==================== lifted_port_scan_driver_flat
### config.mk
export PLATFORM = sky130hd
export DESIGN_NAME = lifted_port_scan_driver_flat
export DESIGN_NICKNAME = d
export VERILOG_FILES = /design/src/rtl/lifted_port_scan_driver_if.sv /design/src/rtl/lifted_port_scan_driver.sv /design/src/flat_wrapper.sv
export SDC_FILE = /design/constraint.sdc
export NUM_CORES = 1
export LEC_CHECK = 0
export ABC_AREA = 1
export CELL_PAD_IN_SITES_DETAIL_PLACEMENT = 0
export CELL_PAD_IN_SITES_GLOBAL_PLACEMENT = 2
export CORE_UTILIZATION = 34
export CTS_BUF_LIST = sky130_fd_sc_hd__clkbuf_8
export DETAILED_ROUTE_END_ITERATION = 6
export PLACE_DENSITY_LB_ADDON = 0.25
export REMOVE_ABC_BUFFERS = 1
export SYNTH_ARGS = -nofsm -noshare
export SYNTH_HDL_FRONTEND = slang
export SYNTH_SLANG_ARGS = --single-unit
export TNS_END_PERCENT = 5
### constraint.sdc
create_clock -name CLK -period 1.8 [get_ports CLK]
set_input_delay 0.36 -clock CLK [delete_from_list [all_inputs] [get_ports CLK]]
set_output_delay 0.36 -clock CLK [all_outputs]
set_load 0.05 [all_outputs]
### src/rtl/lifted_port_scan_driver_if.sv
// Bus between host-side scan control, the scan driver and the partial module's lifted nets.
// Optional LIFTED_SCAN_PARITY_EN adds the parity_err status signal.
interface lifted_port_scan_driver_if #(
   parameter int unsigned NUM_IN  = 4,
   parameter int unsigned NUM_OUT = 3
);
   logic               scan_start;
   logic               scan_in;
   logic               scan_out;
   logic               busy;
   logic               done;
   logic [NUM_OUT-1:0] lifted_output;
   logic [NUM_IN-1:0]  lifted_input;
`ifdef LIFTED_SCAN_PARITY_EN
   logic               parity_err;
`endif

   // Host / partial-module side
   modport master (
      output scan_start, scan_in, lifted_output,
      input  scan_out, busy, done, lifted_input
`ifdef LIFTED_SCAN_PARITY_EN
      , input parity_err
`endif
   );

   // Scan driver side
   modport slave (
      input  scan_start, scan_in, lifted_output,
      output scan_out, busy, done, lifted_input
`ifdef LIFTED_SCAN_PARITY_EN
      , output parity_err
`endif
   );
endinterface

### src/rtl/lifted_port_scan_driver.sv
// Scan stage around a partially-extracted module: captures lifted outputs, shifts the chain
// serially, then updates the registered lifted-input drive.
// Optional feature macro: LIFTED_SCAN_PARITY_EN (parity check cycle before update, parity_err).
module lifted_port_scan_driver #(
   parameter int unsigned NUM_IN  = 4,
   parameter int unsigned NUM_OUT = 3
) (
   input logic CLK,
   input logic ASYNCRESETN,
   lifted_port_scan_driver_if.slave bus
);
   localparam int unsigned L  = NUM_IN + NUM_OUT;
   localparam int unsigned CW = $clog2(L + 1);

   typedef enum logic [2:0] {
      ST_IDLE,
      ST_CAPTURE,
      ST_SHIFT,
`ifdef LIFTED_SCAN_PARITY_EN
      ST_PARITY,
`endif
      ST_UPDATE
   } state_t;

   state_t            state, state_d;
   logic [L-1:0]      sr, sr_d;
   logic [CW-1:0]     cnt, cnt_d;
   logic [NUM_IN-1:0] li, li_d;
   logic              busy, busy_d;
   logic              done, done_d;
`ifdef LIFTED_SCAN_PARITY_EN
   logic              perr, perr_d;
`endif

   // Next-state and next-register values
   always_comb begin
      state_d = state;
      sr_d    = sr;
      cnt_d   = cnt;
      li_d    = li;
      done_d  = 1'b0;
`ifdef LIFTED_SCAN_PARITY_EN
      perr_d  = perr;
`endif
      case (state)
         ST_IDLE: begin
            if (bus.scan_start) begin
               state_d = ST_CAPTURE;
`ifdef LIFTED_SCAN_PARITY_EN
               perr_d  = 1'b0;
`endif
            end
         end
         ST_CAPTURE: begin
            sr_d    = {li, bus.lifted_output};
            cnt_d   = CW'(0);
            state_d = ST_SHIFT;
         end
         ST_SHIFT: begin
            sr_d  = {bus.scan_in, sr[L-1:1]};
            cnt_d = cnt + CW'(1);
            if (cnt == CW'(L - 1)) begin
`ifdef LIFTED_SCAN_PARITY_EN
               state_d = ST_PARITY;
`else
               state_d = ST_UPDATE;
`endif
            end
         end
`ifdef LIFTED_SCAN_PARITY_EN
         ST_PARITY: begin
            // sr now holds exactly the L bits shifted in; a bad parity bit skips the update
            if (bus.scan_in != (^sr)) begin
               perr_d  = 1'b1;
               done_d  = 1'b1;
               state_d = ST_IDLE;
            end else begin
               state_d = ST_UPDATE;
            end
         end
`endif
         ST_UPDATE: begin
            li_d    = sr[L-1:NUM_OUT];
            done_d  = 1'b1;
            state_d = ST_IDLE;
         end
         default: state_d = ST_IDLE;
      endcase
      busy_d = (state_d != ST_IDLE);
   end

   // State and output registers
   always_ff @(posedge CLK or negedge ASYNCRESETN) begin
      if (!ASYNCRESETN) begin
         state <= ST_IDLE;
         sr    <= '0;
         cnt   <= '0;
         li    <= '0;
         busy  <= 1'b0;
         done  <= 1'b0;
`ifdef LIFTED_SCAN_PARITY_EN
         perr  <= 1'b0;
`endif
      end else begin
         state <= state_d;
         sr    <= sr_d;
         cnt   <= cnt_d;
         li    <= li_d;
         busy  <= busy_d;
         done  <= done_d;
`ifdef LIFTED_SCAN_PARITY_EN
         perr  <= perr_d;
`endif
      end
   end

   assign bus.scan_out     = sr[0];
   assign bus.busy         = busy;
   assign bus.done         = done;
   assign bus.lifted_input = li;
`ifdef LIFTED_SCAN_PARITY_EN
   assign bus.parity_err   = perr;
`endif
endmodule

### src/flat_wrapper.sv
// flat-port wrapper written by rule: the top's interface ports become plain ports
module lifted_port_scan_driver_flat 
#(
   parameter int unsigned NUM_IN  = 4,
   parameter int unsigned NUM_OUT = 3
)
  (CLK, ASYNCRESETN, bus_scan_start, bus_scan_in, bus_lifted_output, bus_scan_out, bus_busy, bus_done, bus_lifted_input);
  lifted_port_scan_driver_if #(.NUM_IN(NUM_IN), .NUM_OUT(NUM_OUT)) bus_i ();
  input logic CLK;
  input logic ASYNCRESETN;
  input wire logic [$bits(bus_i.scan_start)-1:0] bus_scan_start;
  input wire logic [$bits(bus_i.scan_in)-1:0] bus_scan_in;
  input wire logic [$bits(bus_i.lifted_output)-1:0] bus_lifted_output;
  output wire logic [$bits(bus_i.scan_out)-1:0] bus_scan_out;
  output wire logic [$bits(bus_i.busy)-1:0] bus_busy;
  output wire logic [$bits(bus_i.done)-1:0] bus_done;
  output wire logic [$bits(bus_i.lifted_input)-1:0] bus_lifted_input;
  assign bus_i.scan_start = bus_scan_start;
  assign bus_i.scan_in = bus_scan_in;
  assign bus_i.lifted_output = bus_lifted_output;
  assign bus_scan_out = bus_i.scan_out;
  assign bus_busy = bus_i.busy;
  assign bus_done = bus_i.done;
  assign bus_lifted_input = bus_i.lifted_input;
  lifted_port_scan_driver #(.NUM_IN(NUM_IN), .NUM_OUT(NUM_OUT)) u_core (.CLK(CLK), .ASYNCRESETN(ASYNCRESETN), .bus(bus_i));
endmodule
==================== spi_fsm
[config.mk]
export PLATFORM = sky130hd
export DESIGN_NAME = spi_fsm
export DESIGN_NICKNAME = d
export VERILOG_FILES = /design/src/rtl/spi_fsm.sv
export SDC_FILE = /design/constraint.sdc
export NUM_CORES = 1
export LEC_CHECK = 0
export ABC_CLOCK_PERIOD_IN_PS = 2800
export CAP_MARGIN = 30
export CORE_AREA = 2 2 52 49
export CTS_CLUSTER_DIAMETER = 150
export CTS_CLUSTER_SIZE = 40
export DETAILED_ROUTE_END_ITERATION = 10
export DIE_AREA = 0 0 54 51
export PLACE_DENSITY_LB_ADDON = 0.3
export SYNTH_ARGS = -nofsm -noshare
export SYNTH_HDL_FRONTEND = slang
export SYNTH_SLANG_ARGS = --single-unit
[constraint.sdc]
create_clock -name clk -period 2.8 [get_ports clk]
set_input_delay 0.28 -clock clk [delete_from_list [all_inputs] [get_ports clk]]
set_output_delay 0.28 -clock clk [all_outputs]
set_load 0.01 [all_outputs]
[src/rtl/spi_fsm.sv]
// spi_fsm: SPI memory transaction sequencer (address+R/W byte, then data byte); SPI_FSM_TIMEOUT_EN adds an sclk inactivity abort
module spi_fsm #(
  parameter int CNT_W          = 3,
  parameter int TIMEOUT_CYCLES = 1024
) (
  input  logic             clk,
  input  logic             rst_n,
  input  logic             cs,
  input  logic             sclk_pos,
  input  logic             sclk_neg,
  input  logic [7:0]       sr_pout,
  output logic             addr_we,
  output logic             dm_we,
  output logic             sr_we,
  output logic             miso_bufe,
  output logic [2:0]       state,
  output logic [CNT_W-1:0] bit_count
`ifdef SPI_FSM_TIMEOUT_EN
  ,
  output logic             timeout
`endif
);
  typedef enum logic [2:0] {
    IDLE        = 3'd0,
    GET_ADDR    = 3'd1,
    GOT_ADDR    = 3'd2,
    READ_LOAD   = 3'd3,
    READ_SHIFT  = 3'd4,
    WRITE_GET   = 3'd5,
    WRITE_STORE = 3'd6,
    DONE        = 3'd7
  } state_t;
  state_t cur, nxt;
  logic [CNT_W-1:0] cnt_nxt;
  logic rw, byte_edge, to_hit;
  logic unused_sr;
  assign unused_sr = ^sr_pout[7:1];
  assign state = cur;
  // the data byte is clocked by the falling edge for reads and the rising edge for writes
  assign byte_edge = rw ? sclk_neg : sclk_pos;
`ifdef SPI_FSM_TIMEOUT_EN
  localparam int IW = $clog2(TIMEOUT_CYCLES + 1);
  logic [IW-1:0] idle_cnt;
  // clk cycles since the last sclk edge while a transaction is in flight
  always_ff @(posedge clk or negedge rst_n)
    if (!rst_n) idle_cnt <= '0;
    else idle_cnt <= (cur == IDLE || cur == DONE || sclk_pos || sclk_neg) ? '0 : idle_cnt + 1'b1;
  assign to_hit = !cs && cur != IDLE && cur != DONE && !sclk_pos && !sclk_neg
                  && idle_cnt == IW'(TIMEOUT_CYCLES - 1);
`else
  logic unused_to;
  assign unused_to = TIMEOUT_CYCLES[0];
  assign to_hit = 1'b0;
`endif
  // next-state and bit counter; cs high aborts ahead of any edge, the timeout ahead of pending enables
  always_comb begin
    nxt = cur;
    cnt_nxt = bit_count;
    if (cur != IDLE && cs) begin
      nxt = IDLE;
      cnt_nxt = '0;
    end else begin
      case (cur)
        IDLE: if (!cs) begin
          nxt = GET_ADDR;
          cnt_nxt = '0;
        end
        GET_ADDR: if (sclk_pos) begin
          cnt_nxt = bit_count + 1'b1;
          nxt = &bit_count ? GOT_ADDR : GET_ADDR;
        end
        GOT_ADDR: nxt = sr_pout[0] ? READ_LOAD : WRITE_GET;
        READ_LOAD: nxt = READ_SHIFT;
        READ_SHIFT, WRITE_GET: if (byte_edge) begin
          cnt_nxt = bit_count + 1'b1;
          nxt = !(&bit_count) ? cur : cur == READ_SHIFT ? DONE : WRITE_STORE;
        end
        WRITE_STORE: nxt = DONE;
        default: nxt = cur;
      endcase
      if (to_hit) begin
        nxt = DONE;
        cnt_nxt = '0;
      end
    end
  end
  // state, counter, rw latch and enables decoded from the next state so they line up with it
  always_ff @(posedge clk or negedge rst_n)
    if (!rst_n) begin
      cur <= IDLE;
      bit_count <= '0;
      rw <= 1'b0;
      addr_we <= 1'b0;
      dm_we <= 1'b0;
      sr_we <= 1'b0;
      miso_bufe <= 1'b0;
`ifdef SPI_FSM_TIMEOUT_EN
      timeout <= 1'b0;
`endif
    end else begin
      cur <= nxt;
      bit_count <= cnt_nxt;
      rw <= (cur == GOT_ADDR) ? sr_pout[0] : rw;
      addr_we <= nxt == GOT_ADDR;
      dm_we <= nxt == WRITE_STORE;
      sr_we <= nxt == READ_LOAD;
      miso_bufe <= nxt == READ_SHIFT;
`ifdef SPI_FSM_TIMEOUT_EN
      timeout <= to_hit;
`endif
    end
endmodule

==================== relu_grad_apply
<file path="config.mk">
export PLATFORM = sky130hd
export DESIGN_NAME = relu_grad_apply
export DESIGN_NICKNAME = d
export VERILOG_FILES = /design/src/rtl/cnn_fp_pkg.sv /design/src/rtl/fp32_mul_pipe.sv /design/src/rtl/relu_grad_apply.sv
export SDC_FILE = /design/constraint.sdc
export NUM_CORES = 1
export LEC_CHECK = 0
export CAP_MARGIN = 40
export CORE_MARGIN = 8
export CORE_UTILIZATION = 64
export CTS_BUF_LIST = sky130_fd_sc_hd__clkbuf_2 sky130_fd_sc_hd__clkbuf_4 sky130_fd_sc_hd__clkbuf_8
export CTS_CLUSTER_SIZE = 25
export DETAILED_ROUTE_END_ITERATION = 6
export PLACE_DENSITY = 0.95
export SYNTH_ARGS = -nofsm -noshare
export SYNTH_HDL_FRONTEND = slang
export SYNTH_SLANG_ARGS = --single-unit
</file>
<file path="constraint.sdc">
create_clock -name clk -period 10.65 [get_ports clk]
set_input_delay 2.13 -clock clk [delete_from_list [all_inputs] [get_ports clk]]
set_output_delay 2.13 -clock clk [all_outputs]
set_load 0.05 [all_outputs]
</file>
<file path="src/rtl/cnn_fp_pkg.sv">
// Shared FP32 definitions for the CNN gradient datapath: field layout, special
// encodings and a flush-to-zero operand classifier.
package cnn_fp_pkg;

   typedef struct packed {
      logic        sign;
      logic [7:0]  exp;
      logic [22:0] mant;
   } fp32_t;

   typedef enum logic [1:0] {
      FP_ZERO,
      FP_NORM,
      FP_INF,
      FP_NAN
   } fp_class_e;

   localparam logic [31:0] FP32_QNAN     = 32'h7FC00000;
   localparam int          FP32_EXP_BIAS = 127;
   localparam logic [7:0]  FP32_EXP_MAX  = 8'hFF;

   // Denormals classify as zero: the datapath never sees a subnormal operand.
   function automatic fp_class_e fp_classify(input fp32_t x);
      fp_class_e cls;
      if (x.exp == 8'h00)
         cls = FP_ZERO;
      else if (x.exp == FP32_EXP_MAX)
         cls = (x.mant == 23'h0) ? FP_INF : FP_NAN;
      else
         cls = FP_NORM;
      return cls;
   endfunction

endpackage

</file>
<file path="src/rtl/fp32_mul_pipe.sv">
// Back half of the FP32 multiply: S2 forms the 24x24 significand product, S3
// normalises, rounds to nearest-even and packs into the registered result.
module fp32_mul_pipe
   import cnn_fp_pkg::*;
(
   input  logic        clk,
   input  logic        rst_n,
   input  logic        en,
   input  logic        in_valid,
   input  logic        in_bypass,
   input  logic [31:0] in_bypass_val,
   input  logic        in_sign,
   input  logic [10:0] in_exp,
   input  logic [23:0] in_ma,
   input  logic [23:0] in_mb,
   output logic        out_valid,
   output logic [31:0] out_result
);

   logic               s2_valid_reg;
   logic               s2_bypass_reg;
   logic [31:0]        s2_bypass_val_reg;
   logic               s2_sign_reg;
   logic signed [10:0] s2_exp_reg;
   logic [47:0]        s2_prod_reg;

   logic               out_valid_reg;
   logic [31:0]        out_result_reg;

   logic [22:0]        frac;
   logic               guard;
   logic               sticky;
   logic               round_up;
   logic signed [10:0] exp_norm;
   logic signed [10:0] exp_rnd;
   logic [24:0]        sig_rnd;
   logic [22:0]        frac_rnd;
   logic [31:0]        result;

   always_ff @(posedge clk or negedge rst_n) begin
      if (!rst_n) begin
         s2_valid_reg      <= 1'b0;
         s2_bypass_reg     <= 1'b0;
         s2_bypass_val_reg <= 32'h0;
         s2_sign_reg       <= 1'b0;
         s2_exp_reg        <= 11'sd0;
         s2_prod_reg       <= 48'h0;
      end else if (en) begin
         s2_valid_reg      <= in_valid;
         s2_bypass_reg     <= in_bypass;
         s2_bypass_val_reg <= in_bypass_val;
         s2_sign_reg       <= in_sign;
         s2_exp_reg        <= signed'(in_exp);
         s2_prod_reg       <= 48'(in_ma) * 48'(in_mb);
      end
   end

   // Product of two [1,2) significands lies in [1,4): bit 47 selects the shift.
   always_comb begin
      if (s2_prod_reg[47]) begin
         frac     = s2_prod_reg[46:24];
         guard    = s2_prod_reg[23];
         sticky   = |s2_prod_reg[22:0];
         exp_norm = s2_exp_reg + 11'sd1;
      end else begin
         frac     = s2_prod_reg[45:23];
         guard    = s2_prod_reg[22];
         sticky   = |s2_prod_reg[21:0];
         exp_norm = s2_exp_reg;
      end
      round_up = guard && (sticky || frac[0]);
      sig_rnd  = {1'b0, 1'b1, frac} + 25'(round_up);
      if (sig_rnd[24]) begin
         exp_rnd  = exp_norm + 11'sd1;
         frac_rnd = sig_rnd[23:1];
      end else begin
         exp_rnd  = exp_norm;
         frac_rnd = sig_rnd[22:0];
      end

      if (s2_bypass_reg)
         result = s2_bypass_val_reg;
      else if (exp_rnd >= 11'sd255)
         result = {s2_sign_reg, FP32_EXP_MAX, 23'h0};
      else if (exp_rnd <= 11'sd0)
         result = {s2_sign_reg, 31'h0};
      else
         result = {s2_sign_reg, exp_rnd[7:0], frac_rnd};
   end

   always_ff @(posedge clk or negedge rst_n) begin
      if (!rst_n) begin
         out_valid_reg  <= 1'b0;
         out_result_reg <= 32'h0;
      end else if (en) begin
         out_valid_reg <= s2_valid_reg;
         if (s2_valid_reg)
            out_result_reg <= result;
      end
   end

   assign out_valid  = out_valid_reg;
   assign out_result = out_result_reg;

endmodule

</file>
<file path="src/rtl/relu_grad_apply.sv">
// Leaky-ReLU backward pass: passes top_diff where the forward input was positive,
// otherwise scales it by NEGATIVE_SLOPE through a 3-stage FP32 multiply pipeline.
module relu_grad_apply
   import cnn_fp_pkg::*;
#(
   parameter logic [31:0] NEGATIVE_SLOPE = 32'h38D1B717
) (
   input  logic        clk,
   input  logic        reset,
   input  logic        in_valid,
   output logic        in_ready,
   input  logic [31:0] bottom_data,
   input  logic [31:0] top_diff,
   output logic        out_valid,
   input  logic        out_ready,
   output logic [31:0] out_diff
);

   fp32_t       bottom;
   fp_class_e   bottom_class;
   logic        bottom_pos;
   fp32_t       op [2];
   fp_class_e   op_class [2];
   logic [23:0] op_sig [2];
   logic        any_nan, any_inf, any_zero, zero_times_inf;
   logic        advance;

   logic        prod_sign_next;
   logic        bypass_next;
   logic [31:0] bypass_val_next;
   logic [10:0] exp_sum_next;

   logic        s1_valid_reg;
   logic        s1_bypass_reg;
   logic [31:0] s1_bypass_val_reg;
   logic        s1_sign_reg;
   logic [10:0] s1_exp_reg;
   logic [23:0] s1_ma_reg;
   logic [23:0] s1_mb_reg;

   assign bottom       = fp32_t'(bottom_data);
   assign bottom_class = fp_classify(bottom);
   assign bottom_pos   = !bottom.sign && (bottom_class == FP_NORM || bottom_class == FP_INF);

   // Operand 0 is the gradient, operand 1 the constant slope.
   assign op[0] = fp32_t'(top_diff);
   assign op[1] = fp32_t'(NEGATIVE_SLOPE);

   genvar gi;
   generate
      for (gi = 0; gi < 2; gi++) begin : g_op
         assign op_class[gi] = fp_classify(op[gi]);
         assign op_sig[gi]   = {1'b1, op[gi].mant};
      end
   endgenerate

   assign any_nan        = (op_class[0] == FP_NAN)  || (op_class[1] == FP_NAN);
   assign any_inf        = (op_class[0] == FP_INF)  || (op_class[1] == FP_INF);
   assign any_zero       = (op_class[0] == FP_ZERO) || (op_class[1] == FP_ZERO);
   assign zero_times_inf = any_inf && any_zero;

   // Pass-through and every special-case product are resolved here and ride the
   // pipeline as a bypass value; only finite nonzero products use the multiplier.
   always_comb begin
      prod_sign_next  = op[0].sign ^ op[1].sign;
      bypass_next     = 1'b1;
      bypass_val_next = top_diff;
      exp_sum_next    = {3'b000, op[0].exp} + {3'b000, op[1].exp} - 11'(FP32_EXP_BIAS);
      if (!bottom_pos) begin
         if (any_nan || zero_times_inf)
            bypass_val_next = FP32_QNAN;
         else if (any_inf)
            bypass_val_next = {prod_sign_next, FP32_EXP_MAX, 23'h0};
         else if (any_zero)
            bypass_val_next = {prod_sign_next, 31'h0};
         else
            bypass_next = 1'b0;
      end
   end

   assign advance  = !out_valid || out_ready;
   assign in_ready = advance;

   always_ff @(posedge clk or negedge reset) begin
      if (!reset) begin
         s1_valid_reg      <= 1'b0;
         s1_bypass_reg     <= 1'b0;
         s1_bypass_val_reg <= 32'h0;
         s1_sign_reg       <= 1'b0;
         s1_exp_reg        <= 11'h0;
         s1_ma_reg         <= 24'h0;
         s1_mb_reg         <= 24'h0;
      end else if (advance) begin
         s1_valid_reg      <= in_valid;
         s1_bypass_reg     <= bypass_next;
         s1_bypass_val_reg <= bypass_val_next;
         s1_sign_reg       <= prod_sign_next;
         s1_exp_reg        <= exp_sum_next;
         s1_ma_reg         <= op_sig[0];
         s1_mb_reg         <= op_sig[1];
      end
   end

   fp32_mul_pipe u_mul (
      .clk           (clk),
      .rst_n         (reset),
      .en            (advance),
      .in_valid      (s1_valid_reg),
      .in_bypass     (s1_bypass_reg),
      .in_bypass_val (s1_bypass_val_reg),
      .in_sign       (s1_sign_reg),
      .in_exp        (s1_exp_reg),
      .in_ma         (s1_ma_reg),
      .in_mb         (s1_mb_reg),
      .out_valid     (out_valid),
      .out_result    (out_diff)
   );

endmodule

</file>
==================== alu_sequencer
[config.mk]
export PLATFORM = sky130hd
export DESIGN_NAME = alu_sequencer
export DESIGN_NICKNAME = d
export VERILOG_FILES = /design/src/rtl/alu_sequencer.sv
export SDC_FILE = /design/constraint.sdc
export NUM_CORES = 1
export LEC_CHECK = 0
export CAP_MARGIN = 0
export CORE_ASPECT_RATIO = 0.8
export CORE_UTILIZATION = 30
export DETAILED_ROUTE_END_ITERATION = 16
export SLEW_MARGIN = 20
export SYNTH_ARGS = -nofsm -noshare
export SYNTH_HDL_FRONTEND = slang
export SYNTH_SLANG_ARGS = --single-unit
[constraint.sdc]
create_clock -name i_clk -period 2.93 [get_ports i_clk]
set_input_delay 0.4395 -clock i_clk [delete_from_list [all_inputs] [get_ports i_clk]]
set_output_delay 0.4395 -clock i_clk [all_outputs]
set_load 0.01 [all_outputs]
[src/rtl/alu_sequencer.sv]
// rtl/alu_sequencer.sv - single-issue ALU micro-sequencer with 4x8 register file
module alu_sequencer #(
    parameter int         CNT_W    = 8,
    parameter logic [7:0] SAT_CODE = 8'hEE
) (
    input  logic             i_clk,
    input  logic             i_rst,
    input  logic             i_instr_valid,
    input  logic [17:0]      i_instr,
    output logic             o_instr_ready,
    output logic [7:0]       o_alu_a,
    output logic [7:0]       o_alu_b,
    output logic [3:0]       o_alu_func,
    input  logic [7:0]       i_alu_result,
    output logic             o_done,
    output logic [7:0]       o_result,
    output logic             o_sat_err,
    input  logic             i_clr_err,
    input  logic [1:0]       i_rd_sel,
    output logic [7:0]       o_rd_data,
    output logic [CNT_W-1:0] o_instr_cnt,
    output logic             o_busy
);

    typedef enum logic [1:0] {IDLE, EXEC, WB} state_t;

    state_t     state;
    logic [7:0] r1, r2, r3;
    logic [1:0] rd_q;

    logic       imm_sel;
    logic [3:0] func;
    logic [1:0] rd, rs1, rs2;
    logic [7:0] imm;
    logic [7:0] rs1_val, rs2_val;
    logic       unused;

    assign imm_sel = i_instr[17];
    assign func    = i_instr[16:13];
    assign rd      = i_instr[12:11];
    assign rs1     = i_instr[10:9];
    assign imm     = i_instr[7:0];
    assign rs2     = i_instr[1:0];
    assign unused  = i_instr[8];

    // R0 is hardwired to zero; no storage exists for it
    function automatic logic [7:0] rf_read(input logic [1:0] sel,
                                           input logic [7:0] v1,
                                           input logic [7:0] v2,
                                           input logic [7:0] v3);
        case (sel)
            2'd1:    rf_read = v1;
            2'd2:    rf_read = v2;
            2'd3:    rf_read = v3;
            default: rf_read = 8'h00;
        endcase
    endfunction

    assign rs1_val   = rf_read(rs1, r1, r2, r3);
    assign rs2_val   = rf_read(rs2, r1, r2, r3);
    assign o_rd_data = rf_read(i_rd_sel, r1, r2, r3);

    always_ff @(posedge i_clk) begin
        if (i_rst) begin
            state         <= IDLE;
            r1            <= 8'h00;
            r2            <= 8'h00;
            r3            <= 8'h00;
            rd_q          <= 2'd0;
            o_alu_a       <= 8'h00;
            o_alu_b       <= 8'h00;
            o_alu_func    <= 4'h0;
            o_done        <= 1'b0;
            o_result      <= 8'h00;
            o_sat_err     <= 1'b0;
            o_instr_cnt   <= '0;
            o_instr_ready <= 1'b1;
            o_busy        <= 1'b0;
        end else begin
            o_done <= 1'b0;
            if (i_clr_err)
                o_sat_err <= 1'b0;

            case (state)
                IDLE: begin
                    if (i_instr_valid && o_instr_ready) begin
                        o_alu_a       <= rs1_val;
                        o_alu_b       <= imm_sel ? imm : rs2_val;
                        o_alu_func    <= func;
                        rd_q          <= rd;
                        o_instr_ready <= 1'b0;
                        o_busy        <= 1'b1;
                        state         <= EXEC;
                    end
                end
                EXEC: begin
                    state <= WB;
                end
                WB: begin
                    case (rd_q)
                        2'd1:    r1 <= i_alu_result;
                        2'd2:    r2 <= i_alu_result;
                        2'd3:    r3 <= i_alu_result;
                        default: ;
                    endcase
                    o_result      <= i_alu_result;
                    o_done        <= 1'b1;
                    o_instr_cnt   <= o_instr_cnt + CNT_W'(1);
                    o_instr_ready <= 1'b1;
                    o_busy        <= 1'b0;
                    state         <= IDLE;
                    // Placed after the clear so a coincident set takes priority
                    if ((o_alu_func == 4'b0010 || o_alu_func == 4'b0011) &&
                        i_alu_result == SAT_CODE)
                        o_sat_err <= 1'b1;
                end
                default: begin
                    o_instr_ready <= 1'b1;
                    o_busy        <= 1'b0;
                    state         <= IDLE;
                end
            endcase
        end
    end

endmodule
==================== product_accumulator
## src/rtl/product_accumulator.sv

```systemverilog
// Sums a frame of unsigned products into an ACC_W-bit score (wraps, or clamps when ACC_SATURATE_EN is defined).
// Latency: last product accepted in cycle N -> score_valid in cycle N+1.
// Backpressure: prod_ready only in ACCUM; score held with score_valid until score_ack.
module product_accumulator #(
    parameter int PROD_W = 32,
    parameter int ACC_W  = 40,
    parameter int LEN_W  = 12
) (
    input  logic              clk,
    input  logic              reset,
    input  logic              start,
    input  logic [LEN_W-1:0]  frame_len,
    input  logic              prod_valid,
    input  logic [PROD_W-1:0] prod_in,
    output logic              prod_ready,
    output logic [ACC_W-1:0]  score,
    output logic              score_valid,
    input  logic              score_ack,
    output logic              busy,
    output logic              overflow
);

    typedef enum logic [1:0] {
        IDLE  = 2'd0,
        ACCUM = 2'd1,
        HOLD  = 2'd2
    } state_t;

    localparam logic [LEN_W-1:0] LEN_ONE = LEN_W'(1);

    state_t             state;
    state_t             state_nxt;
    logic [ACC_W-1:0]   acc;
    logic [LEN_W-1:0]   len;
    logic [LEN_W-1:0]   count;
    logic               ovf;
    logic [ACC_W:0]     sum;
    logic               carry;
    logic               start_ok;
    logic               xfer;
    logic               last;

    assign start_ok = (state == IDLE) && start;
    assign xfer     = (state == ACCUM) && prod_valid;
    assign last     = ((count + LEN_ONE) == len);

    // One extra bit captures the carry out of the accumulator.
    assign sum   = {1'b0, acc} + (ACC_W + 1)'(prod_in);
    assign carry = sum[ACC_W];

    always_ff @(posedge clk) begin
        if (reset) begin
            state <= IDLE;
        end else begin
            state <= state_nxt;
        end
    end

    always_comb begin
        state_nxt = state;
        case (state)
            IDLE: begin
                if (start) begin
                    state_nxt = (frame_len == '0) ? HOLD : ACCUM;
                end
            end
            ACCUM: begin
                if (prod_valid && last) begin
                    state_nxt = HOLD;
                end
            end
            HOLD: begin
                if (score_ack) begin
                    state_nxt = IDLE;
                end
            end
            default: state_nxt = IDLE;
        endcase
    end

    always_ff @(posedge clk) begin
        if (reset) begin
            acc   <= '0;
            len   <= '0;
            count <= '0;
            ovf   <= 1'b0;
        end else if (start_ok) begin
            acc   <= '0;
            len   <= frame_len;
            count <= '0;
            ovf   <= 1'b0;
        end else if (xfer) begin
`ifdef ACC_SATURATE_EN
            // All-ones plus any non-zero product carries again, so the clamp holds.
            acc <= carry ? {ACC_W{1'b1}} : sum[ACC_W-1:0];
`else
            acc <= sum[ACC_W-1:0];
`endif
            count <= count + LEN_ONE;
            if (carry) begin
                ovf <= 1'b1;
            end
        end
    end

    assign prod_ready  = (state == ACCUM);
    assign score_valid = (state == HOLD);
    assign busy        = (state != IDLE);
    assign score       = acc;
    assign overflow    = ovf;

endmodule
```

## config.mk

```make
export PLATFORM = sky130hd
export DESIGN_NAME = product_accumulator
export DESIGN_NICKNAME = d
export VERILOG_FILES = /design/src/rtl/product_accumulator.sv
export SDC_FILE = /design/constraint.sdc
export NUM_CORES = 1
export LEC_CHECK = 0
export ABC_AREA = 1
export CORE_MARGIN = 2
export CORE_UTILIZATION = 35
export CTS_CLUSTER_SIZE = 14
export DETAILED_ROUTE_END_ITERATION = 10
export GPL_TIMING_DRIVEN = 0
export PLACE_DENSITY_LB_ADDON = 0.3
export SYNTH_ARGS = -nofsm -noshare
export SYNTH_HDL_FRONTEND = slang
export SYNTH_SLANG_ARGS = --single-unit
```

## constraint.sdc

```tcl
create_clock -name clk -period 5.25 [get_ports clk]
set_input_delay 0.525 -clock clk [delete_from_list [all_inputs] [get_ports clk]]
set_output_delay 0.525 -clock clk [all_outputs]
set_load 0.01 [all_outputs]
```

Figure 1. The clock network (lifted_port_scan_driver_flat).
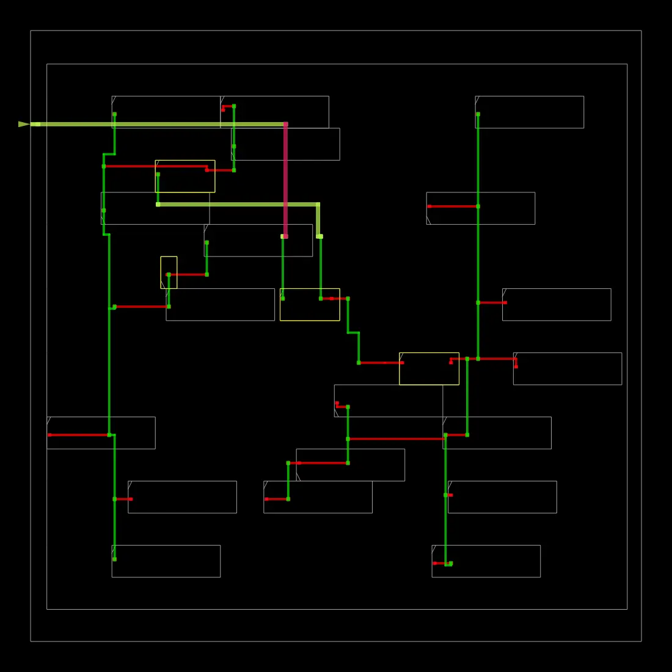
clk latency late pin: 0.25 ns

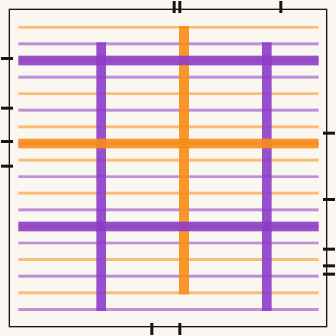
Figure 2: lifted_port_scan_driver_flat, power grid.
Pins as bars on the die edge.
| colour | net |
|---|---|
| purple | VSS |
| orange | VDD |
rows: 17
met1 rails: 18
met5 straps: 3
met4 straps: 3
signal pins: 14
die height: 51.8 µm

==> impl_metrics.csv, lifted_port_scan_driver_flat <==
group,metric,value,unit
final_layout,inv_count,15,
clock_tree,cts.sinks,19,
timing,final.min_clock_period,1.34,ns
final_layout,combGateArea,304,µm²
logic_synthesis,synthTopCellsByCount,"31 x nand2_1, 19 x dfrtp_1, 18 x nand3_1, 11 x inv_1",
clock_tree,path_clk_slew,0.07,ns
timing,hold-worst-slack,0.440,ns
logic_synthesis,synth_top_cell_by_area,"dfrtp_1",
final_layout,comb_share,29.3,%
logic_synthesis,ys_sh_simple,28.6,%
final_layout,mostFrequentLayoutCells,"31 x nand2_1, 19 x dfrtp_1, 18 x nand3_1, 12 x inv_1, 8 x buf_4",
grt,grt_pass1_vias,662,
run_status,outcome,"completed",
final_layout,logic_gate_count,63,
logic_synthesis,synth-xor-area-share,1.04,%
detailed_routing,wl_met2,764,µm
logic_synthesis,ys_area,843,µm²
timing,drv_slew,0,
logic_synthesis,ys_warn_count,0,
final_layout,num-fill-cells,212,
job,maxCapViolCount,0,
clock_tree,clk_path_buf_depth,2,
grt,grtUsageTotal,15.6,%
final_layout,clockBufferCount,3,
clock_tree,cts_tree,"done",
logic_synthesis,synthArstFlopShare,100,%
critical_path,crit_path_start_kind,"register",
detailed_routing,drtPass1Iterations,4,
final_layout,final_area,1040,µm²
timing,rsz0062_at_grt,"no",
floorplan,die_area,2680,µm²
final_layout,buffers,14,
logic_synthesis,ys.flops,19,
final_layout,nNetsFinal,125,
logic_synthesis,yosysUniqueCellTypes,15,
grt,grt-busiest-layer,"met2",
final_layout,largest_reg_flops,7,
clock_tree,cts_root_buf,"clkbuf_8",
logic_synthesis,syn_inst,98,
final_layout,instances_no_fill,143,
placement,routabilityCongestion,0.832,
timing,post-route-period-util,74.2,%
==> lifted_port_scan_driver_flat: worst paths after layout <==
kind / from / to / slack (ns) / cells past startpoint
min in group CLK: u_core.sr[2] / u_core.sr[2] / 0.48 / 2
max in group asynchronous: ASYNCRESETN / u_core.bus.busy / 1.16 / 2
worst min register to register: u_core.sr[2] / u_core.sr[2] / 0.48 / 2
worst min-delay path: ASYNCRESETN / u_core.bus.lifted_input[3] / 0.44 / 2
worst max-delay path: u_core.state[0] / u_core.cnt[1] / 0.46 / 6
worst max register to register: u_core.state[0] / u_core.cnt[1] / 0.46 / 6
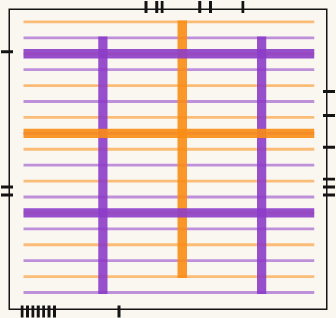
Figure 3: spi_fsm, power grid.
Pins as bars on the die edge.
| colour | net |
|---|---|
| orange | VDD |
| purple | VSS |
signal pins: 23
met4 straps: 3
met5 straps: 3
Die X: 54 µm
Core Area: 2300 µm²
die height: 51 µm

==> impl_metrics.csv, spi_fsm <==
group,metric,value,unit
run_status,outcome,"completed",
clock_tree,clock_latency,0.27,ns
logic_synthesis,top_logic_kind,"AND-OR/OR-AND gates",
hold_path,hold_class,"input pin to async pin",
critical_path,regToRegEndpoint,"miso_bufe",
placement,routabilityCongestion,0.905,
final_layout,num-fill-cells,255,
job,warnings,34,
detailed_routing,routedWlPerCell,12.8,µm
critical_path,crit_end,"state[0]",
final_layout,comb_share,39.7,%
logic_synthesis,synth_top_area_share,43.1,%
critical_path,rrSetupSlack,1.10,ns
critical_path,critPathTopFamily,"buffers and inverters",
timing,post-route-period-util,62.3,%
critical_path,crit_slowest_cell,"clkdlybuf4s50_1",
detailed_routing,drt_first_iter_violations,3,
critical_path,crit_path_start_kind,"register",
logic_synthesis,yosysUniqueCellTypes,26,
final_layout,area_growth,29.8,%
clock_tree,clk_path_buf_depth,2,
logic_synthesis,avgSynthCellArea,10.1,µm²
final_layout,biggestCellCategory,"multi-input combinational cells",
clock_tree,path_clk_slew,0.07,ns
timing,final.min_clock_period,1.75,ns
final_layout,sh_seq_area,33.2,%
grt,grt.overflow.total,0,
final_layout,mostFrequentLayoutCells,"15 x clkdlybuf4s50_1, 11 x dfrtp_1, 8 x nor2_1, 6 x a21oi_1",
grt,grt-busiest-layer,"met2",
critical_path,cp.depth,1,
-- spi_fsm: metrics by stage --
stage          setup WS [ns]  utilization, %
2_1_floorplan           1.18               -
3_3_place_gp            1.03            34.9
3_5_place_dp            1.02            34.9
4_1_cts                 1.05            36.1
5_1_grt                0.984            36.1
6_report                1.05            36.1
-- spi_fsm: registers in the layout, indices dropped and copies added, names as in the netlist --
name	cells
bit_count	3
state	3
miso_bufe	1
sr_we	1
rw	1
addr_we	1
dm_we	1
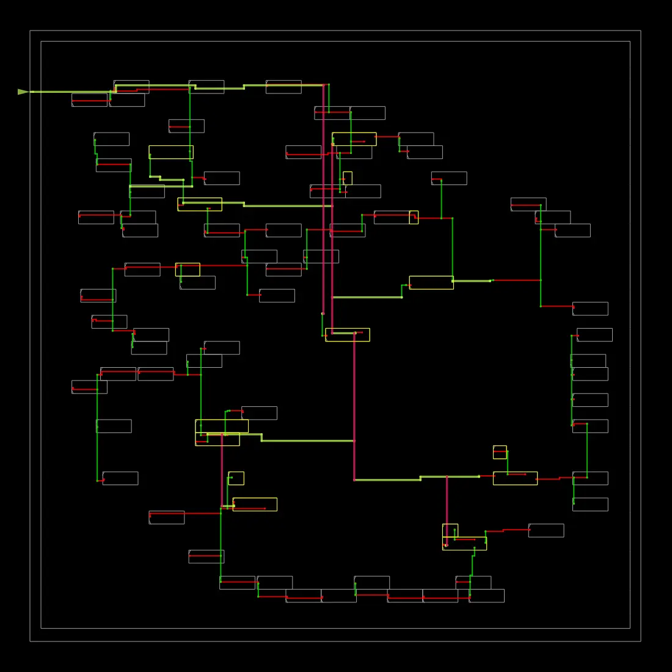
Figure 4: product_accumulator, the clock network.
sequential cell count: 67
clk latency late pin: 0.35 ns
clock buffers: 10
CTS sink count: 67

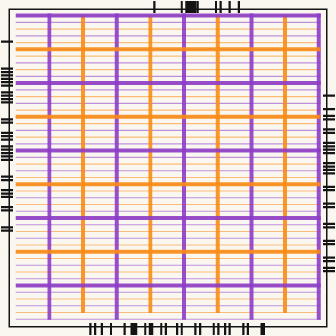
Figure 5: product_accumulator, power grid.
Pins as bars on the die edge.
| colour | net |
|---|---|
| purple | VSS |
| orange | VDD |
met4 straps: 9
met5 straps: 9
signal pins: 93
rows: 45

==> impl_metrics.csv, product_accumulator <==
group,metric,value,unit
clock_tree,cts_hold_buf,0,
detailed_routing,wl_met2,7.59,mm
grt,grtUsageTotal,21.1,%
final_layout,num-fill-cells,1577,
final_layout,layout_top_cell,"nand2_1",
timing,setup_viol,0,
hold_path,hold_class,"register to register",
critical_path,crit_end,"score[22]",
floorplan,n_tap_cell,188,
floorplan,die.size.y,127,µm
final_layout,biggestCellCategory,"multi-input combinational cells",
run_status,outcome,"completed",
logic_synthesis,yosys_cells,852,
clock_tree,cts_tree,"done",
-- product_accumulator: cell families after synthesis --
group,count (synthesis),synth area share [%]
DFF,67,25.2
xor gates and xnor gates,22,3.62
AOI/OAI and AO/OA,206,22.3
and+or+nand+nor,378,30.4
adders and majority gates,34,8.13
buffers and inverters,145,10.3
-- product_accumulator: state kept, by name, indices dropped and copies added, names as in the netlist --
name,count
len,12
score,40
state,2
count,12
overflow,1
-- product_accumulator: worst register-to-register path, delay by kind of cell, from the launching register on --
kind	cells	cell delay [ns]
compound gates	2	0.34
fa+ha+maj	2	0.73
buf+inv	2	0.12
flops	1	0.35
simple gates	10	0.82
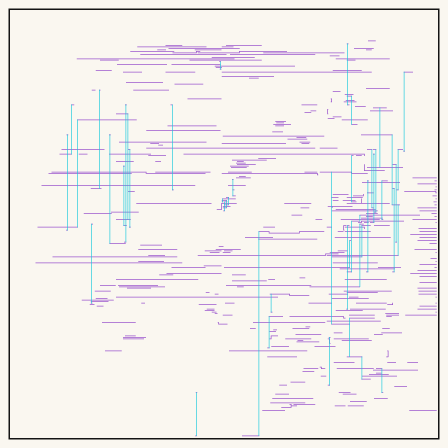
Figure 6: relu_grad_apply, signal wires by layer.
Two of the layers only.
| colour | layer | wire length |
|---|---|---|
| cyan | met4 | 1280 µm |
| purple | met3 | 4090 µm |

==> impl_metrics.csv, relu_grad_apply <==
group,metric,value,unit
run_status,outcome,"finished with violations",
run_status,violations,"DRC",
final_layout,num-fill-cells,2375,
final_layout,nFlopsAndLatches,195,
timing,relSlewSlack,48.2,%
critical_path,criticalPathCategory,"register to register",
placement,pre_cts_slack,2.71,ns
detailed_routing,drtPass1Iterations,7,
final_layout,seq_area,4880,µm²
logic_synthesis,mappedNetlistArea,20600,µm²
clock_tree,clk_path_buf_depth,2,
timing,hold_viol_final,0,
timing,drv_slew,0,
logic_synthesis,synthArstFlopShare,100,%
detailed_routing,drc,1,
final_layout,drive_gt1_share,3.53,%
logic_synthesis,ys_area,20600,µm²
detailed_routing,routedWlPerCell,19.8,µm
critical_path,crit_fanout,45,
grt,grtUsageTotal,29.2,%
logic_synthesis,synth-xor-area-share,5.36,%
clock_tree,ctsResizeCount,0,
final_layout,biggestCellCategory,"multi-input combinational cells",
clock_tree,cts-htree-levels,4,
floorplan,n_tap_cell,402,
critical_path,cp.depth,28,
logic_synthesis,fp_nets,2849,
-- relu_grad_apply: layer usage --
| layer | global-route usage, % | vias to the layer above | routed length (µm) |
|---|---|---|---|
| li1 | - | 7541 | - |
| met1 | 40.8 | 8139 | 23700 |
| met2 | 48.0 | 695 | 26000 |
| met3 | 3.47 | 100 | 4090 |
| met4 | 7.58 | 0 | 1280 |
| met5 | 0 | - | 0 |
-- relu_grad_apply: tightest hold or removal path, stage by stage (launching register included) --
cell and delay [ns]:
dfrtp_1 0.35, nand2_1 0.05, nand2_1 0.05
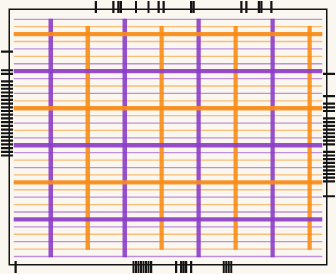
Figure 7: alu_sequencer, power grid.
Pins as bars on the die edge.
| colour | net |
|---|---|
| purple | VSS |
| orange | VDD |
rows: 32
met1 rails: 33
Die X: 116 µm
die height: 93.2 µm
Core Area: 9850 µm²

==> impl_metrics.csv, alu_sequencer <==
group,metric,value,unit
timing,setup_viol,0,
timing,rsz0062_at_grt,"no",
clock_tree,ctsResizeCount,0,
hold_path,hold_class,"register to register",
final_layout,combGateArea,1610,µm²
critical_path,crit_end,"o_rd_data[4]",
logic_synthesis,yosys.cell_count.top_type,"dfxtp_1",
placement,dp_hpwl,6.22,mm
placement,routabilityCongestion,0.859,
timing,relSlewSlack,49.3,%
critical_path,criticalPathCategory,"input pin to output pin",
logic_synthesis,edf_count,0,
grt,grt_pass1_wl,14.0,mm
clock_tree,cts.sinks,68,
timing,hold-worst-slack,0.453,ns
logic_synthesis,yosysUniqueCellTypes,41,
clock_tree,clk_path_buf_depth,2,
final_layout,seq_area,1360,µm²
clock_tree,clock_latency,0.33,ns
floorplan,die_area,10800,µm²
detailed_routing,vias,2827,
detailed_routing,via_per_inst,5.16,
critical_path,crit_start,"i_rd_sel[1]",
placement,portBuffers,78,
run_status,outcome,"completed",
alu_sequencer: per-layer routing:
| layer | up-vias | share of wire, % | track usage, % |
|---|---|---|---|
| met5 | - | 0 | 0 |
| met4 | 0 | 1.5 | 5.56 |
| met3 | 20 | 6.2 | 5.51 |
| met2 | 101 | 41 | 25.0 |
| met1 | 1346 | 51 | 23.8 |
| li1 | 1360 | - | - |
alu_sequencer: area by class of cell:
type	instances	area share, %
Sequential cell	68	31.8
Clock inverter	6	2.08
Multi-Input combinational cell	243	37.5
Tap cell	136	3.98
Clock buffer	9	5.26
Timing Repair Buffer	84	19.2
Inverter	2	0.175

==================== prog_loader
File: config.mk
export PLATFORM = sky130hd
export DESIGN_NAME = prog_loader
export DESIGN_NICKNAME = d
export VERILOG_FILES = /design/src/rtl/prog_loader_pkg.sv /design/src/rtl/prog_loader_byte_to_word_packer.sv /design/src/rtl/prog_loader.sv
export SDC_FILE = /design/constraint.sdc
export NUM_CORES = 1
export LEC_CHECK = 0
export CAP_MARGIN = 20
export CORE_MARGIN = 3
export CORE_UTILIZATION = 35
export CTS_BUF_LIST = sky130_fd_sc_hd__clkbuf_8
export DETAILED_ROUTE_END_ITERATION = 8
export GPL_ROUTABILITY_DRIVEN = 0
export PLACE_DENSITY = 0.64
export SYNTH_ARGS = -nofsm -noshare
export SYNTH_HDL_FRONTEND = slang
export SYNTH_HIERARCHICAL = 1
export SYNTH_SLANG_ARGS = --single-unit
export TNS_END_PERCENT = 1
File: constraint.sdc
create_clock -name clk -period 4.3 [get_ports clk]
set_input_delay 0.645 -clock clk [delete_from_list [all_inputs] [get_ports clk]]
set_output_delay 0.645 -clock clk [all_outputs]
set_load 0.005 [all_outputs]
File: src/rtl/prog_loader_pkg.sv
// Shared types and constants for the boot-time program loader.
package prog_loader_pkg;

  typedef enum logic [2:0] {
    S_IDLE = 3'd0,
    S_LEN0 = 3'd1,
    S_LEN1 = 3'd2,
    S_DATA = 3'd3,
    S_CSUM = 3'd4,
    S_DONE = 3'd5,
    S_ERR  = 3'd6
  } state_t;

  localparam logic [7:0] SYNC_BYTE_DEFAULT = 8'hA5;
  localparam int         CNT_W             = 16;

endpackage

File: src/rtl/prog_loader_byte_to_word_packer.sv
// Packs little-endian bytes into 32-bit words; word_valid pulses one cycle after the 4th byte.
module byte_to_word_packer (
  input  logic        clk,
  input  logic        rst,
  input  logic        clear,
  input  logic        byte_valid,
  input  logic [7:0]  byte_data,
  output logic [1:0]  byte_idx,
  output logic        word_valid,
  output logic [31:0] word_data
);

  logic [23:0] partial;

  always_ff @(posedge clk or posedge rst) begin
    if (rst) begin
      byte_idx   <= 2'd0;
      partial    <= 24'd0;
      word_valid <= 1'b0;
      word_data  <= 32'd0;
    end else begin
      word_valid <= 1'b0;
      if (clear) begin
        byte_idx <= 2'd0;
        partial  <= 24'd0;
      end else if (byte_valid) begin
        // bytes shift in from the top so byte 0 ends up in bits [7:0]
        if (byte_idx == 2'd3) begin
          word_valid <= 1'b1;
          word_data  <= {byte_data, partial};
        end else begin
          partial <= {byte_data, partial[23:8]};
        end
        byte_idx <= byte_idx + 2'd1;
      end
    end
  end

endmodule

File: src/rtl/prog_loader.sv
// Framed byte-stream loader into instruction memory; holds the CPU in reset until loaded.
// Optional trailing XOR checksum byte enabled by defining LOADER_CHECKSUM_EN.
module prog_loader
  import prog_loader_pkg::*;
#(
  parameter logic [31:0] BASE_ADDR = 32'h0000_0000,
  parameter int          MAX_WORDS = 256,
  parameter logic [7:0]  SYNC_BYTE = SYNC_BYTE_DEFAULT
) (
  input  logic        clk,
  input  logic        rst,
  input  logic        start,
  input  logic        rx_valid,
  input  logic [7:0]  rx_data,
  output logic        rx_ready,
  output logic        imem_we,
  output logic [31:0] imem_addr,
  output logic [31:0] imem_wdata,
  output logic        cpu_rst_n,
  output logic        done,
  output logic        err
);

  localparam logic [CNT_W-1:0] MAX_CNT = CNT_W'(MAX_WORDS);

`ifdef LOADER_CHECKSUM_EN
  localparam state_t S_FINAL = S_CSUM;
`else
  localparam state_t S_FINAL = S_DONE;
`endif

  state_t           state, state_next;
  logic [CNT_W-1:0] count;
  logic [CNT_W-1:0] word_idx;
  logic [CNT_W-1:0] count_next;
  logic [1:0]       byte_idx;
  logic             accept;
  logic             rearm;
  logic             pack_clear;
  logic             word_valid;
  logic [31:0]      word_data;
`ifdef LOADER_CHECKSUM_EN
  logic [7:0]       csum;
`endif

  assign accept     = rx_valid && rx_ready;
  assign rearm      = start && (state == S_DONE || state == S_ERR);
  assign pack_clear = rearm || (state == S_IDLE);
  assign count_next = {rx_data, count[7:0]};

  byte_to_word_packer u_packer (
    .clk        (clk),
    .rst        (rst),
    .clear      (pack_clear),
    .byte_valid (accept && state == S_DATA),
    .byte_data  (rx_data),
    .byte_idx   (byte_idx),
    .word_valid (word_valid),
    .word_data  (word_data)
  );

  always_ff @(posedge clk or posedge rst) begin
    if (rst) state <= S_IDLE;
    else     state <= state_next;
  end

  always_comb begin
    state_next = state;
    case (state)
      S_IDLE: if (accept && rx_data == SYNC_BYTE) state_next = S_LEN0;
      S_LEN0: if (accept) state_next = S_LEN1;
      S_LEN1: if (accept) begin
        if (count_next > MAX_CNT)        state_next = S_ERR;
        else if (count_next == '0)       state_next = S_FINAL;
        else                             state_next = S_DATA;
      end
      // leave on the 4th byte of the last word; its write lands the following cycle
      S_DATA: if (accept && byte_idx == 2'd3 && word_idx == count - CNT_W'(1))
        state_next = S_FINAL;
`ifdef LOADER_CHECKSUM_EN
      S_CSUM: if (accept) state_next = (rx_data == csum) ? S_DONE : S_ERR;
`endif
      S_DONE, S_ERR: if (start) state_next = S_IDLE;
      default: state_next = S_IDLE;
    endcase
  end

  always_comb begin
    rx_ready  = !(state == S_DONE || state == S_ERR);
    cpu_rst_n = (state == S_DONE);
    done      = (state == S_DONE);
    err       = (state == S_ERR);
  end

  always_ff @(posedge clk or posedge rst) begin
    if (rst) begin
      count    <= '0;
      word_idx <= '0;
    end else if (rearm || state == S_IDLE) begin
      count    <= '0;
      word_idx <= '0;
    end else begin
      if (accept && state == S_LEN0) count[7:0]  <= rx_data;
      if (accept && state == S_LEN1) count[15:8] <= rx_data;
      if (word_valid) word_idx <= word_idx + CNT_W'(1);
    end
  end

`ifdef LOADER_CHECKSUM_EN
  always_ff @(posedge clk or posedge rst) begin
    if (rst)                              csum <= 8'd0;
    else if (rearm || state == S_IDLE)    csum <= 8'd0;
    else if (accept && state == S_DATA)   csum <= csum ^ rx_data;
  end
`endif

  assign imem_we    = word_valid;
  assign imem_wdata = word_data;
  assign imem_addr  = BASE_ADDR + {14'd0, word_idx, 2'b00};

endmodule

==================== display_sequencer
### src/rtl/display_pkg.sv
`default_nettype none
// ============================================================================
// Module   : display_pkg
// Purpose  : State codes shared by display_sequencer and the top-level controller.
// Revision : 1.0  initial release
// ============================================================================
package display_pkg;

    localparam logic [2:0] S_PE_IDLE      = 3'd0;
    localparam logic [2:0] S_PE_DISPLAY   = 3'd1;
    localparam logic [2:0] S_3X3_DISPLAY  = 3'd2;
    localparam logic [2:0] S_2X2_DISPLAY  = 3'd3;
    localparam logic [2:0] S_DONE_DISPLAY = 3'd4;

    typedef enum logic [2:0] {
        ST_PE_IDLE      = S_PE_IDLE,
        ST_PE_DISPLAY   = S_PE_DISPLAY,
        ST_3X3_DISPLAY  = S_3X3_DISPLAY,
        ST_2X2_DISPLAY  = S_2X2_DISPLAY,
        ST_DONE_DISPLAY = S_DONE_DISPLAY
    } state_t;

    function automatic logic is_showing(input logic [2:0] code);
        return (code >= S_PE_DISPLAY) && (code <= S_2X2_DISPLAY);
    endfunction

endpackage
`default_nettype wire

### src/rtl/dwell_timer.sv
`default_nettype none
// ============================================================================
// Module   : dwell_timer
// Purpose  : Counts while run is high; pulses expire on the last dwell cycle.
// Revision : 1.0  initial release
// ============================================================================
module dwell_timer #(
    parameter int DWELL_CYCLES = 50_000_000
) (
    input  logic clk,
    input  logic reset,
    input  logic run,
    input  logic clear,
    output logic expire
);

    localparam int CNT_W = (DWELL_CYCLES > 1) ? $clog2(DWELL_CYCLES) : 1;
    localparam logic [CNT_W-1:0] LAST = CNT_W'(DWELL_CYCLES - 1);

    logic [CNT_W-1:0] count;

    assign expire = run && (count == LAST);

    // Counter sits at zero whenever the sequencer is not actively showing a result.
    always_ff @(posedge clk or posedge reset) begin
        if (reset) begin
            count <= '0;
        end else if (clear || !run || expire) begin
            count <= '0;
        end else begin
            count <= count + 1'b1;
        end
    end

endmodule
`default_nettype wire

### src/rtl/display_sequencer.sv
`default_nettype none
// ============================================================================
// Module   : display_sequencer
// Purpose  : Snapshots PE/3x3/2x2 results and shows each for a dwell period.
//            Optional manual advance: define DISPLAY_MANUAL_ADVANCE_EN.
// Revision : 1.0  initial release
// ============================================================================
module display_sequencer
    import display_pkg::*;
#(
    parameter int DATA_W       = 8,
    parameter int DWELL_CYCLES = 50_000_000
) (
    input  logic              clk,
    input  logic              reset,
    input  logic              state_display,
    input  logic [DATA_W-1:0] pe_result,
    input  logic [DATA_W-1:0] sa3_result,
    input  logic [DATA_W-1:0] sa2_result,
    input  logic              next_btn,
    output logic [2:0]        current_display,
    output logic [DATA_W-1:0] disp_data,
    output logic              disp_valid
);

    state_t            state;
    logic [DATA_W-1:0] snap_pe;
    logic [DATA_W-1:0] snap_sa3;
    logic [DATA_W-1:0] snap_sa2;
    logic              showing;
    logic              expire;
    logic              btn_adv;
    logic              advance;

    assign showing = is_showing(state);

`ifdef DISPLAY_MANUAL_ADVANCE_EN
    logic [1:0] btn_sync;
    logic       btn_prev;

    always_ff @(posedge clk or posedge reset) begin
        if (reset) begin
            btn_sync <= 2'b00;
            btn_prev <= 1'b0;
        end else begin
            btn_sync <= {btn_sync[0], next_btn};
            btn_prev <= btn_sync[1];
        end
    end

    assign btn_adv = btn_sync[1] && !btn_prev && showing;
`else
    logic unused_next_btn;
    assign unused_next_btn = next_btn;
    assign btn_adv         = 1'b0;
`endif

    // A button edge and a timeout together still produce only one step.
    assign advance = expire || btn_adv;

    dwell_timer #(
        .DWELL_CYCLES (DWELL_CYCLES)
    ) u_dwell_timer (
        .clk    (clk),
        .reset  (reset),
        .run    (showing && state_display),
        .clear  (btn_adv),
        .expire (expire)
    );

    always_ff @(posedge clk or posedge reset) begin
        if (reset) begin
            state    <= ST_PE_IDLE;
            snap_pe  <= '0;
            snap_sa3 <= '0;
            snap_sa2 <= '0;
        end else begin
            case (state)
                ST_PE_IDLE: begin
                    if (state_display) begin
                        state    <= ST_PE_DISPLAY;
                        snap_pe  <= pe_result;
                        snap_sa3 <= sa3_result;
                        snap_sa2 <= sa2_result;
                    end
                end
                ST_PE_DISPLAY: begin
                    if (!state_display) state <= ST_PE_IDLE;
                    else if (advance)   state <= ST_3X3_DISPLAY;
                end
                ST_3X3_DISPLAY: begin
                    if (!state_display) state <= ST_PE_IDLE;
                    else if (advance)   state <= ST_2X2_DISPLAY;
                end
                ST_2X2_DISPLAY: begin
                    if (!state_display) state <= ST_PE_IDLE;
                    else if (advance)   state <= ST_DONE_DISPLAY;
                end
                ST_DONE_DISPLAY: begin
                    if (!state_display) state <= ST_PE_IDLE;
                end
                default: state <= ST_PE_IDLE;
            endcase
        end
    end

    assign current_display = state;
    assign disp_valid      = showing;

    always_comb begin
        disp_data = '0;
        case (state)
            ST_PE_DISPLAY:  disp_data = snap_pe;
            ST_3X3_DISPLAY: disp_data = snap_sa3;
            ST_2X2_DISPLAY: disp_data = snap_sa2;
            default:        disp_data = '0;
        endcase
    end

endmodule
`default_nettype wire

### config.mk
export PLATFORM = sky130hd
export DESIGN_NAME = display_sequencer
export DESIGN_NICKNAME = d
export VERILOG_FILES = /design/src/rtl/display_pkg.sv /design/src/rtl/dwell_timer.sv /design/src/rtl/display_sequencer.sv
export SDC_FILE = /design/constraint.sdc
export NUM_CORES = 1
export LEC_CHECK = 0
export CORE_ASPECT_RATIO = 1.1
export CORE_MARGIN = 4
export CORE_UTILIZATION = 50
export DETAILED_ROUTE_END_ITERATION = 10
export PLACE_DENSITY_LB_ADDON = 0.1
export SYNTH_ARGS = -nofsm -noshare
export SYNTH_HDL_FRONTEND = slang
export SYNTH_SLANG_ARGS = --single-unit
### constraint.sdc
create_clock -name clk -period 2.73 [get_ports clk]
set_input_delay 0.546 -clock clk [delete_from_list [all_inputs] [get_ports clk]]
set_output_delay 0.546 -clock clk [all_outputs]
set_load 0.01 [all_outputs]
==================== frame_seq_ctrl_flat
$ cat src/rtl/frame_seq_ctrl_pkg.sv
// Shared constants and types for the APU frame sequencing controller.
package apu_frame_pkg;

  localparam int unsigned STEP0 = 0;
  localparam int unsigned STEP1 = 1;
  localparam int unsigned STEP2 = 2;
  localparam int unsigned STEP3 = 3;
  localparam int unsigned STEP4 = 4;

  localparam int unsigned DLY_EVEN_DEF = 3;
  localparam int unsigned DLY_ODD_DEF  = 4;

  typedef enum logic {
    MODE_4STEP = 1'b0,
    MODE_5STEP = 1'b1
  } mode_e;

endpackage

$ cat src/rtl/frame_seq_ctrl_if.sv
// Register-port events, step pulses and frame clock outputs of the frame sequencer.
interface frame_seq_ctrl_if;
  logic       wr_4017;
  logic [1:0] din;
  logic       aclk_odd;
  logic       rd_4015;
  logic [4:0] step_hit;
  logic       mode;
  logic       irq_inh;
  logic       qframe;
  logic       hframe;
  logic       frame_irq;
  logic       cnt_clr;

  modport master (
    output wr_4017, din, aclk_odd, rd_4015, step_hit,
    input  mode, irq_inh, qframe, hframe, frame_irq, cnt_clr
  );

  modport slave (
    input  wr_4017, din, aclk_odd, rd_4015, step_hit,
    output mode, irq_inh, qframe, hframe, frame_irq, cnt_clr
  );
endinterface

$ cat src/rtl/frame_wr_delay.sv
// Write-to-clear delay: reloads on every $4017 write, flags the cycle before the clear.
module frame_wr_delay import apu_frame_pkg::*; #(
  parameter int unsigned DLY_EVEN = DLY_EVEN_DEF,
  parameter int unsigned DLY_ODD  = DLY_ODD_DEF
) (
  input  logic CLK,
  input  logic RES,
  input  logic load,
  input  logic odd,
  output logic expire
);

  logic [2:0] cnt;

  // Count runs DLY-1 .. 1; expire at 1 lets the top register cnt_clr in cycle t+DLY.
  always_ff @(posedge CLK or posedge RES) begin
    if (RES) begin
      cnt <= '0;
    end else if (load) begin
      cnt <= odd ? 3'(DLY_ODD - 1) : 3'(DLY_EVEN - 1);
    end else if (cnt != '0) begin
      cnt <= cnt - 3'd1;
    end
  end

  // A write in the expiry cycle restarts the delay and suppresses this clear.
  assign expire = (cnt == 3'd1) && !load;

endmodule

$ cat src/rtl/frame_seq_ctrl.sv
// Frame sequencer: step decode, frame IRQ flag, $4017 state and registered clock pulses.
module frame_seq_ctrl import apu_frame_pkg::*; #(
  parameter int unsigned DLY_EVEN = DLY_EVEN_DEF,
  parameter int unsigned DLY_ODD  = DLY_ODD_DEF
) (
  input logic           CLK,
  input logic           RES,
  frame_seq_ctrl_if.slave bus
);

  mode_e      mode_q;
  logic       inh_q;
  logic       q_q, h_q, clr_q, irq_q;
  logic       expire;
  logic [4:0] low;
  logic       q_d, h_d, clr_d, irq_set;

  frame_wr_delay #(
    .DLY_EVEN(DLY_EVEN),
    .DLY_ODD (DLY_ODD)
  ) u_delay (
    .CLK   (CLK),
    .RES   (RES),
    .load  (bus.wr_4017),
    .odd   (bus.aclk_odd),
    .expire(expire)
  );

  // Isolate the lowest set bit so multi-hot inputs honour the earliest step.
  assign low = bus.step_hit & (~bus.step_hit + 5'd1);

  always_comb begin
    q_d     = 1'b0;
    h_d     = 1'b0;
    clr_d   = 1'b0;
    irq_set = 1'b0;
    if (expire) begin
      clr_d = 1'b1;
      q_d   = (mode_q == MODE_5STEP);
      h_d   = (mode_q == MODE_5STEP);
    end else if (low[STEP0] || low[STEP2]) begin
      q_d = 1'b1;
    end else if (low[STEP1]) begin
      q_d = 1'b1;
      h_d = 1'b1;
    end else if (low[STEP3] && mode_q == MODE_4STEP) begin
      q_d     = 1'b1;
      h_d     = 1'b1;
      clr_d   = 1'b1;
      irq_set = !inh_q;
    end else if (low[STEP4] && mode_q == MODE_5STEP) begin
      q_d   = 1'b1;
      h_d   = 1'b1;
      clr_d = 1'b1;
    end
  end

  always_ff @(posedge CLK or posedge RES) begin
    if (RES) begin
      mode_q <= MODE_4STEP;
      inh_q  <= 1'b0;
      q_q    <= 1'b0;
      h_q    <= 1'b0;
      clr_q  <= 1'b0;
      irq_q  <= 1'b0;
    end else begin
      q_q   <= q_d;
      h_q   <= h_d;
      clr_q <= clr_d;
      if (bus.wr_4017) begin
        mode_q <= mode_e'(bus.din[1]);
        inh_q  <= bus.din[0];
      end
      if (bus.wr_4017 && bus.din[0]) begin
        irq_q <= 1'b0;
      end else if (irq_set) begin
        irq_q <= 1'b1;
      end else if (bus.rd_4015) begin
        irq_q <= 1'b0;
      end
    end
  end

  assign bus.mode      = mode_q;
  assign bus.irq_inh   = inh_q;
  assign bus.qframe    = q_q;
  assign bus.hframe    = h_q;
  assign bus.frame_irq = irq_q;
  assign bus.cnt_clr   = clr_q;

endmodule

$ cat src/flat_wrapper.sv
// flat-port wrapper written by rule: the top's interface ports become plain ports
module frame_seq_ctrl_flat import apu_frame_pkg::*;
#(
  parameter int unsigned DLY_EVEN = DLY_EVEN_DEF,
  parameter int unsigned DLY_ODD  = DLY_ODD_DEF
)
  (CLK, RES, bus_wr_4017, bus_din, bus_aclk_odd, bus_rd_4015, bus_step_hit, bus_mode, bus_irq_inh, bus_qframe, bus_hframe, bus_frame_irq, bus_cnt_clr);
  frame_seq_ctrl_if bus_i ();
  input logic CLK;
  input logic RES;
  input wire logic [$bits(bus_i.wr_4017)-1:0] bus_wr_4017;
  input wire logic [$bits(bus_i.din)-1:0] bus_din;
  input wire logic [$bits(bus_i.aclk_odd)-1:0] bus_aclk_odd;
  input wire logic [$bits(bus_i.rd_4015)-1:0] bus_rd_4015;
  input wire logic [$bits(bus_i.step_hit)-1:0] bus_step_hit;
  output wire logic [$bits(bus_i.mode)-1:0] bus_mode;
  output wire logic [$bits(bus_i.irq_inh)-1:0] bus_irq_inh;
  output wire logic [$bits(bus_i.qframe)-1:0] bus_qframe;
  output wire logic [$bits(bus_i.hframe)-1:0] bus_hframe;
  output wire logic [$bits(bus_i.frame_irq)-1:0] bus_frame_irq;
  output wire logic [$bits(bus_i.cnt_clr)-1:0] bus_cnt_clr;
  assign bus_i.wr_4017 = bus_wr_4017;
  assign bus_i.din = bus_din;
  assign bus_i.aclk_odd = bus_aclk_odd;
  assign bus_i.rd_4015 = bus_rd_4015;
  assign bus_i.step_hit = bus_step_hit;
  assign bus_mode = bus_i.mode;
  assign bus_irq_inh = bus_i.irq_inh;
  assign bus_qframe = bus_i.qframe;
  assign bus_hframe = bus_i.hframe;
  assign bus_frame_irq = bus_i.frame_irq;
  assign bus_cnt_clr = bus_i.cnt_clr;
  frame_seq_ctrl #(.DLY_EVEN(DLY_EVEN), .DLY_ODD(DLY_ODD)) u_core (.CLK(CLK), .RES(RES), .bus(bus_i));
endmodule
$ cat config.mk
export PLATFORM = sky130hd
export DESIGN_NAME = frame_seq_ctrl_flat
export DESIGN_NICKNAME = d
export VERILOG_FILES = /design/src/rtl/frame_seq_ctrl_pkg.sv /design/src/rtl/frame_seq_ctrl_if.sv /design/src/rtl/frame_wr_delay.sv /design/src/rtl/frame_seq_ctrl.sv /design/src/flat_wrapper.sv
export SDC_FILE = /design/constraint.sdc
export NUM_CORES = 1
export LEC_CHECK = 0
export ABC_AREA = 1
export CORE_AREA = 3 3 40 42
export CTS_CLUSTER_DIAMETER = 50
export DETAILED_ROUTE_END_ITERATION = 7
export DIE_AREA = 0 0 43 45
export GPL_TIMING_DRIVEN = 0
export PLACE_DENSITY = 0.68
export SYNTH_ARGS = -nofsm -noshare
export SYNTH_HDL_FRONTEND = slang
export SYNTH_HIERARCHICAL = 1
export SYNTH_SLANG_ARGS = --single-unit
export TNS_END_PERCENT = 50
$ cat constraint.sdc
create_clock -name CLK -period 1.4 [get_ports CLK]
set_clock_uncertainty 0.05 [all_clocks]
set_input_delay 0.21 -clock CLK [delete_from_list [all_inputs] [get_ports CLK]]
set_output_delay 0.21 -clock CLK [all_outputs]
set_load 0.02 [all_outputs]
==================== aibcr3_dll_dlyline_ctrl_flat
[src/rtl/aibcr3_dll_dlyline_ctrl_if.sv]
// Target handshake between the DLL code logic (master) and the delay-line controller (slave).
interface aibcr3_dll_dlyline_ctrl_if #(
   parameter int NCELL = 64
);
   localparam int CODEW = $clog2(NCELL + 1);

   logic [CODEW-1:0] tgt_code;
   logic             tgt_vld;
   logic             tgt_rdy;

   modport master (output tgt_code, output tgt_vld, input tgt_rdy);
   modport slave  (input tgt_code, input tgt_vld, output tgt_rdy);
endinterface

[src/rtl/aibcr3_dll_dlyline_ctrl.sv]
// DLL delay-line controller: walks a thermometer-coded cell enable vector one cell per step
// toward a requested code, with a scan path through the enable register.
module aibcr3_dll_dlyline_ctrl #(
   parameter  int NCELL  = 64,
   parameter  int SETTLE = 4,
   localparam int CODEW  = $clog2(NCELL + 1)
) (
   input  logic                     CLKIN,
   input  logic                     RST,
   aibcr3_dll_dlyline_ctrl_if.slave tgt,
   input  logic                     iSE,
   input  logic                     iSI,
   output logic                     SOOUT,
   output logic [NCELL-1:0]         bk,
   output logic [CODEW-1:0]         cur_code,
   output logic                     busy
);
   typedef enum logic [1:0] {S_IDLE, S_STEP, S_SETTLE, S_RESYNC} state_t;

   state_t           state;
   logic [CODEW-1:0] tgt_q;
   logic [CODEW-1:0] tgt_sat;
   logic [CODEW-1:0] pcnt;
   logic [3:0]       cnt;
   logic [NCELL-1:0] therm;

   function automatic logic [CODEW-1:0] popcount(input logic [NCELL-1:0] v);
      int sum;
      sum = 0;
      for (int i = 0; i < NCELL; i++) sum += int'(v[i]);
      return (sum > NCELL) ? CODEW'(NCELL) : CODEW'(sum);
   endfunction

   assign tgt.tgt_rdy = (state == S_IDLE) & ~iSE;
   assign SOOUT       = bk[NCELL-1];
   assign tgt_sat     = (tgt.tgt_code > CODEW'(NCELL)) ? CODEW'(NCELL) : tgt.tgt_code;

   // Scan may leave an arbitrary pattern; resync rebuilds a clean thermometer from its weight.
   always_comb begin
      pcnt = popcount(bk);
      for (int i = 0; i < NCELL; i++) therm[i] = (i < int'(pcnt));
   end

   always_ff @(posedge CLKIN) begin
      if (RST) begin
         state    <= S_IDLE;
         bk       <= '0;
         cur_code <= '0;
         tgt_q    <= '0;
         cnt      <= '0;
         busy     <= 1'b0;
      end else if (iSE) begin
         bk    <= {bk[NCELL-2:0], iSI};
         state <= S_RESYNC;
         busy  <= 1'b1;
      end else begin
         case (state)
            S_IDLE: begin
               if (tgt.tgt_vld) begin
                  tgt_q <= tgt_sat;
                  if (tgt_sat != cur_code) begin
                     state <= S_STEP;
                     busy  <= 1'b1;
                  end
               end
            end
            S_STEP: begin
               // Touch only the boundary cell so the delay never jumps by more than one stage.
               for (int i = 0; i < NCELL; i++) begin
                  if (tgt_q > cur_code && i == int'(cur_code))     bk[i] <= 1'b1;
                  if (tgt_q < cur_code && i == int'(cur_code) - 1) bk[i] <= 1'b0;
               end
               cur_code <= (tgt_q > cur_code) ? cur_code + 1'b1 : cur_code - 1'b1;
               cnt      <= 4'(SETTLE - 1);
               state    <= S_SETTLE;
            end
            S_SETTLE: begin
               if (cnt == '0) begin
                  if (cur_code != tgt_q) state <= S_STEP;
                  else begin
                     state <= S_IDLE;
                     busy  <= 1'b0;
                  end
               end else begin
                  cnt <= cnt - 1'b1;
               end
            end
            S_RESYNC: begin
               cur_code <= pcnt;
               tgt_q    <= pcnt;
               bk       <= therm;
               state    <= S_IDLE;
               busy     <= 1'b0;
            end
            default: state <= S_IDLE;
         endcase
      end
   end
endmodule

[src/flat_wrapper.sv]
// flat-port wrapper written by rule: the top's interface ports become plain ports
module aibcr3_dll_dlyline_ctrl_flat 
#(
   parameter  int NCELL  = 64,
   parameter  int SETTLE = 4,
   localparam int CODEW  = $clog2(NCELL + 1)
)
  (CLKIN, RST, iSE, iSI, SOOUT, bk, cur_code, busy, tgt_tgt_code, tgt_tgt_vld, tgt_tgt_rdy);
  aibcr3_dll_dlyline_ctrl_if #(.NCELL(NCELL)) tgt_i ();
  input  logic CLKIN;
  input  logic RST;
  input  logic iSE;
  input  logic iSI;
  output logic SOOUT;
  output logic [NCELL-1:0] bk;
  output logic [CODEW-1:0] cur_code;
  output logic busy;
  input wire logic [$bits(tgt_i.tgt_code)-1:0] tgt_tgt_code;
  input wire logic [$bits(tgt_i.tgt_vld)-1:0] tgt_tgt_vld;
  output wire logic [$bits(tgt_i.tgt_rdy)-1:0] tgt_tgt_rdy;
  assign tgt_i.tgt_code = tgt_tgt_code;
  assign tgt_i.tgt_vld = tgt_tgt_vld;
  assign tgt_tgt_rdy = tgt_i.tgt_rdy;
  aibcr3_dll_dlyline_ctrl #(.NCELL(NCELL), .SETTLE(SETTLE)) u_core (.CLKIN(CLKIN), .RST(RST), .tgt(tgt_i), .iSE(iSE), .iSI(iSI), .SOOUT(SOOUT), .bk(bk), .cur_code(cur_code), .busy(busy));
endmodule
[config.mk]
export PLATFORM = sky130hd
export DESIGN_NAME = aibcr3_dll_dlyline_ctrl_flat
export DESIGN_NICKNAME = d
export VERILOG_FILES = /design/src/rtl/aibcr3_dll_dlyline_ctrl_if.sv /design/src/rtl/aibcr3_dll_dlyline_ctrl.sv /design/src/flat_wrapper.sv
export SDC_FILE = /design/constraint.sdc
export NUM_CORES = 1
export LEC_CHECK = 0
export ABC_AREA = 1
export CORE_AREA = 5 5 140 142
export CTS_CLUSTER_DIAMETER = 40
export DETAILED_ROUTE_END_ITERATION = 7
export DIE_AREA = 0 0 145 147
export PLACE_DENSITY_LB_ADDON = 0.08
export REMOVE_ABC_BUFFERS = 1
export SETUP_SLACK_MARGIN = 0.02
export SLEW_MARGIN = 5
export SYNTH_ARGS = -nofsm -noshare
export SYNTH_HDL_FRONTEND = slang
export SYNTH_SLANG_ARGS = --single-unit
[constraint.sdc]
create_clock -name CLKIN -period 9.9 [get_ports CLKIN]
set_clock_uncertainty 0.05 [all_clocks]
set_input_delay 1.98 -clock CLKIN [delete_from_list [all_inputs] [get_ports CLKIN]]
set_output_delay 1.98 -clock CLKIN [all_outputs]
set_load 0.05 [all_outputs]
Figure 8. The clock network (frame_seq_ctrl_flat).
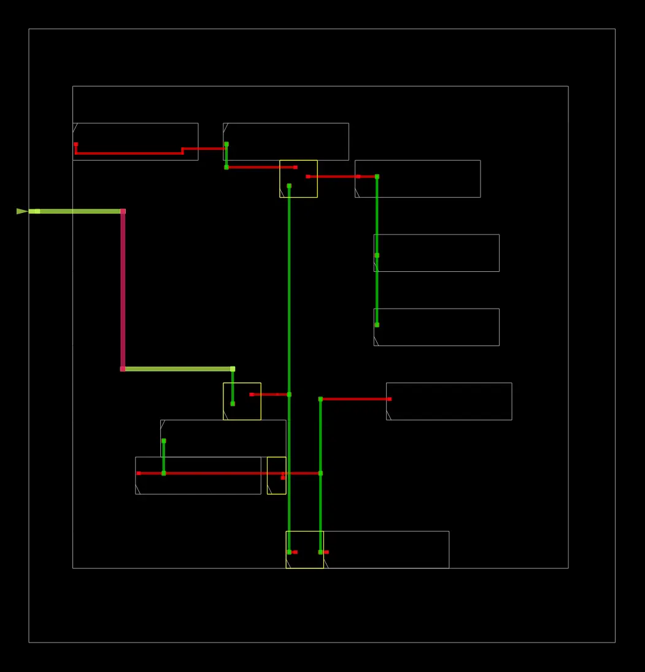
Num CTS Buffers: 3
clk latency late pin: 0.26 ns
clock buffers: 4

==> impl_metrics.csv, frame_seq_ctrl_flat <==
group,metric,value,unit
critical_path,reg2reg_depth,6,
logic_synthesis,synth_top_area_share,46.8,%
run_status,outcome,"completed",
logic_synthesis,yosys_cells,63,
final_layout,clock_cell_area_share,3.81,%
critical_path,cp.depth,6,
logic_synthesis,mappedNetlistArea,482,µm²
logic_synthesis,mux_area_share,0,%
floorplan,placementRows,13,
logic_synthesis,synth_top_cell_by_area,"dfrtp_1",
logic_synthesis,ys_sh_simple,29.6,%
clock_tree,cts_root_buf,"clkbuf_4",
final_layout,logic_gate_count,39,
final_layout,nFlopsAndLatches,9,
final_layout,area_growth,43.1,%
clock_tree,cts.sinks,9,
placement,dp_hpwl,775,µm
critical_path,crit_path_start_kind,"register",
grt,grt-busiest-layer,"met2",
logic_synthesis,top_logic_kind,"simple AND/OR/NAND/NOR gates",
placement,post-place-cells,95,
final_layout,final_area,689,µm²
detailed_routing,wirelength,898,µm
grt,gr-usage-met1,12.9,%
logic_synthesis,synth.cellmix.compoundShare,4.16,%
placement,pre_cts_slack,0.000346,ns
final_layout,num-fill-cells,132,
==> frame_seq_ctrl_flat: how the worst min path moves through the flow <==
stage,from,to,slack (ns),cells after the start
CTS,RES,u_core/u_delay/cnt[1],0.1,2
global route,RES,u_core/u_delay/cnt[0],0.1,2
global placement,RES,u_core/u_delay/cnt[0],0.37,2
finish,RES,u_core/u_delay/cnt[1],0.1,2
floorplan,RES,u_core/u_delay/cnt[0],-0.09,1
detailed placement,RES,u_core/u_delay/cnt[0],0.38,2
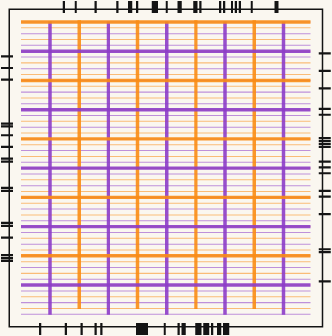
Figure 9: aibcr3_dll_dlyline_ctrl_flat, power grid.
Pins as bars on the die edge.
| colour | net |
|---|---|
| orange | VDD |
| purple | VSS |
met5 straps: 10
met4 straps: 9
met1 rails: 51
rows: 50

==> impl_metrics.csv, aibcr3_dll_dlyline_ctrl_flat <==
group,metric,value,unit
logic_synthesis,synthTopCellsByArea,"dfxtp_1 19%, nand2_1 17%, fa_1 12%",
hold_path,holdPathStages,1,
floorplan,die_x,145,µm
logic_synthesis,yosysSeqAreaShare,19.2,%
critical_path,rrSetupSlack,2.34,ns
logic_synthesis,top_logic_kind,"simple AND/OR/NAND/NOR gates",
logic_synthesis,synth_top_area_share,19.2,%
grt,grtUsageTotal,34.3,%
final_layout,clockBufferCount,10,
final_layout,area_growth,15.3,%
detailed_routing,ant_nets,0,
final_layout,inv_count,227,
detailed_routing,wl_met2,15.5,mm
logic_synthesis,edf_count,0,
final_layout,largest_reg_flops,64,
timing,setup_tns,0,ns
clock_tree,cts.sinks,85,
final_layout,clock_cell_area_share,3.39,%
logic_synthesis,synthTopCellsByCount,"401 x nand2_1, 214 x inv_1, 194 x nor2_1, 102 x o21ai_0",
logic_synthesis,ys.flop_type,"dfxtp_1",
critical_path,crit_buf_inv,3,
detailed_routing,drtPass1Iterations,6,
logic_synthesis,synth_top_cell_by_area,"dfxtp_1",
timing,hold-worst-slack,0.423,ns
critical_path,required,10.08,ns
critical_path,regToRegEndpoint,"u_core.bk[18]",
logic_synthesis,ys.flops,85,
clock_tree,cts-htree-levels,3,
floorplan,core_util_floorplan,48.4,%
clock_tree,cts_root_buf,"clkbuf_16",
grt,globalRouteMet3Util,12.0,%
run_status,outcome,"completed",
placement,dp_hpwl,28.1,mm
detailed_routing,drt_first_iter_violations,1354,
detailed_routing,maxUsedRoutingLayer,"met4",
clock_tree,path_clk_slew,0.07,ns
final_layout,nFlopsAndLatches,85,
job,maxCapViolCount,0,
final_layout,top_regs,"u_core.bk: 64 flops, u_core.cur_code: 7 flops, u_core.tgt_q: 7 flops",
critical_path,crit_start,"u_core.bk[1]",
logic_synthesis,synth.cellmix.compoundShare,15.1,%
[aibcr3_dll_dlyline_ctrl_flat: metrics by stage]
step	instances	setup slack, ns	instance area, µm²
6_report	1746	2.34	10200
5_1_grt	1746	2.12	10200
4_1_cts	1746	2.49	10200
3_5_place_dp	1730	2.53	9870
3_3_place_gp	1730	2.53	9870
2_1_floorplan	1400	2.93	8630
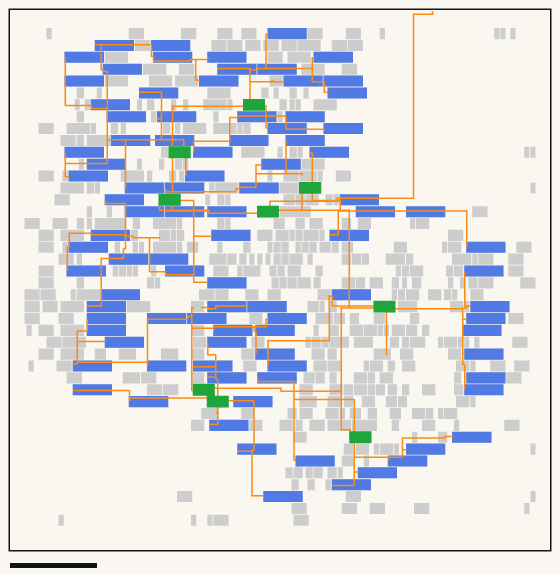
Figure 10: prog_loader, clock wires, drivers and flops.
Scale bar: 20 µm.
[green] cells driving clock nets | count: 9
[blue] flip-flops | count: 94
[orange] clock wires | length: 1210 µm
routed clock nets: 10
Worst Skew: 0.00793 ns
clk latency late pin: 0.38 ns

==> impl_metrics.csv, prog_loader <==
group,metric,value,unit
final_layout,num-fill-cells,1287,
logic_synthesis,avgSynthCellArea,10.7,µm²
logic_synthesis,synthArstFlopShare,100,%
logic_synthesis,yosysSeqAreaShare,48.5,%
final_layout,largest_reg_flops,32,
logic_synthesis,ys.flops,94,
logic_synthesis,yosys_cells,454,
detailed_routing,ant_nets,0,
detailed_routing,routedWlPerCell,16.2,µm
detailed_routing,drc,0,
timing,rsz0062_at_grt,"no",
timing,setup_viol,0,
placement,dp_hpwl,7.86,mm
job,maxCapViolCount,0,
run_status,outcome,"completed",
final_layout,antenna_cells,0,
floorplan,n_tap_cell,176,
critical_path,cp_data_arrival_time,2.37,ns
logic_synthesis,synthTopCellsByArea,"dfrtp_1 48%, mux2_4 9.0%, nand2_1 4.3%",
grt,globalRouteMet3Util,3.45,%
clock_tree,postCtsSetupRepairBufs,0,
final_layout,area_growth,18.0,%
timing,hold-worst-slack,0.513,ns
final_layout,biggestCellCategory,"registers",
clock_tree,numCtsBuffers,9,
grt,grtUsageTotal,15.2,%
placement,placed_cell_area,5520,µm²
timing,drv_slew,0,
critical_path,r2r-start,"state[0]",
detailed_routing,vias,3574,
clock_tree,ctsResizeCount,0,
critical_path,crit_fanout,10,
final_layout,combGateArea,2230,µm²
final_layout,nNetsFinal,521,
placement,post-place-cells,670,
final_layout,buffers,69,
[prog_loader: logic make-up (layout without fill, tap and decap cells)]
logic type / Yosys count / after routing / synth area share (%)
and+or+nand+nor: 151 / 151 / 16.0
DFF: 94 / 94 / 48.5
AOI/OAI and AO/OA: 84 / 84 / 11.5
buffers and inverters: 52 / 93 / 6.71
xor gates and xnor gates: 34 / 34 / 6.14
muxes: 34 / 34 / 10.1
adders and majority gates: 4 / 4 / 1.03
other: 1 / 16 / 0.0773
[prog_loader: critical path, stage by stage (launching register included)]
cell             delay, ns
dfrtp_1               0.48
clkinv_1              0.29
nor3_1                0.60
clkdlybuf4s50_1       0.63
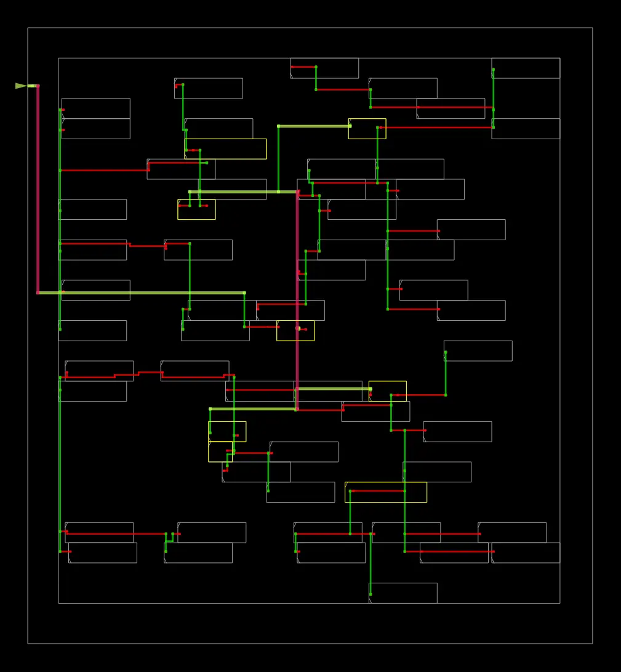
Figure 11: display_sequencer, the clock network.
CTS sink count: 53
clock buffers: 5
sequential cell count: 53
clk latency late pin: 0.31 ns

==> impl_metrics.csv, display_sequencer <==
group,metric,value,unit
run_status,outcome,"completed",
detailed_routing,dr_wl_met3,205,µm
logic_synthesis,fp_nets,271,
hold_path,min_from,"u_dwell_timer.count[0]",
job,maxCapViolCount,0,
clock_tree,clk_path_buf_depth,2,
timing,hold_viol_final,0,
final_layout,layout_top_cell,"dfrtp_1",
grt,grt_max_degree,32,
critical_path,crit_top_cell,"nor2_1",
logic_synthesis,ys_sh_simple,19.1,%
final_layout,buf_share,14.2,%
final_layout,biggestCellCategory,"registers",
final_layout,area_growth,24.7,%
clock_tree,cts-htree-levels,2,
clock_tree,numCtsBuffers,5,
logic_synthesis,yosysUniqueCellTypes,35,
timing,timing.fmax,0.396,GHz
detailed_routing,maxUsedRoutingLayer,"met4",
logic_synthesis,synth_top_cell_by_area,"dfrtp_1",
hold_path,hold_class,"register to register",
clock_tree,cts_hold_buf,0,
logic_synthesis,avgSynthCellArea,10.6,µm²
timing,hold-worst-slack,0.484,ns
floorplan,die.size.y,83.0,µm
grt,grt-busiest-layer,"met2",
final_layout,num-fill-cells,449,
critical_path,crit_path_start_kind,"register",
critical_path,rrSetupSlack,0.48,ns
placement,post-place-cells,338,
logic_synthesis,mux_area_share,14.2,%
job,warnings,27,
logic_synthesis,synthTopCellsByArea,"dfrtp_1 52%, mux2_2 11%, nor2_1 5.9%",
critical_path,cp.depth,6,
timing,worst_slack,0.203,ns
placement,dp_hpwl,3.68,mm
final_layout,instances_no_fill,346,

## Gallery

Signal wires by layer.
Two of the layers only.
picture 1
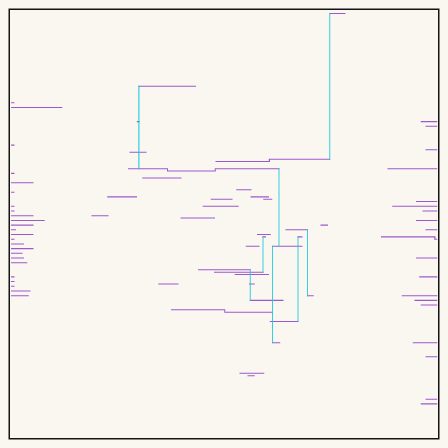
picture 2
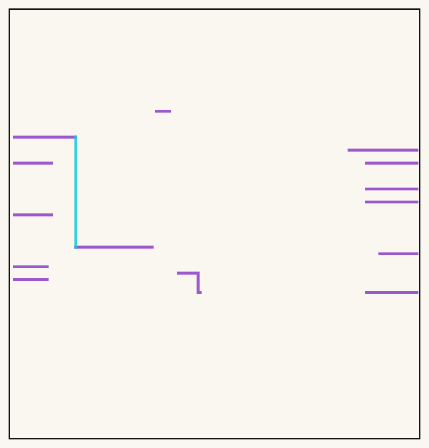
picture 3
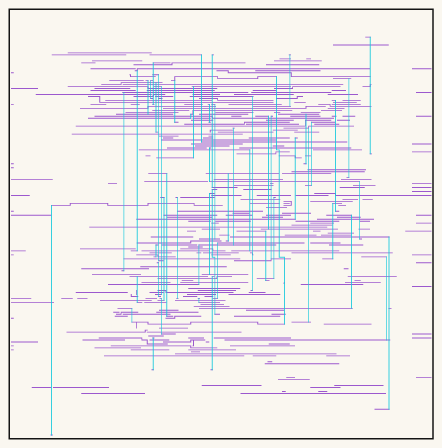
picture 4
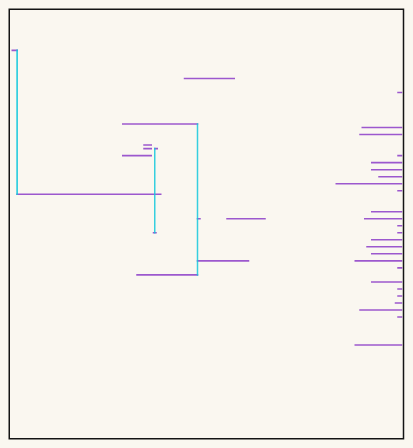
- least wire: picture 2
- most wire: picture 3
| from | picture |
|---|---|
| frame_seq_ctrl_flat | picture 2 |
| prog_loader | picture 1 |
| display_sequencer | picture 4 |
| aibcr3_dll_dlyline_ctrl_flat | picture 3 |

Key to picture 2:
| colour | layer | wire length |
|---|---|---|
| cyan | met4 | 11.6 µm |
| purple | met3 | 67.1 µm |



## Gallery

Signal wires by layer.
Two of the layers only.
Plate I
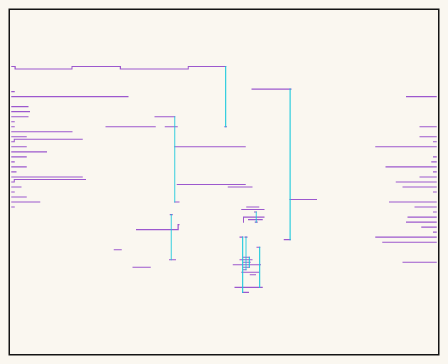
Plate II
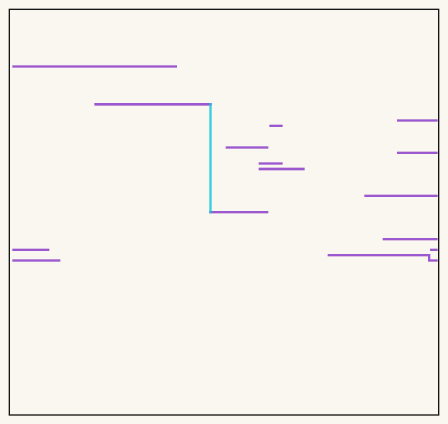
Plate III
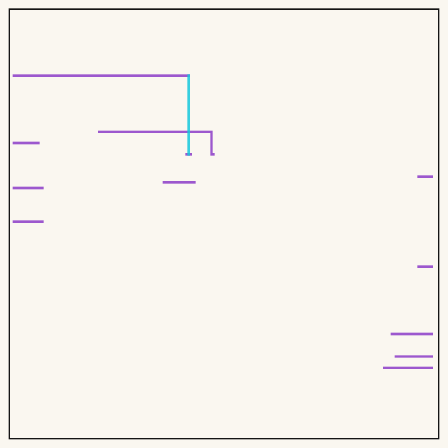
Plate IV
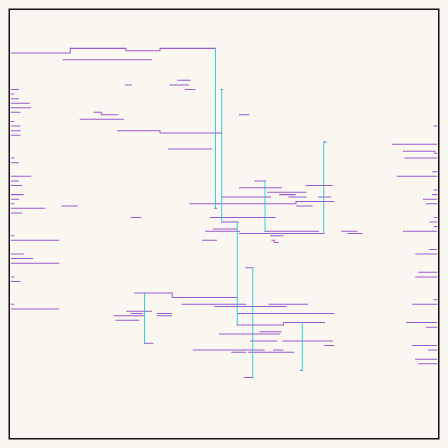
- least wire: Plate II
- most wire: Plate IV
- alu_sequencer = Plate I
- spi_fsm = Plate II
- lifted_port_scan_driver_flat = Plate III
- product_accumulator = Plate IV

Key to Plate IV:
| colour | layer | wire length |
|---|---|---|
| purple | met3 | 908 µm |
| cyan | met4 | 222 µm |


==> notes/layouts.md <==
Pictures saved along the way, in no particular order.

Clock wires, drivers and flops.
(a)
Scale bar: 10 µm.
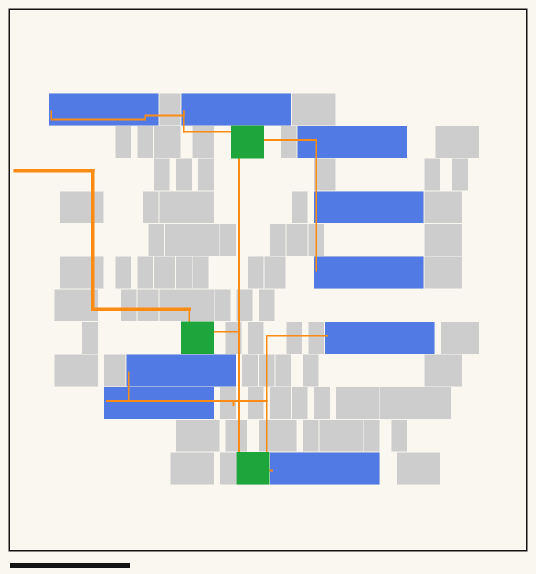
(b)
Scale bar: 50 µm.
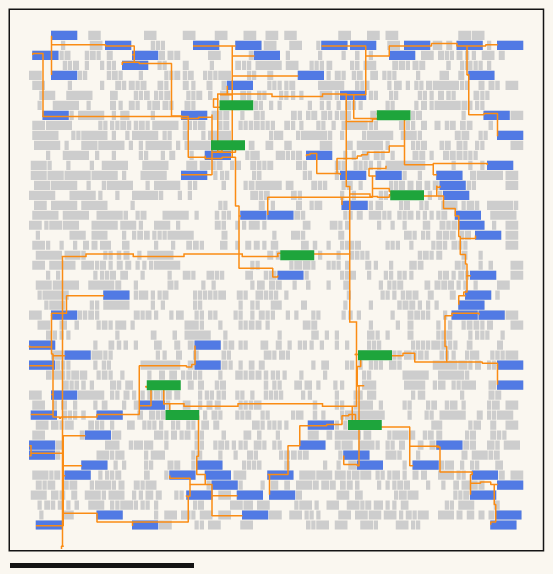
(c)
Scale bar: 20 µm.
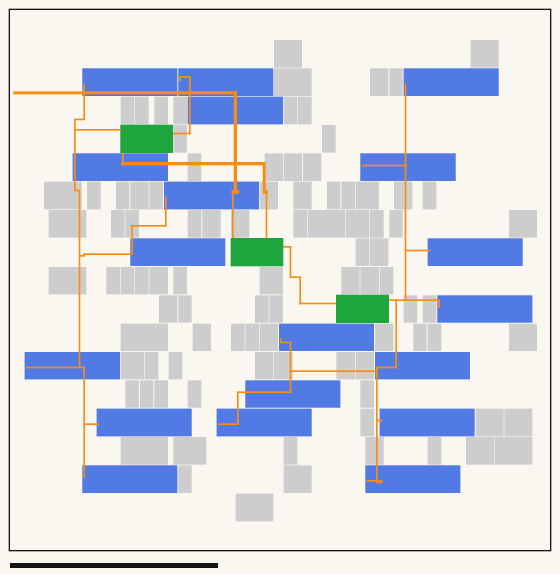
(d)
Scale bar: 20 µm.
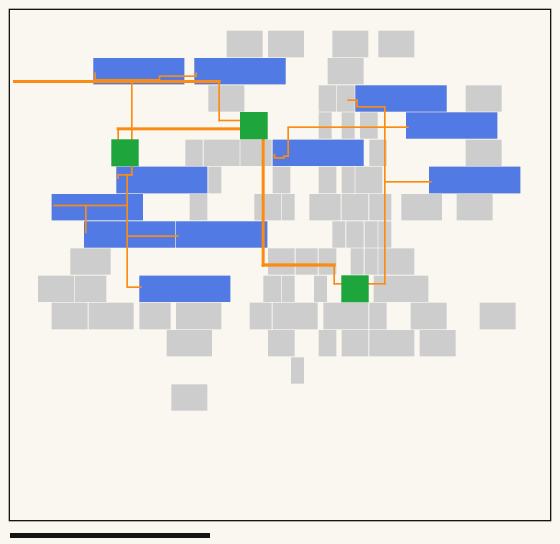
(e)
Scale bar: 50 µm.
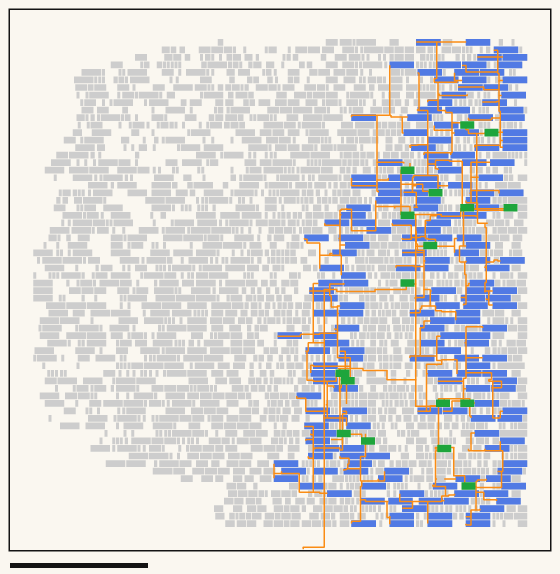
(f)
Scale bar: 50 µm.
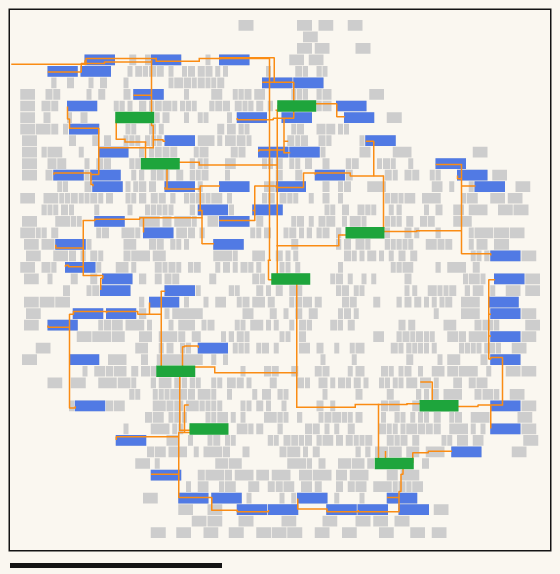
The one with the largest die is (e).
The one with the smallest die is (a).
(f) is product_accumulator.
(d) is spi_fsm.
(e) is relu_grad_apply.
(c) is lifted_port_scan_driver_flat.
(b) is aibcr3_dll_dlyline_ctrl_flat.
(a) is frame_seq_ctrl_flat.

Key to (e):
[green] cells driving clock nets | count: 17
[blue] flip-flops | count: 195
[orange] clock wires | length: 2120 µm
routed clock nets: 18

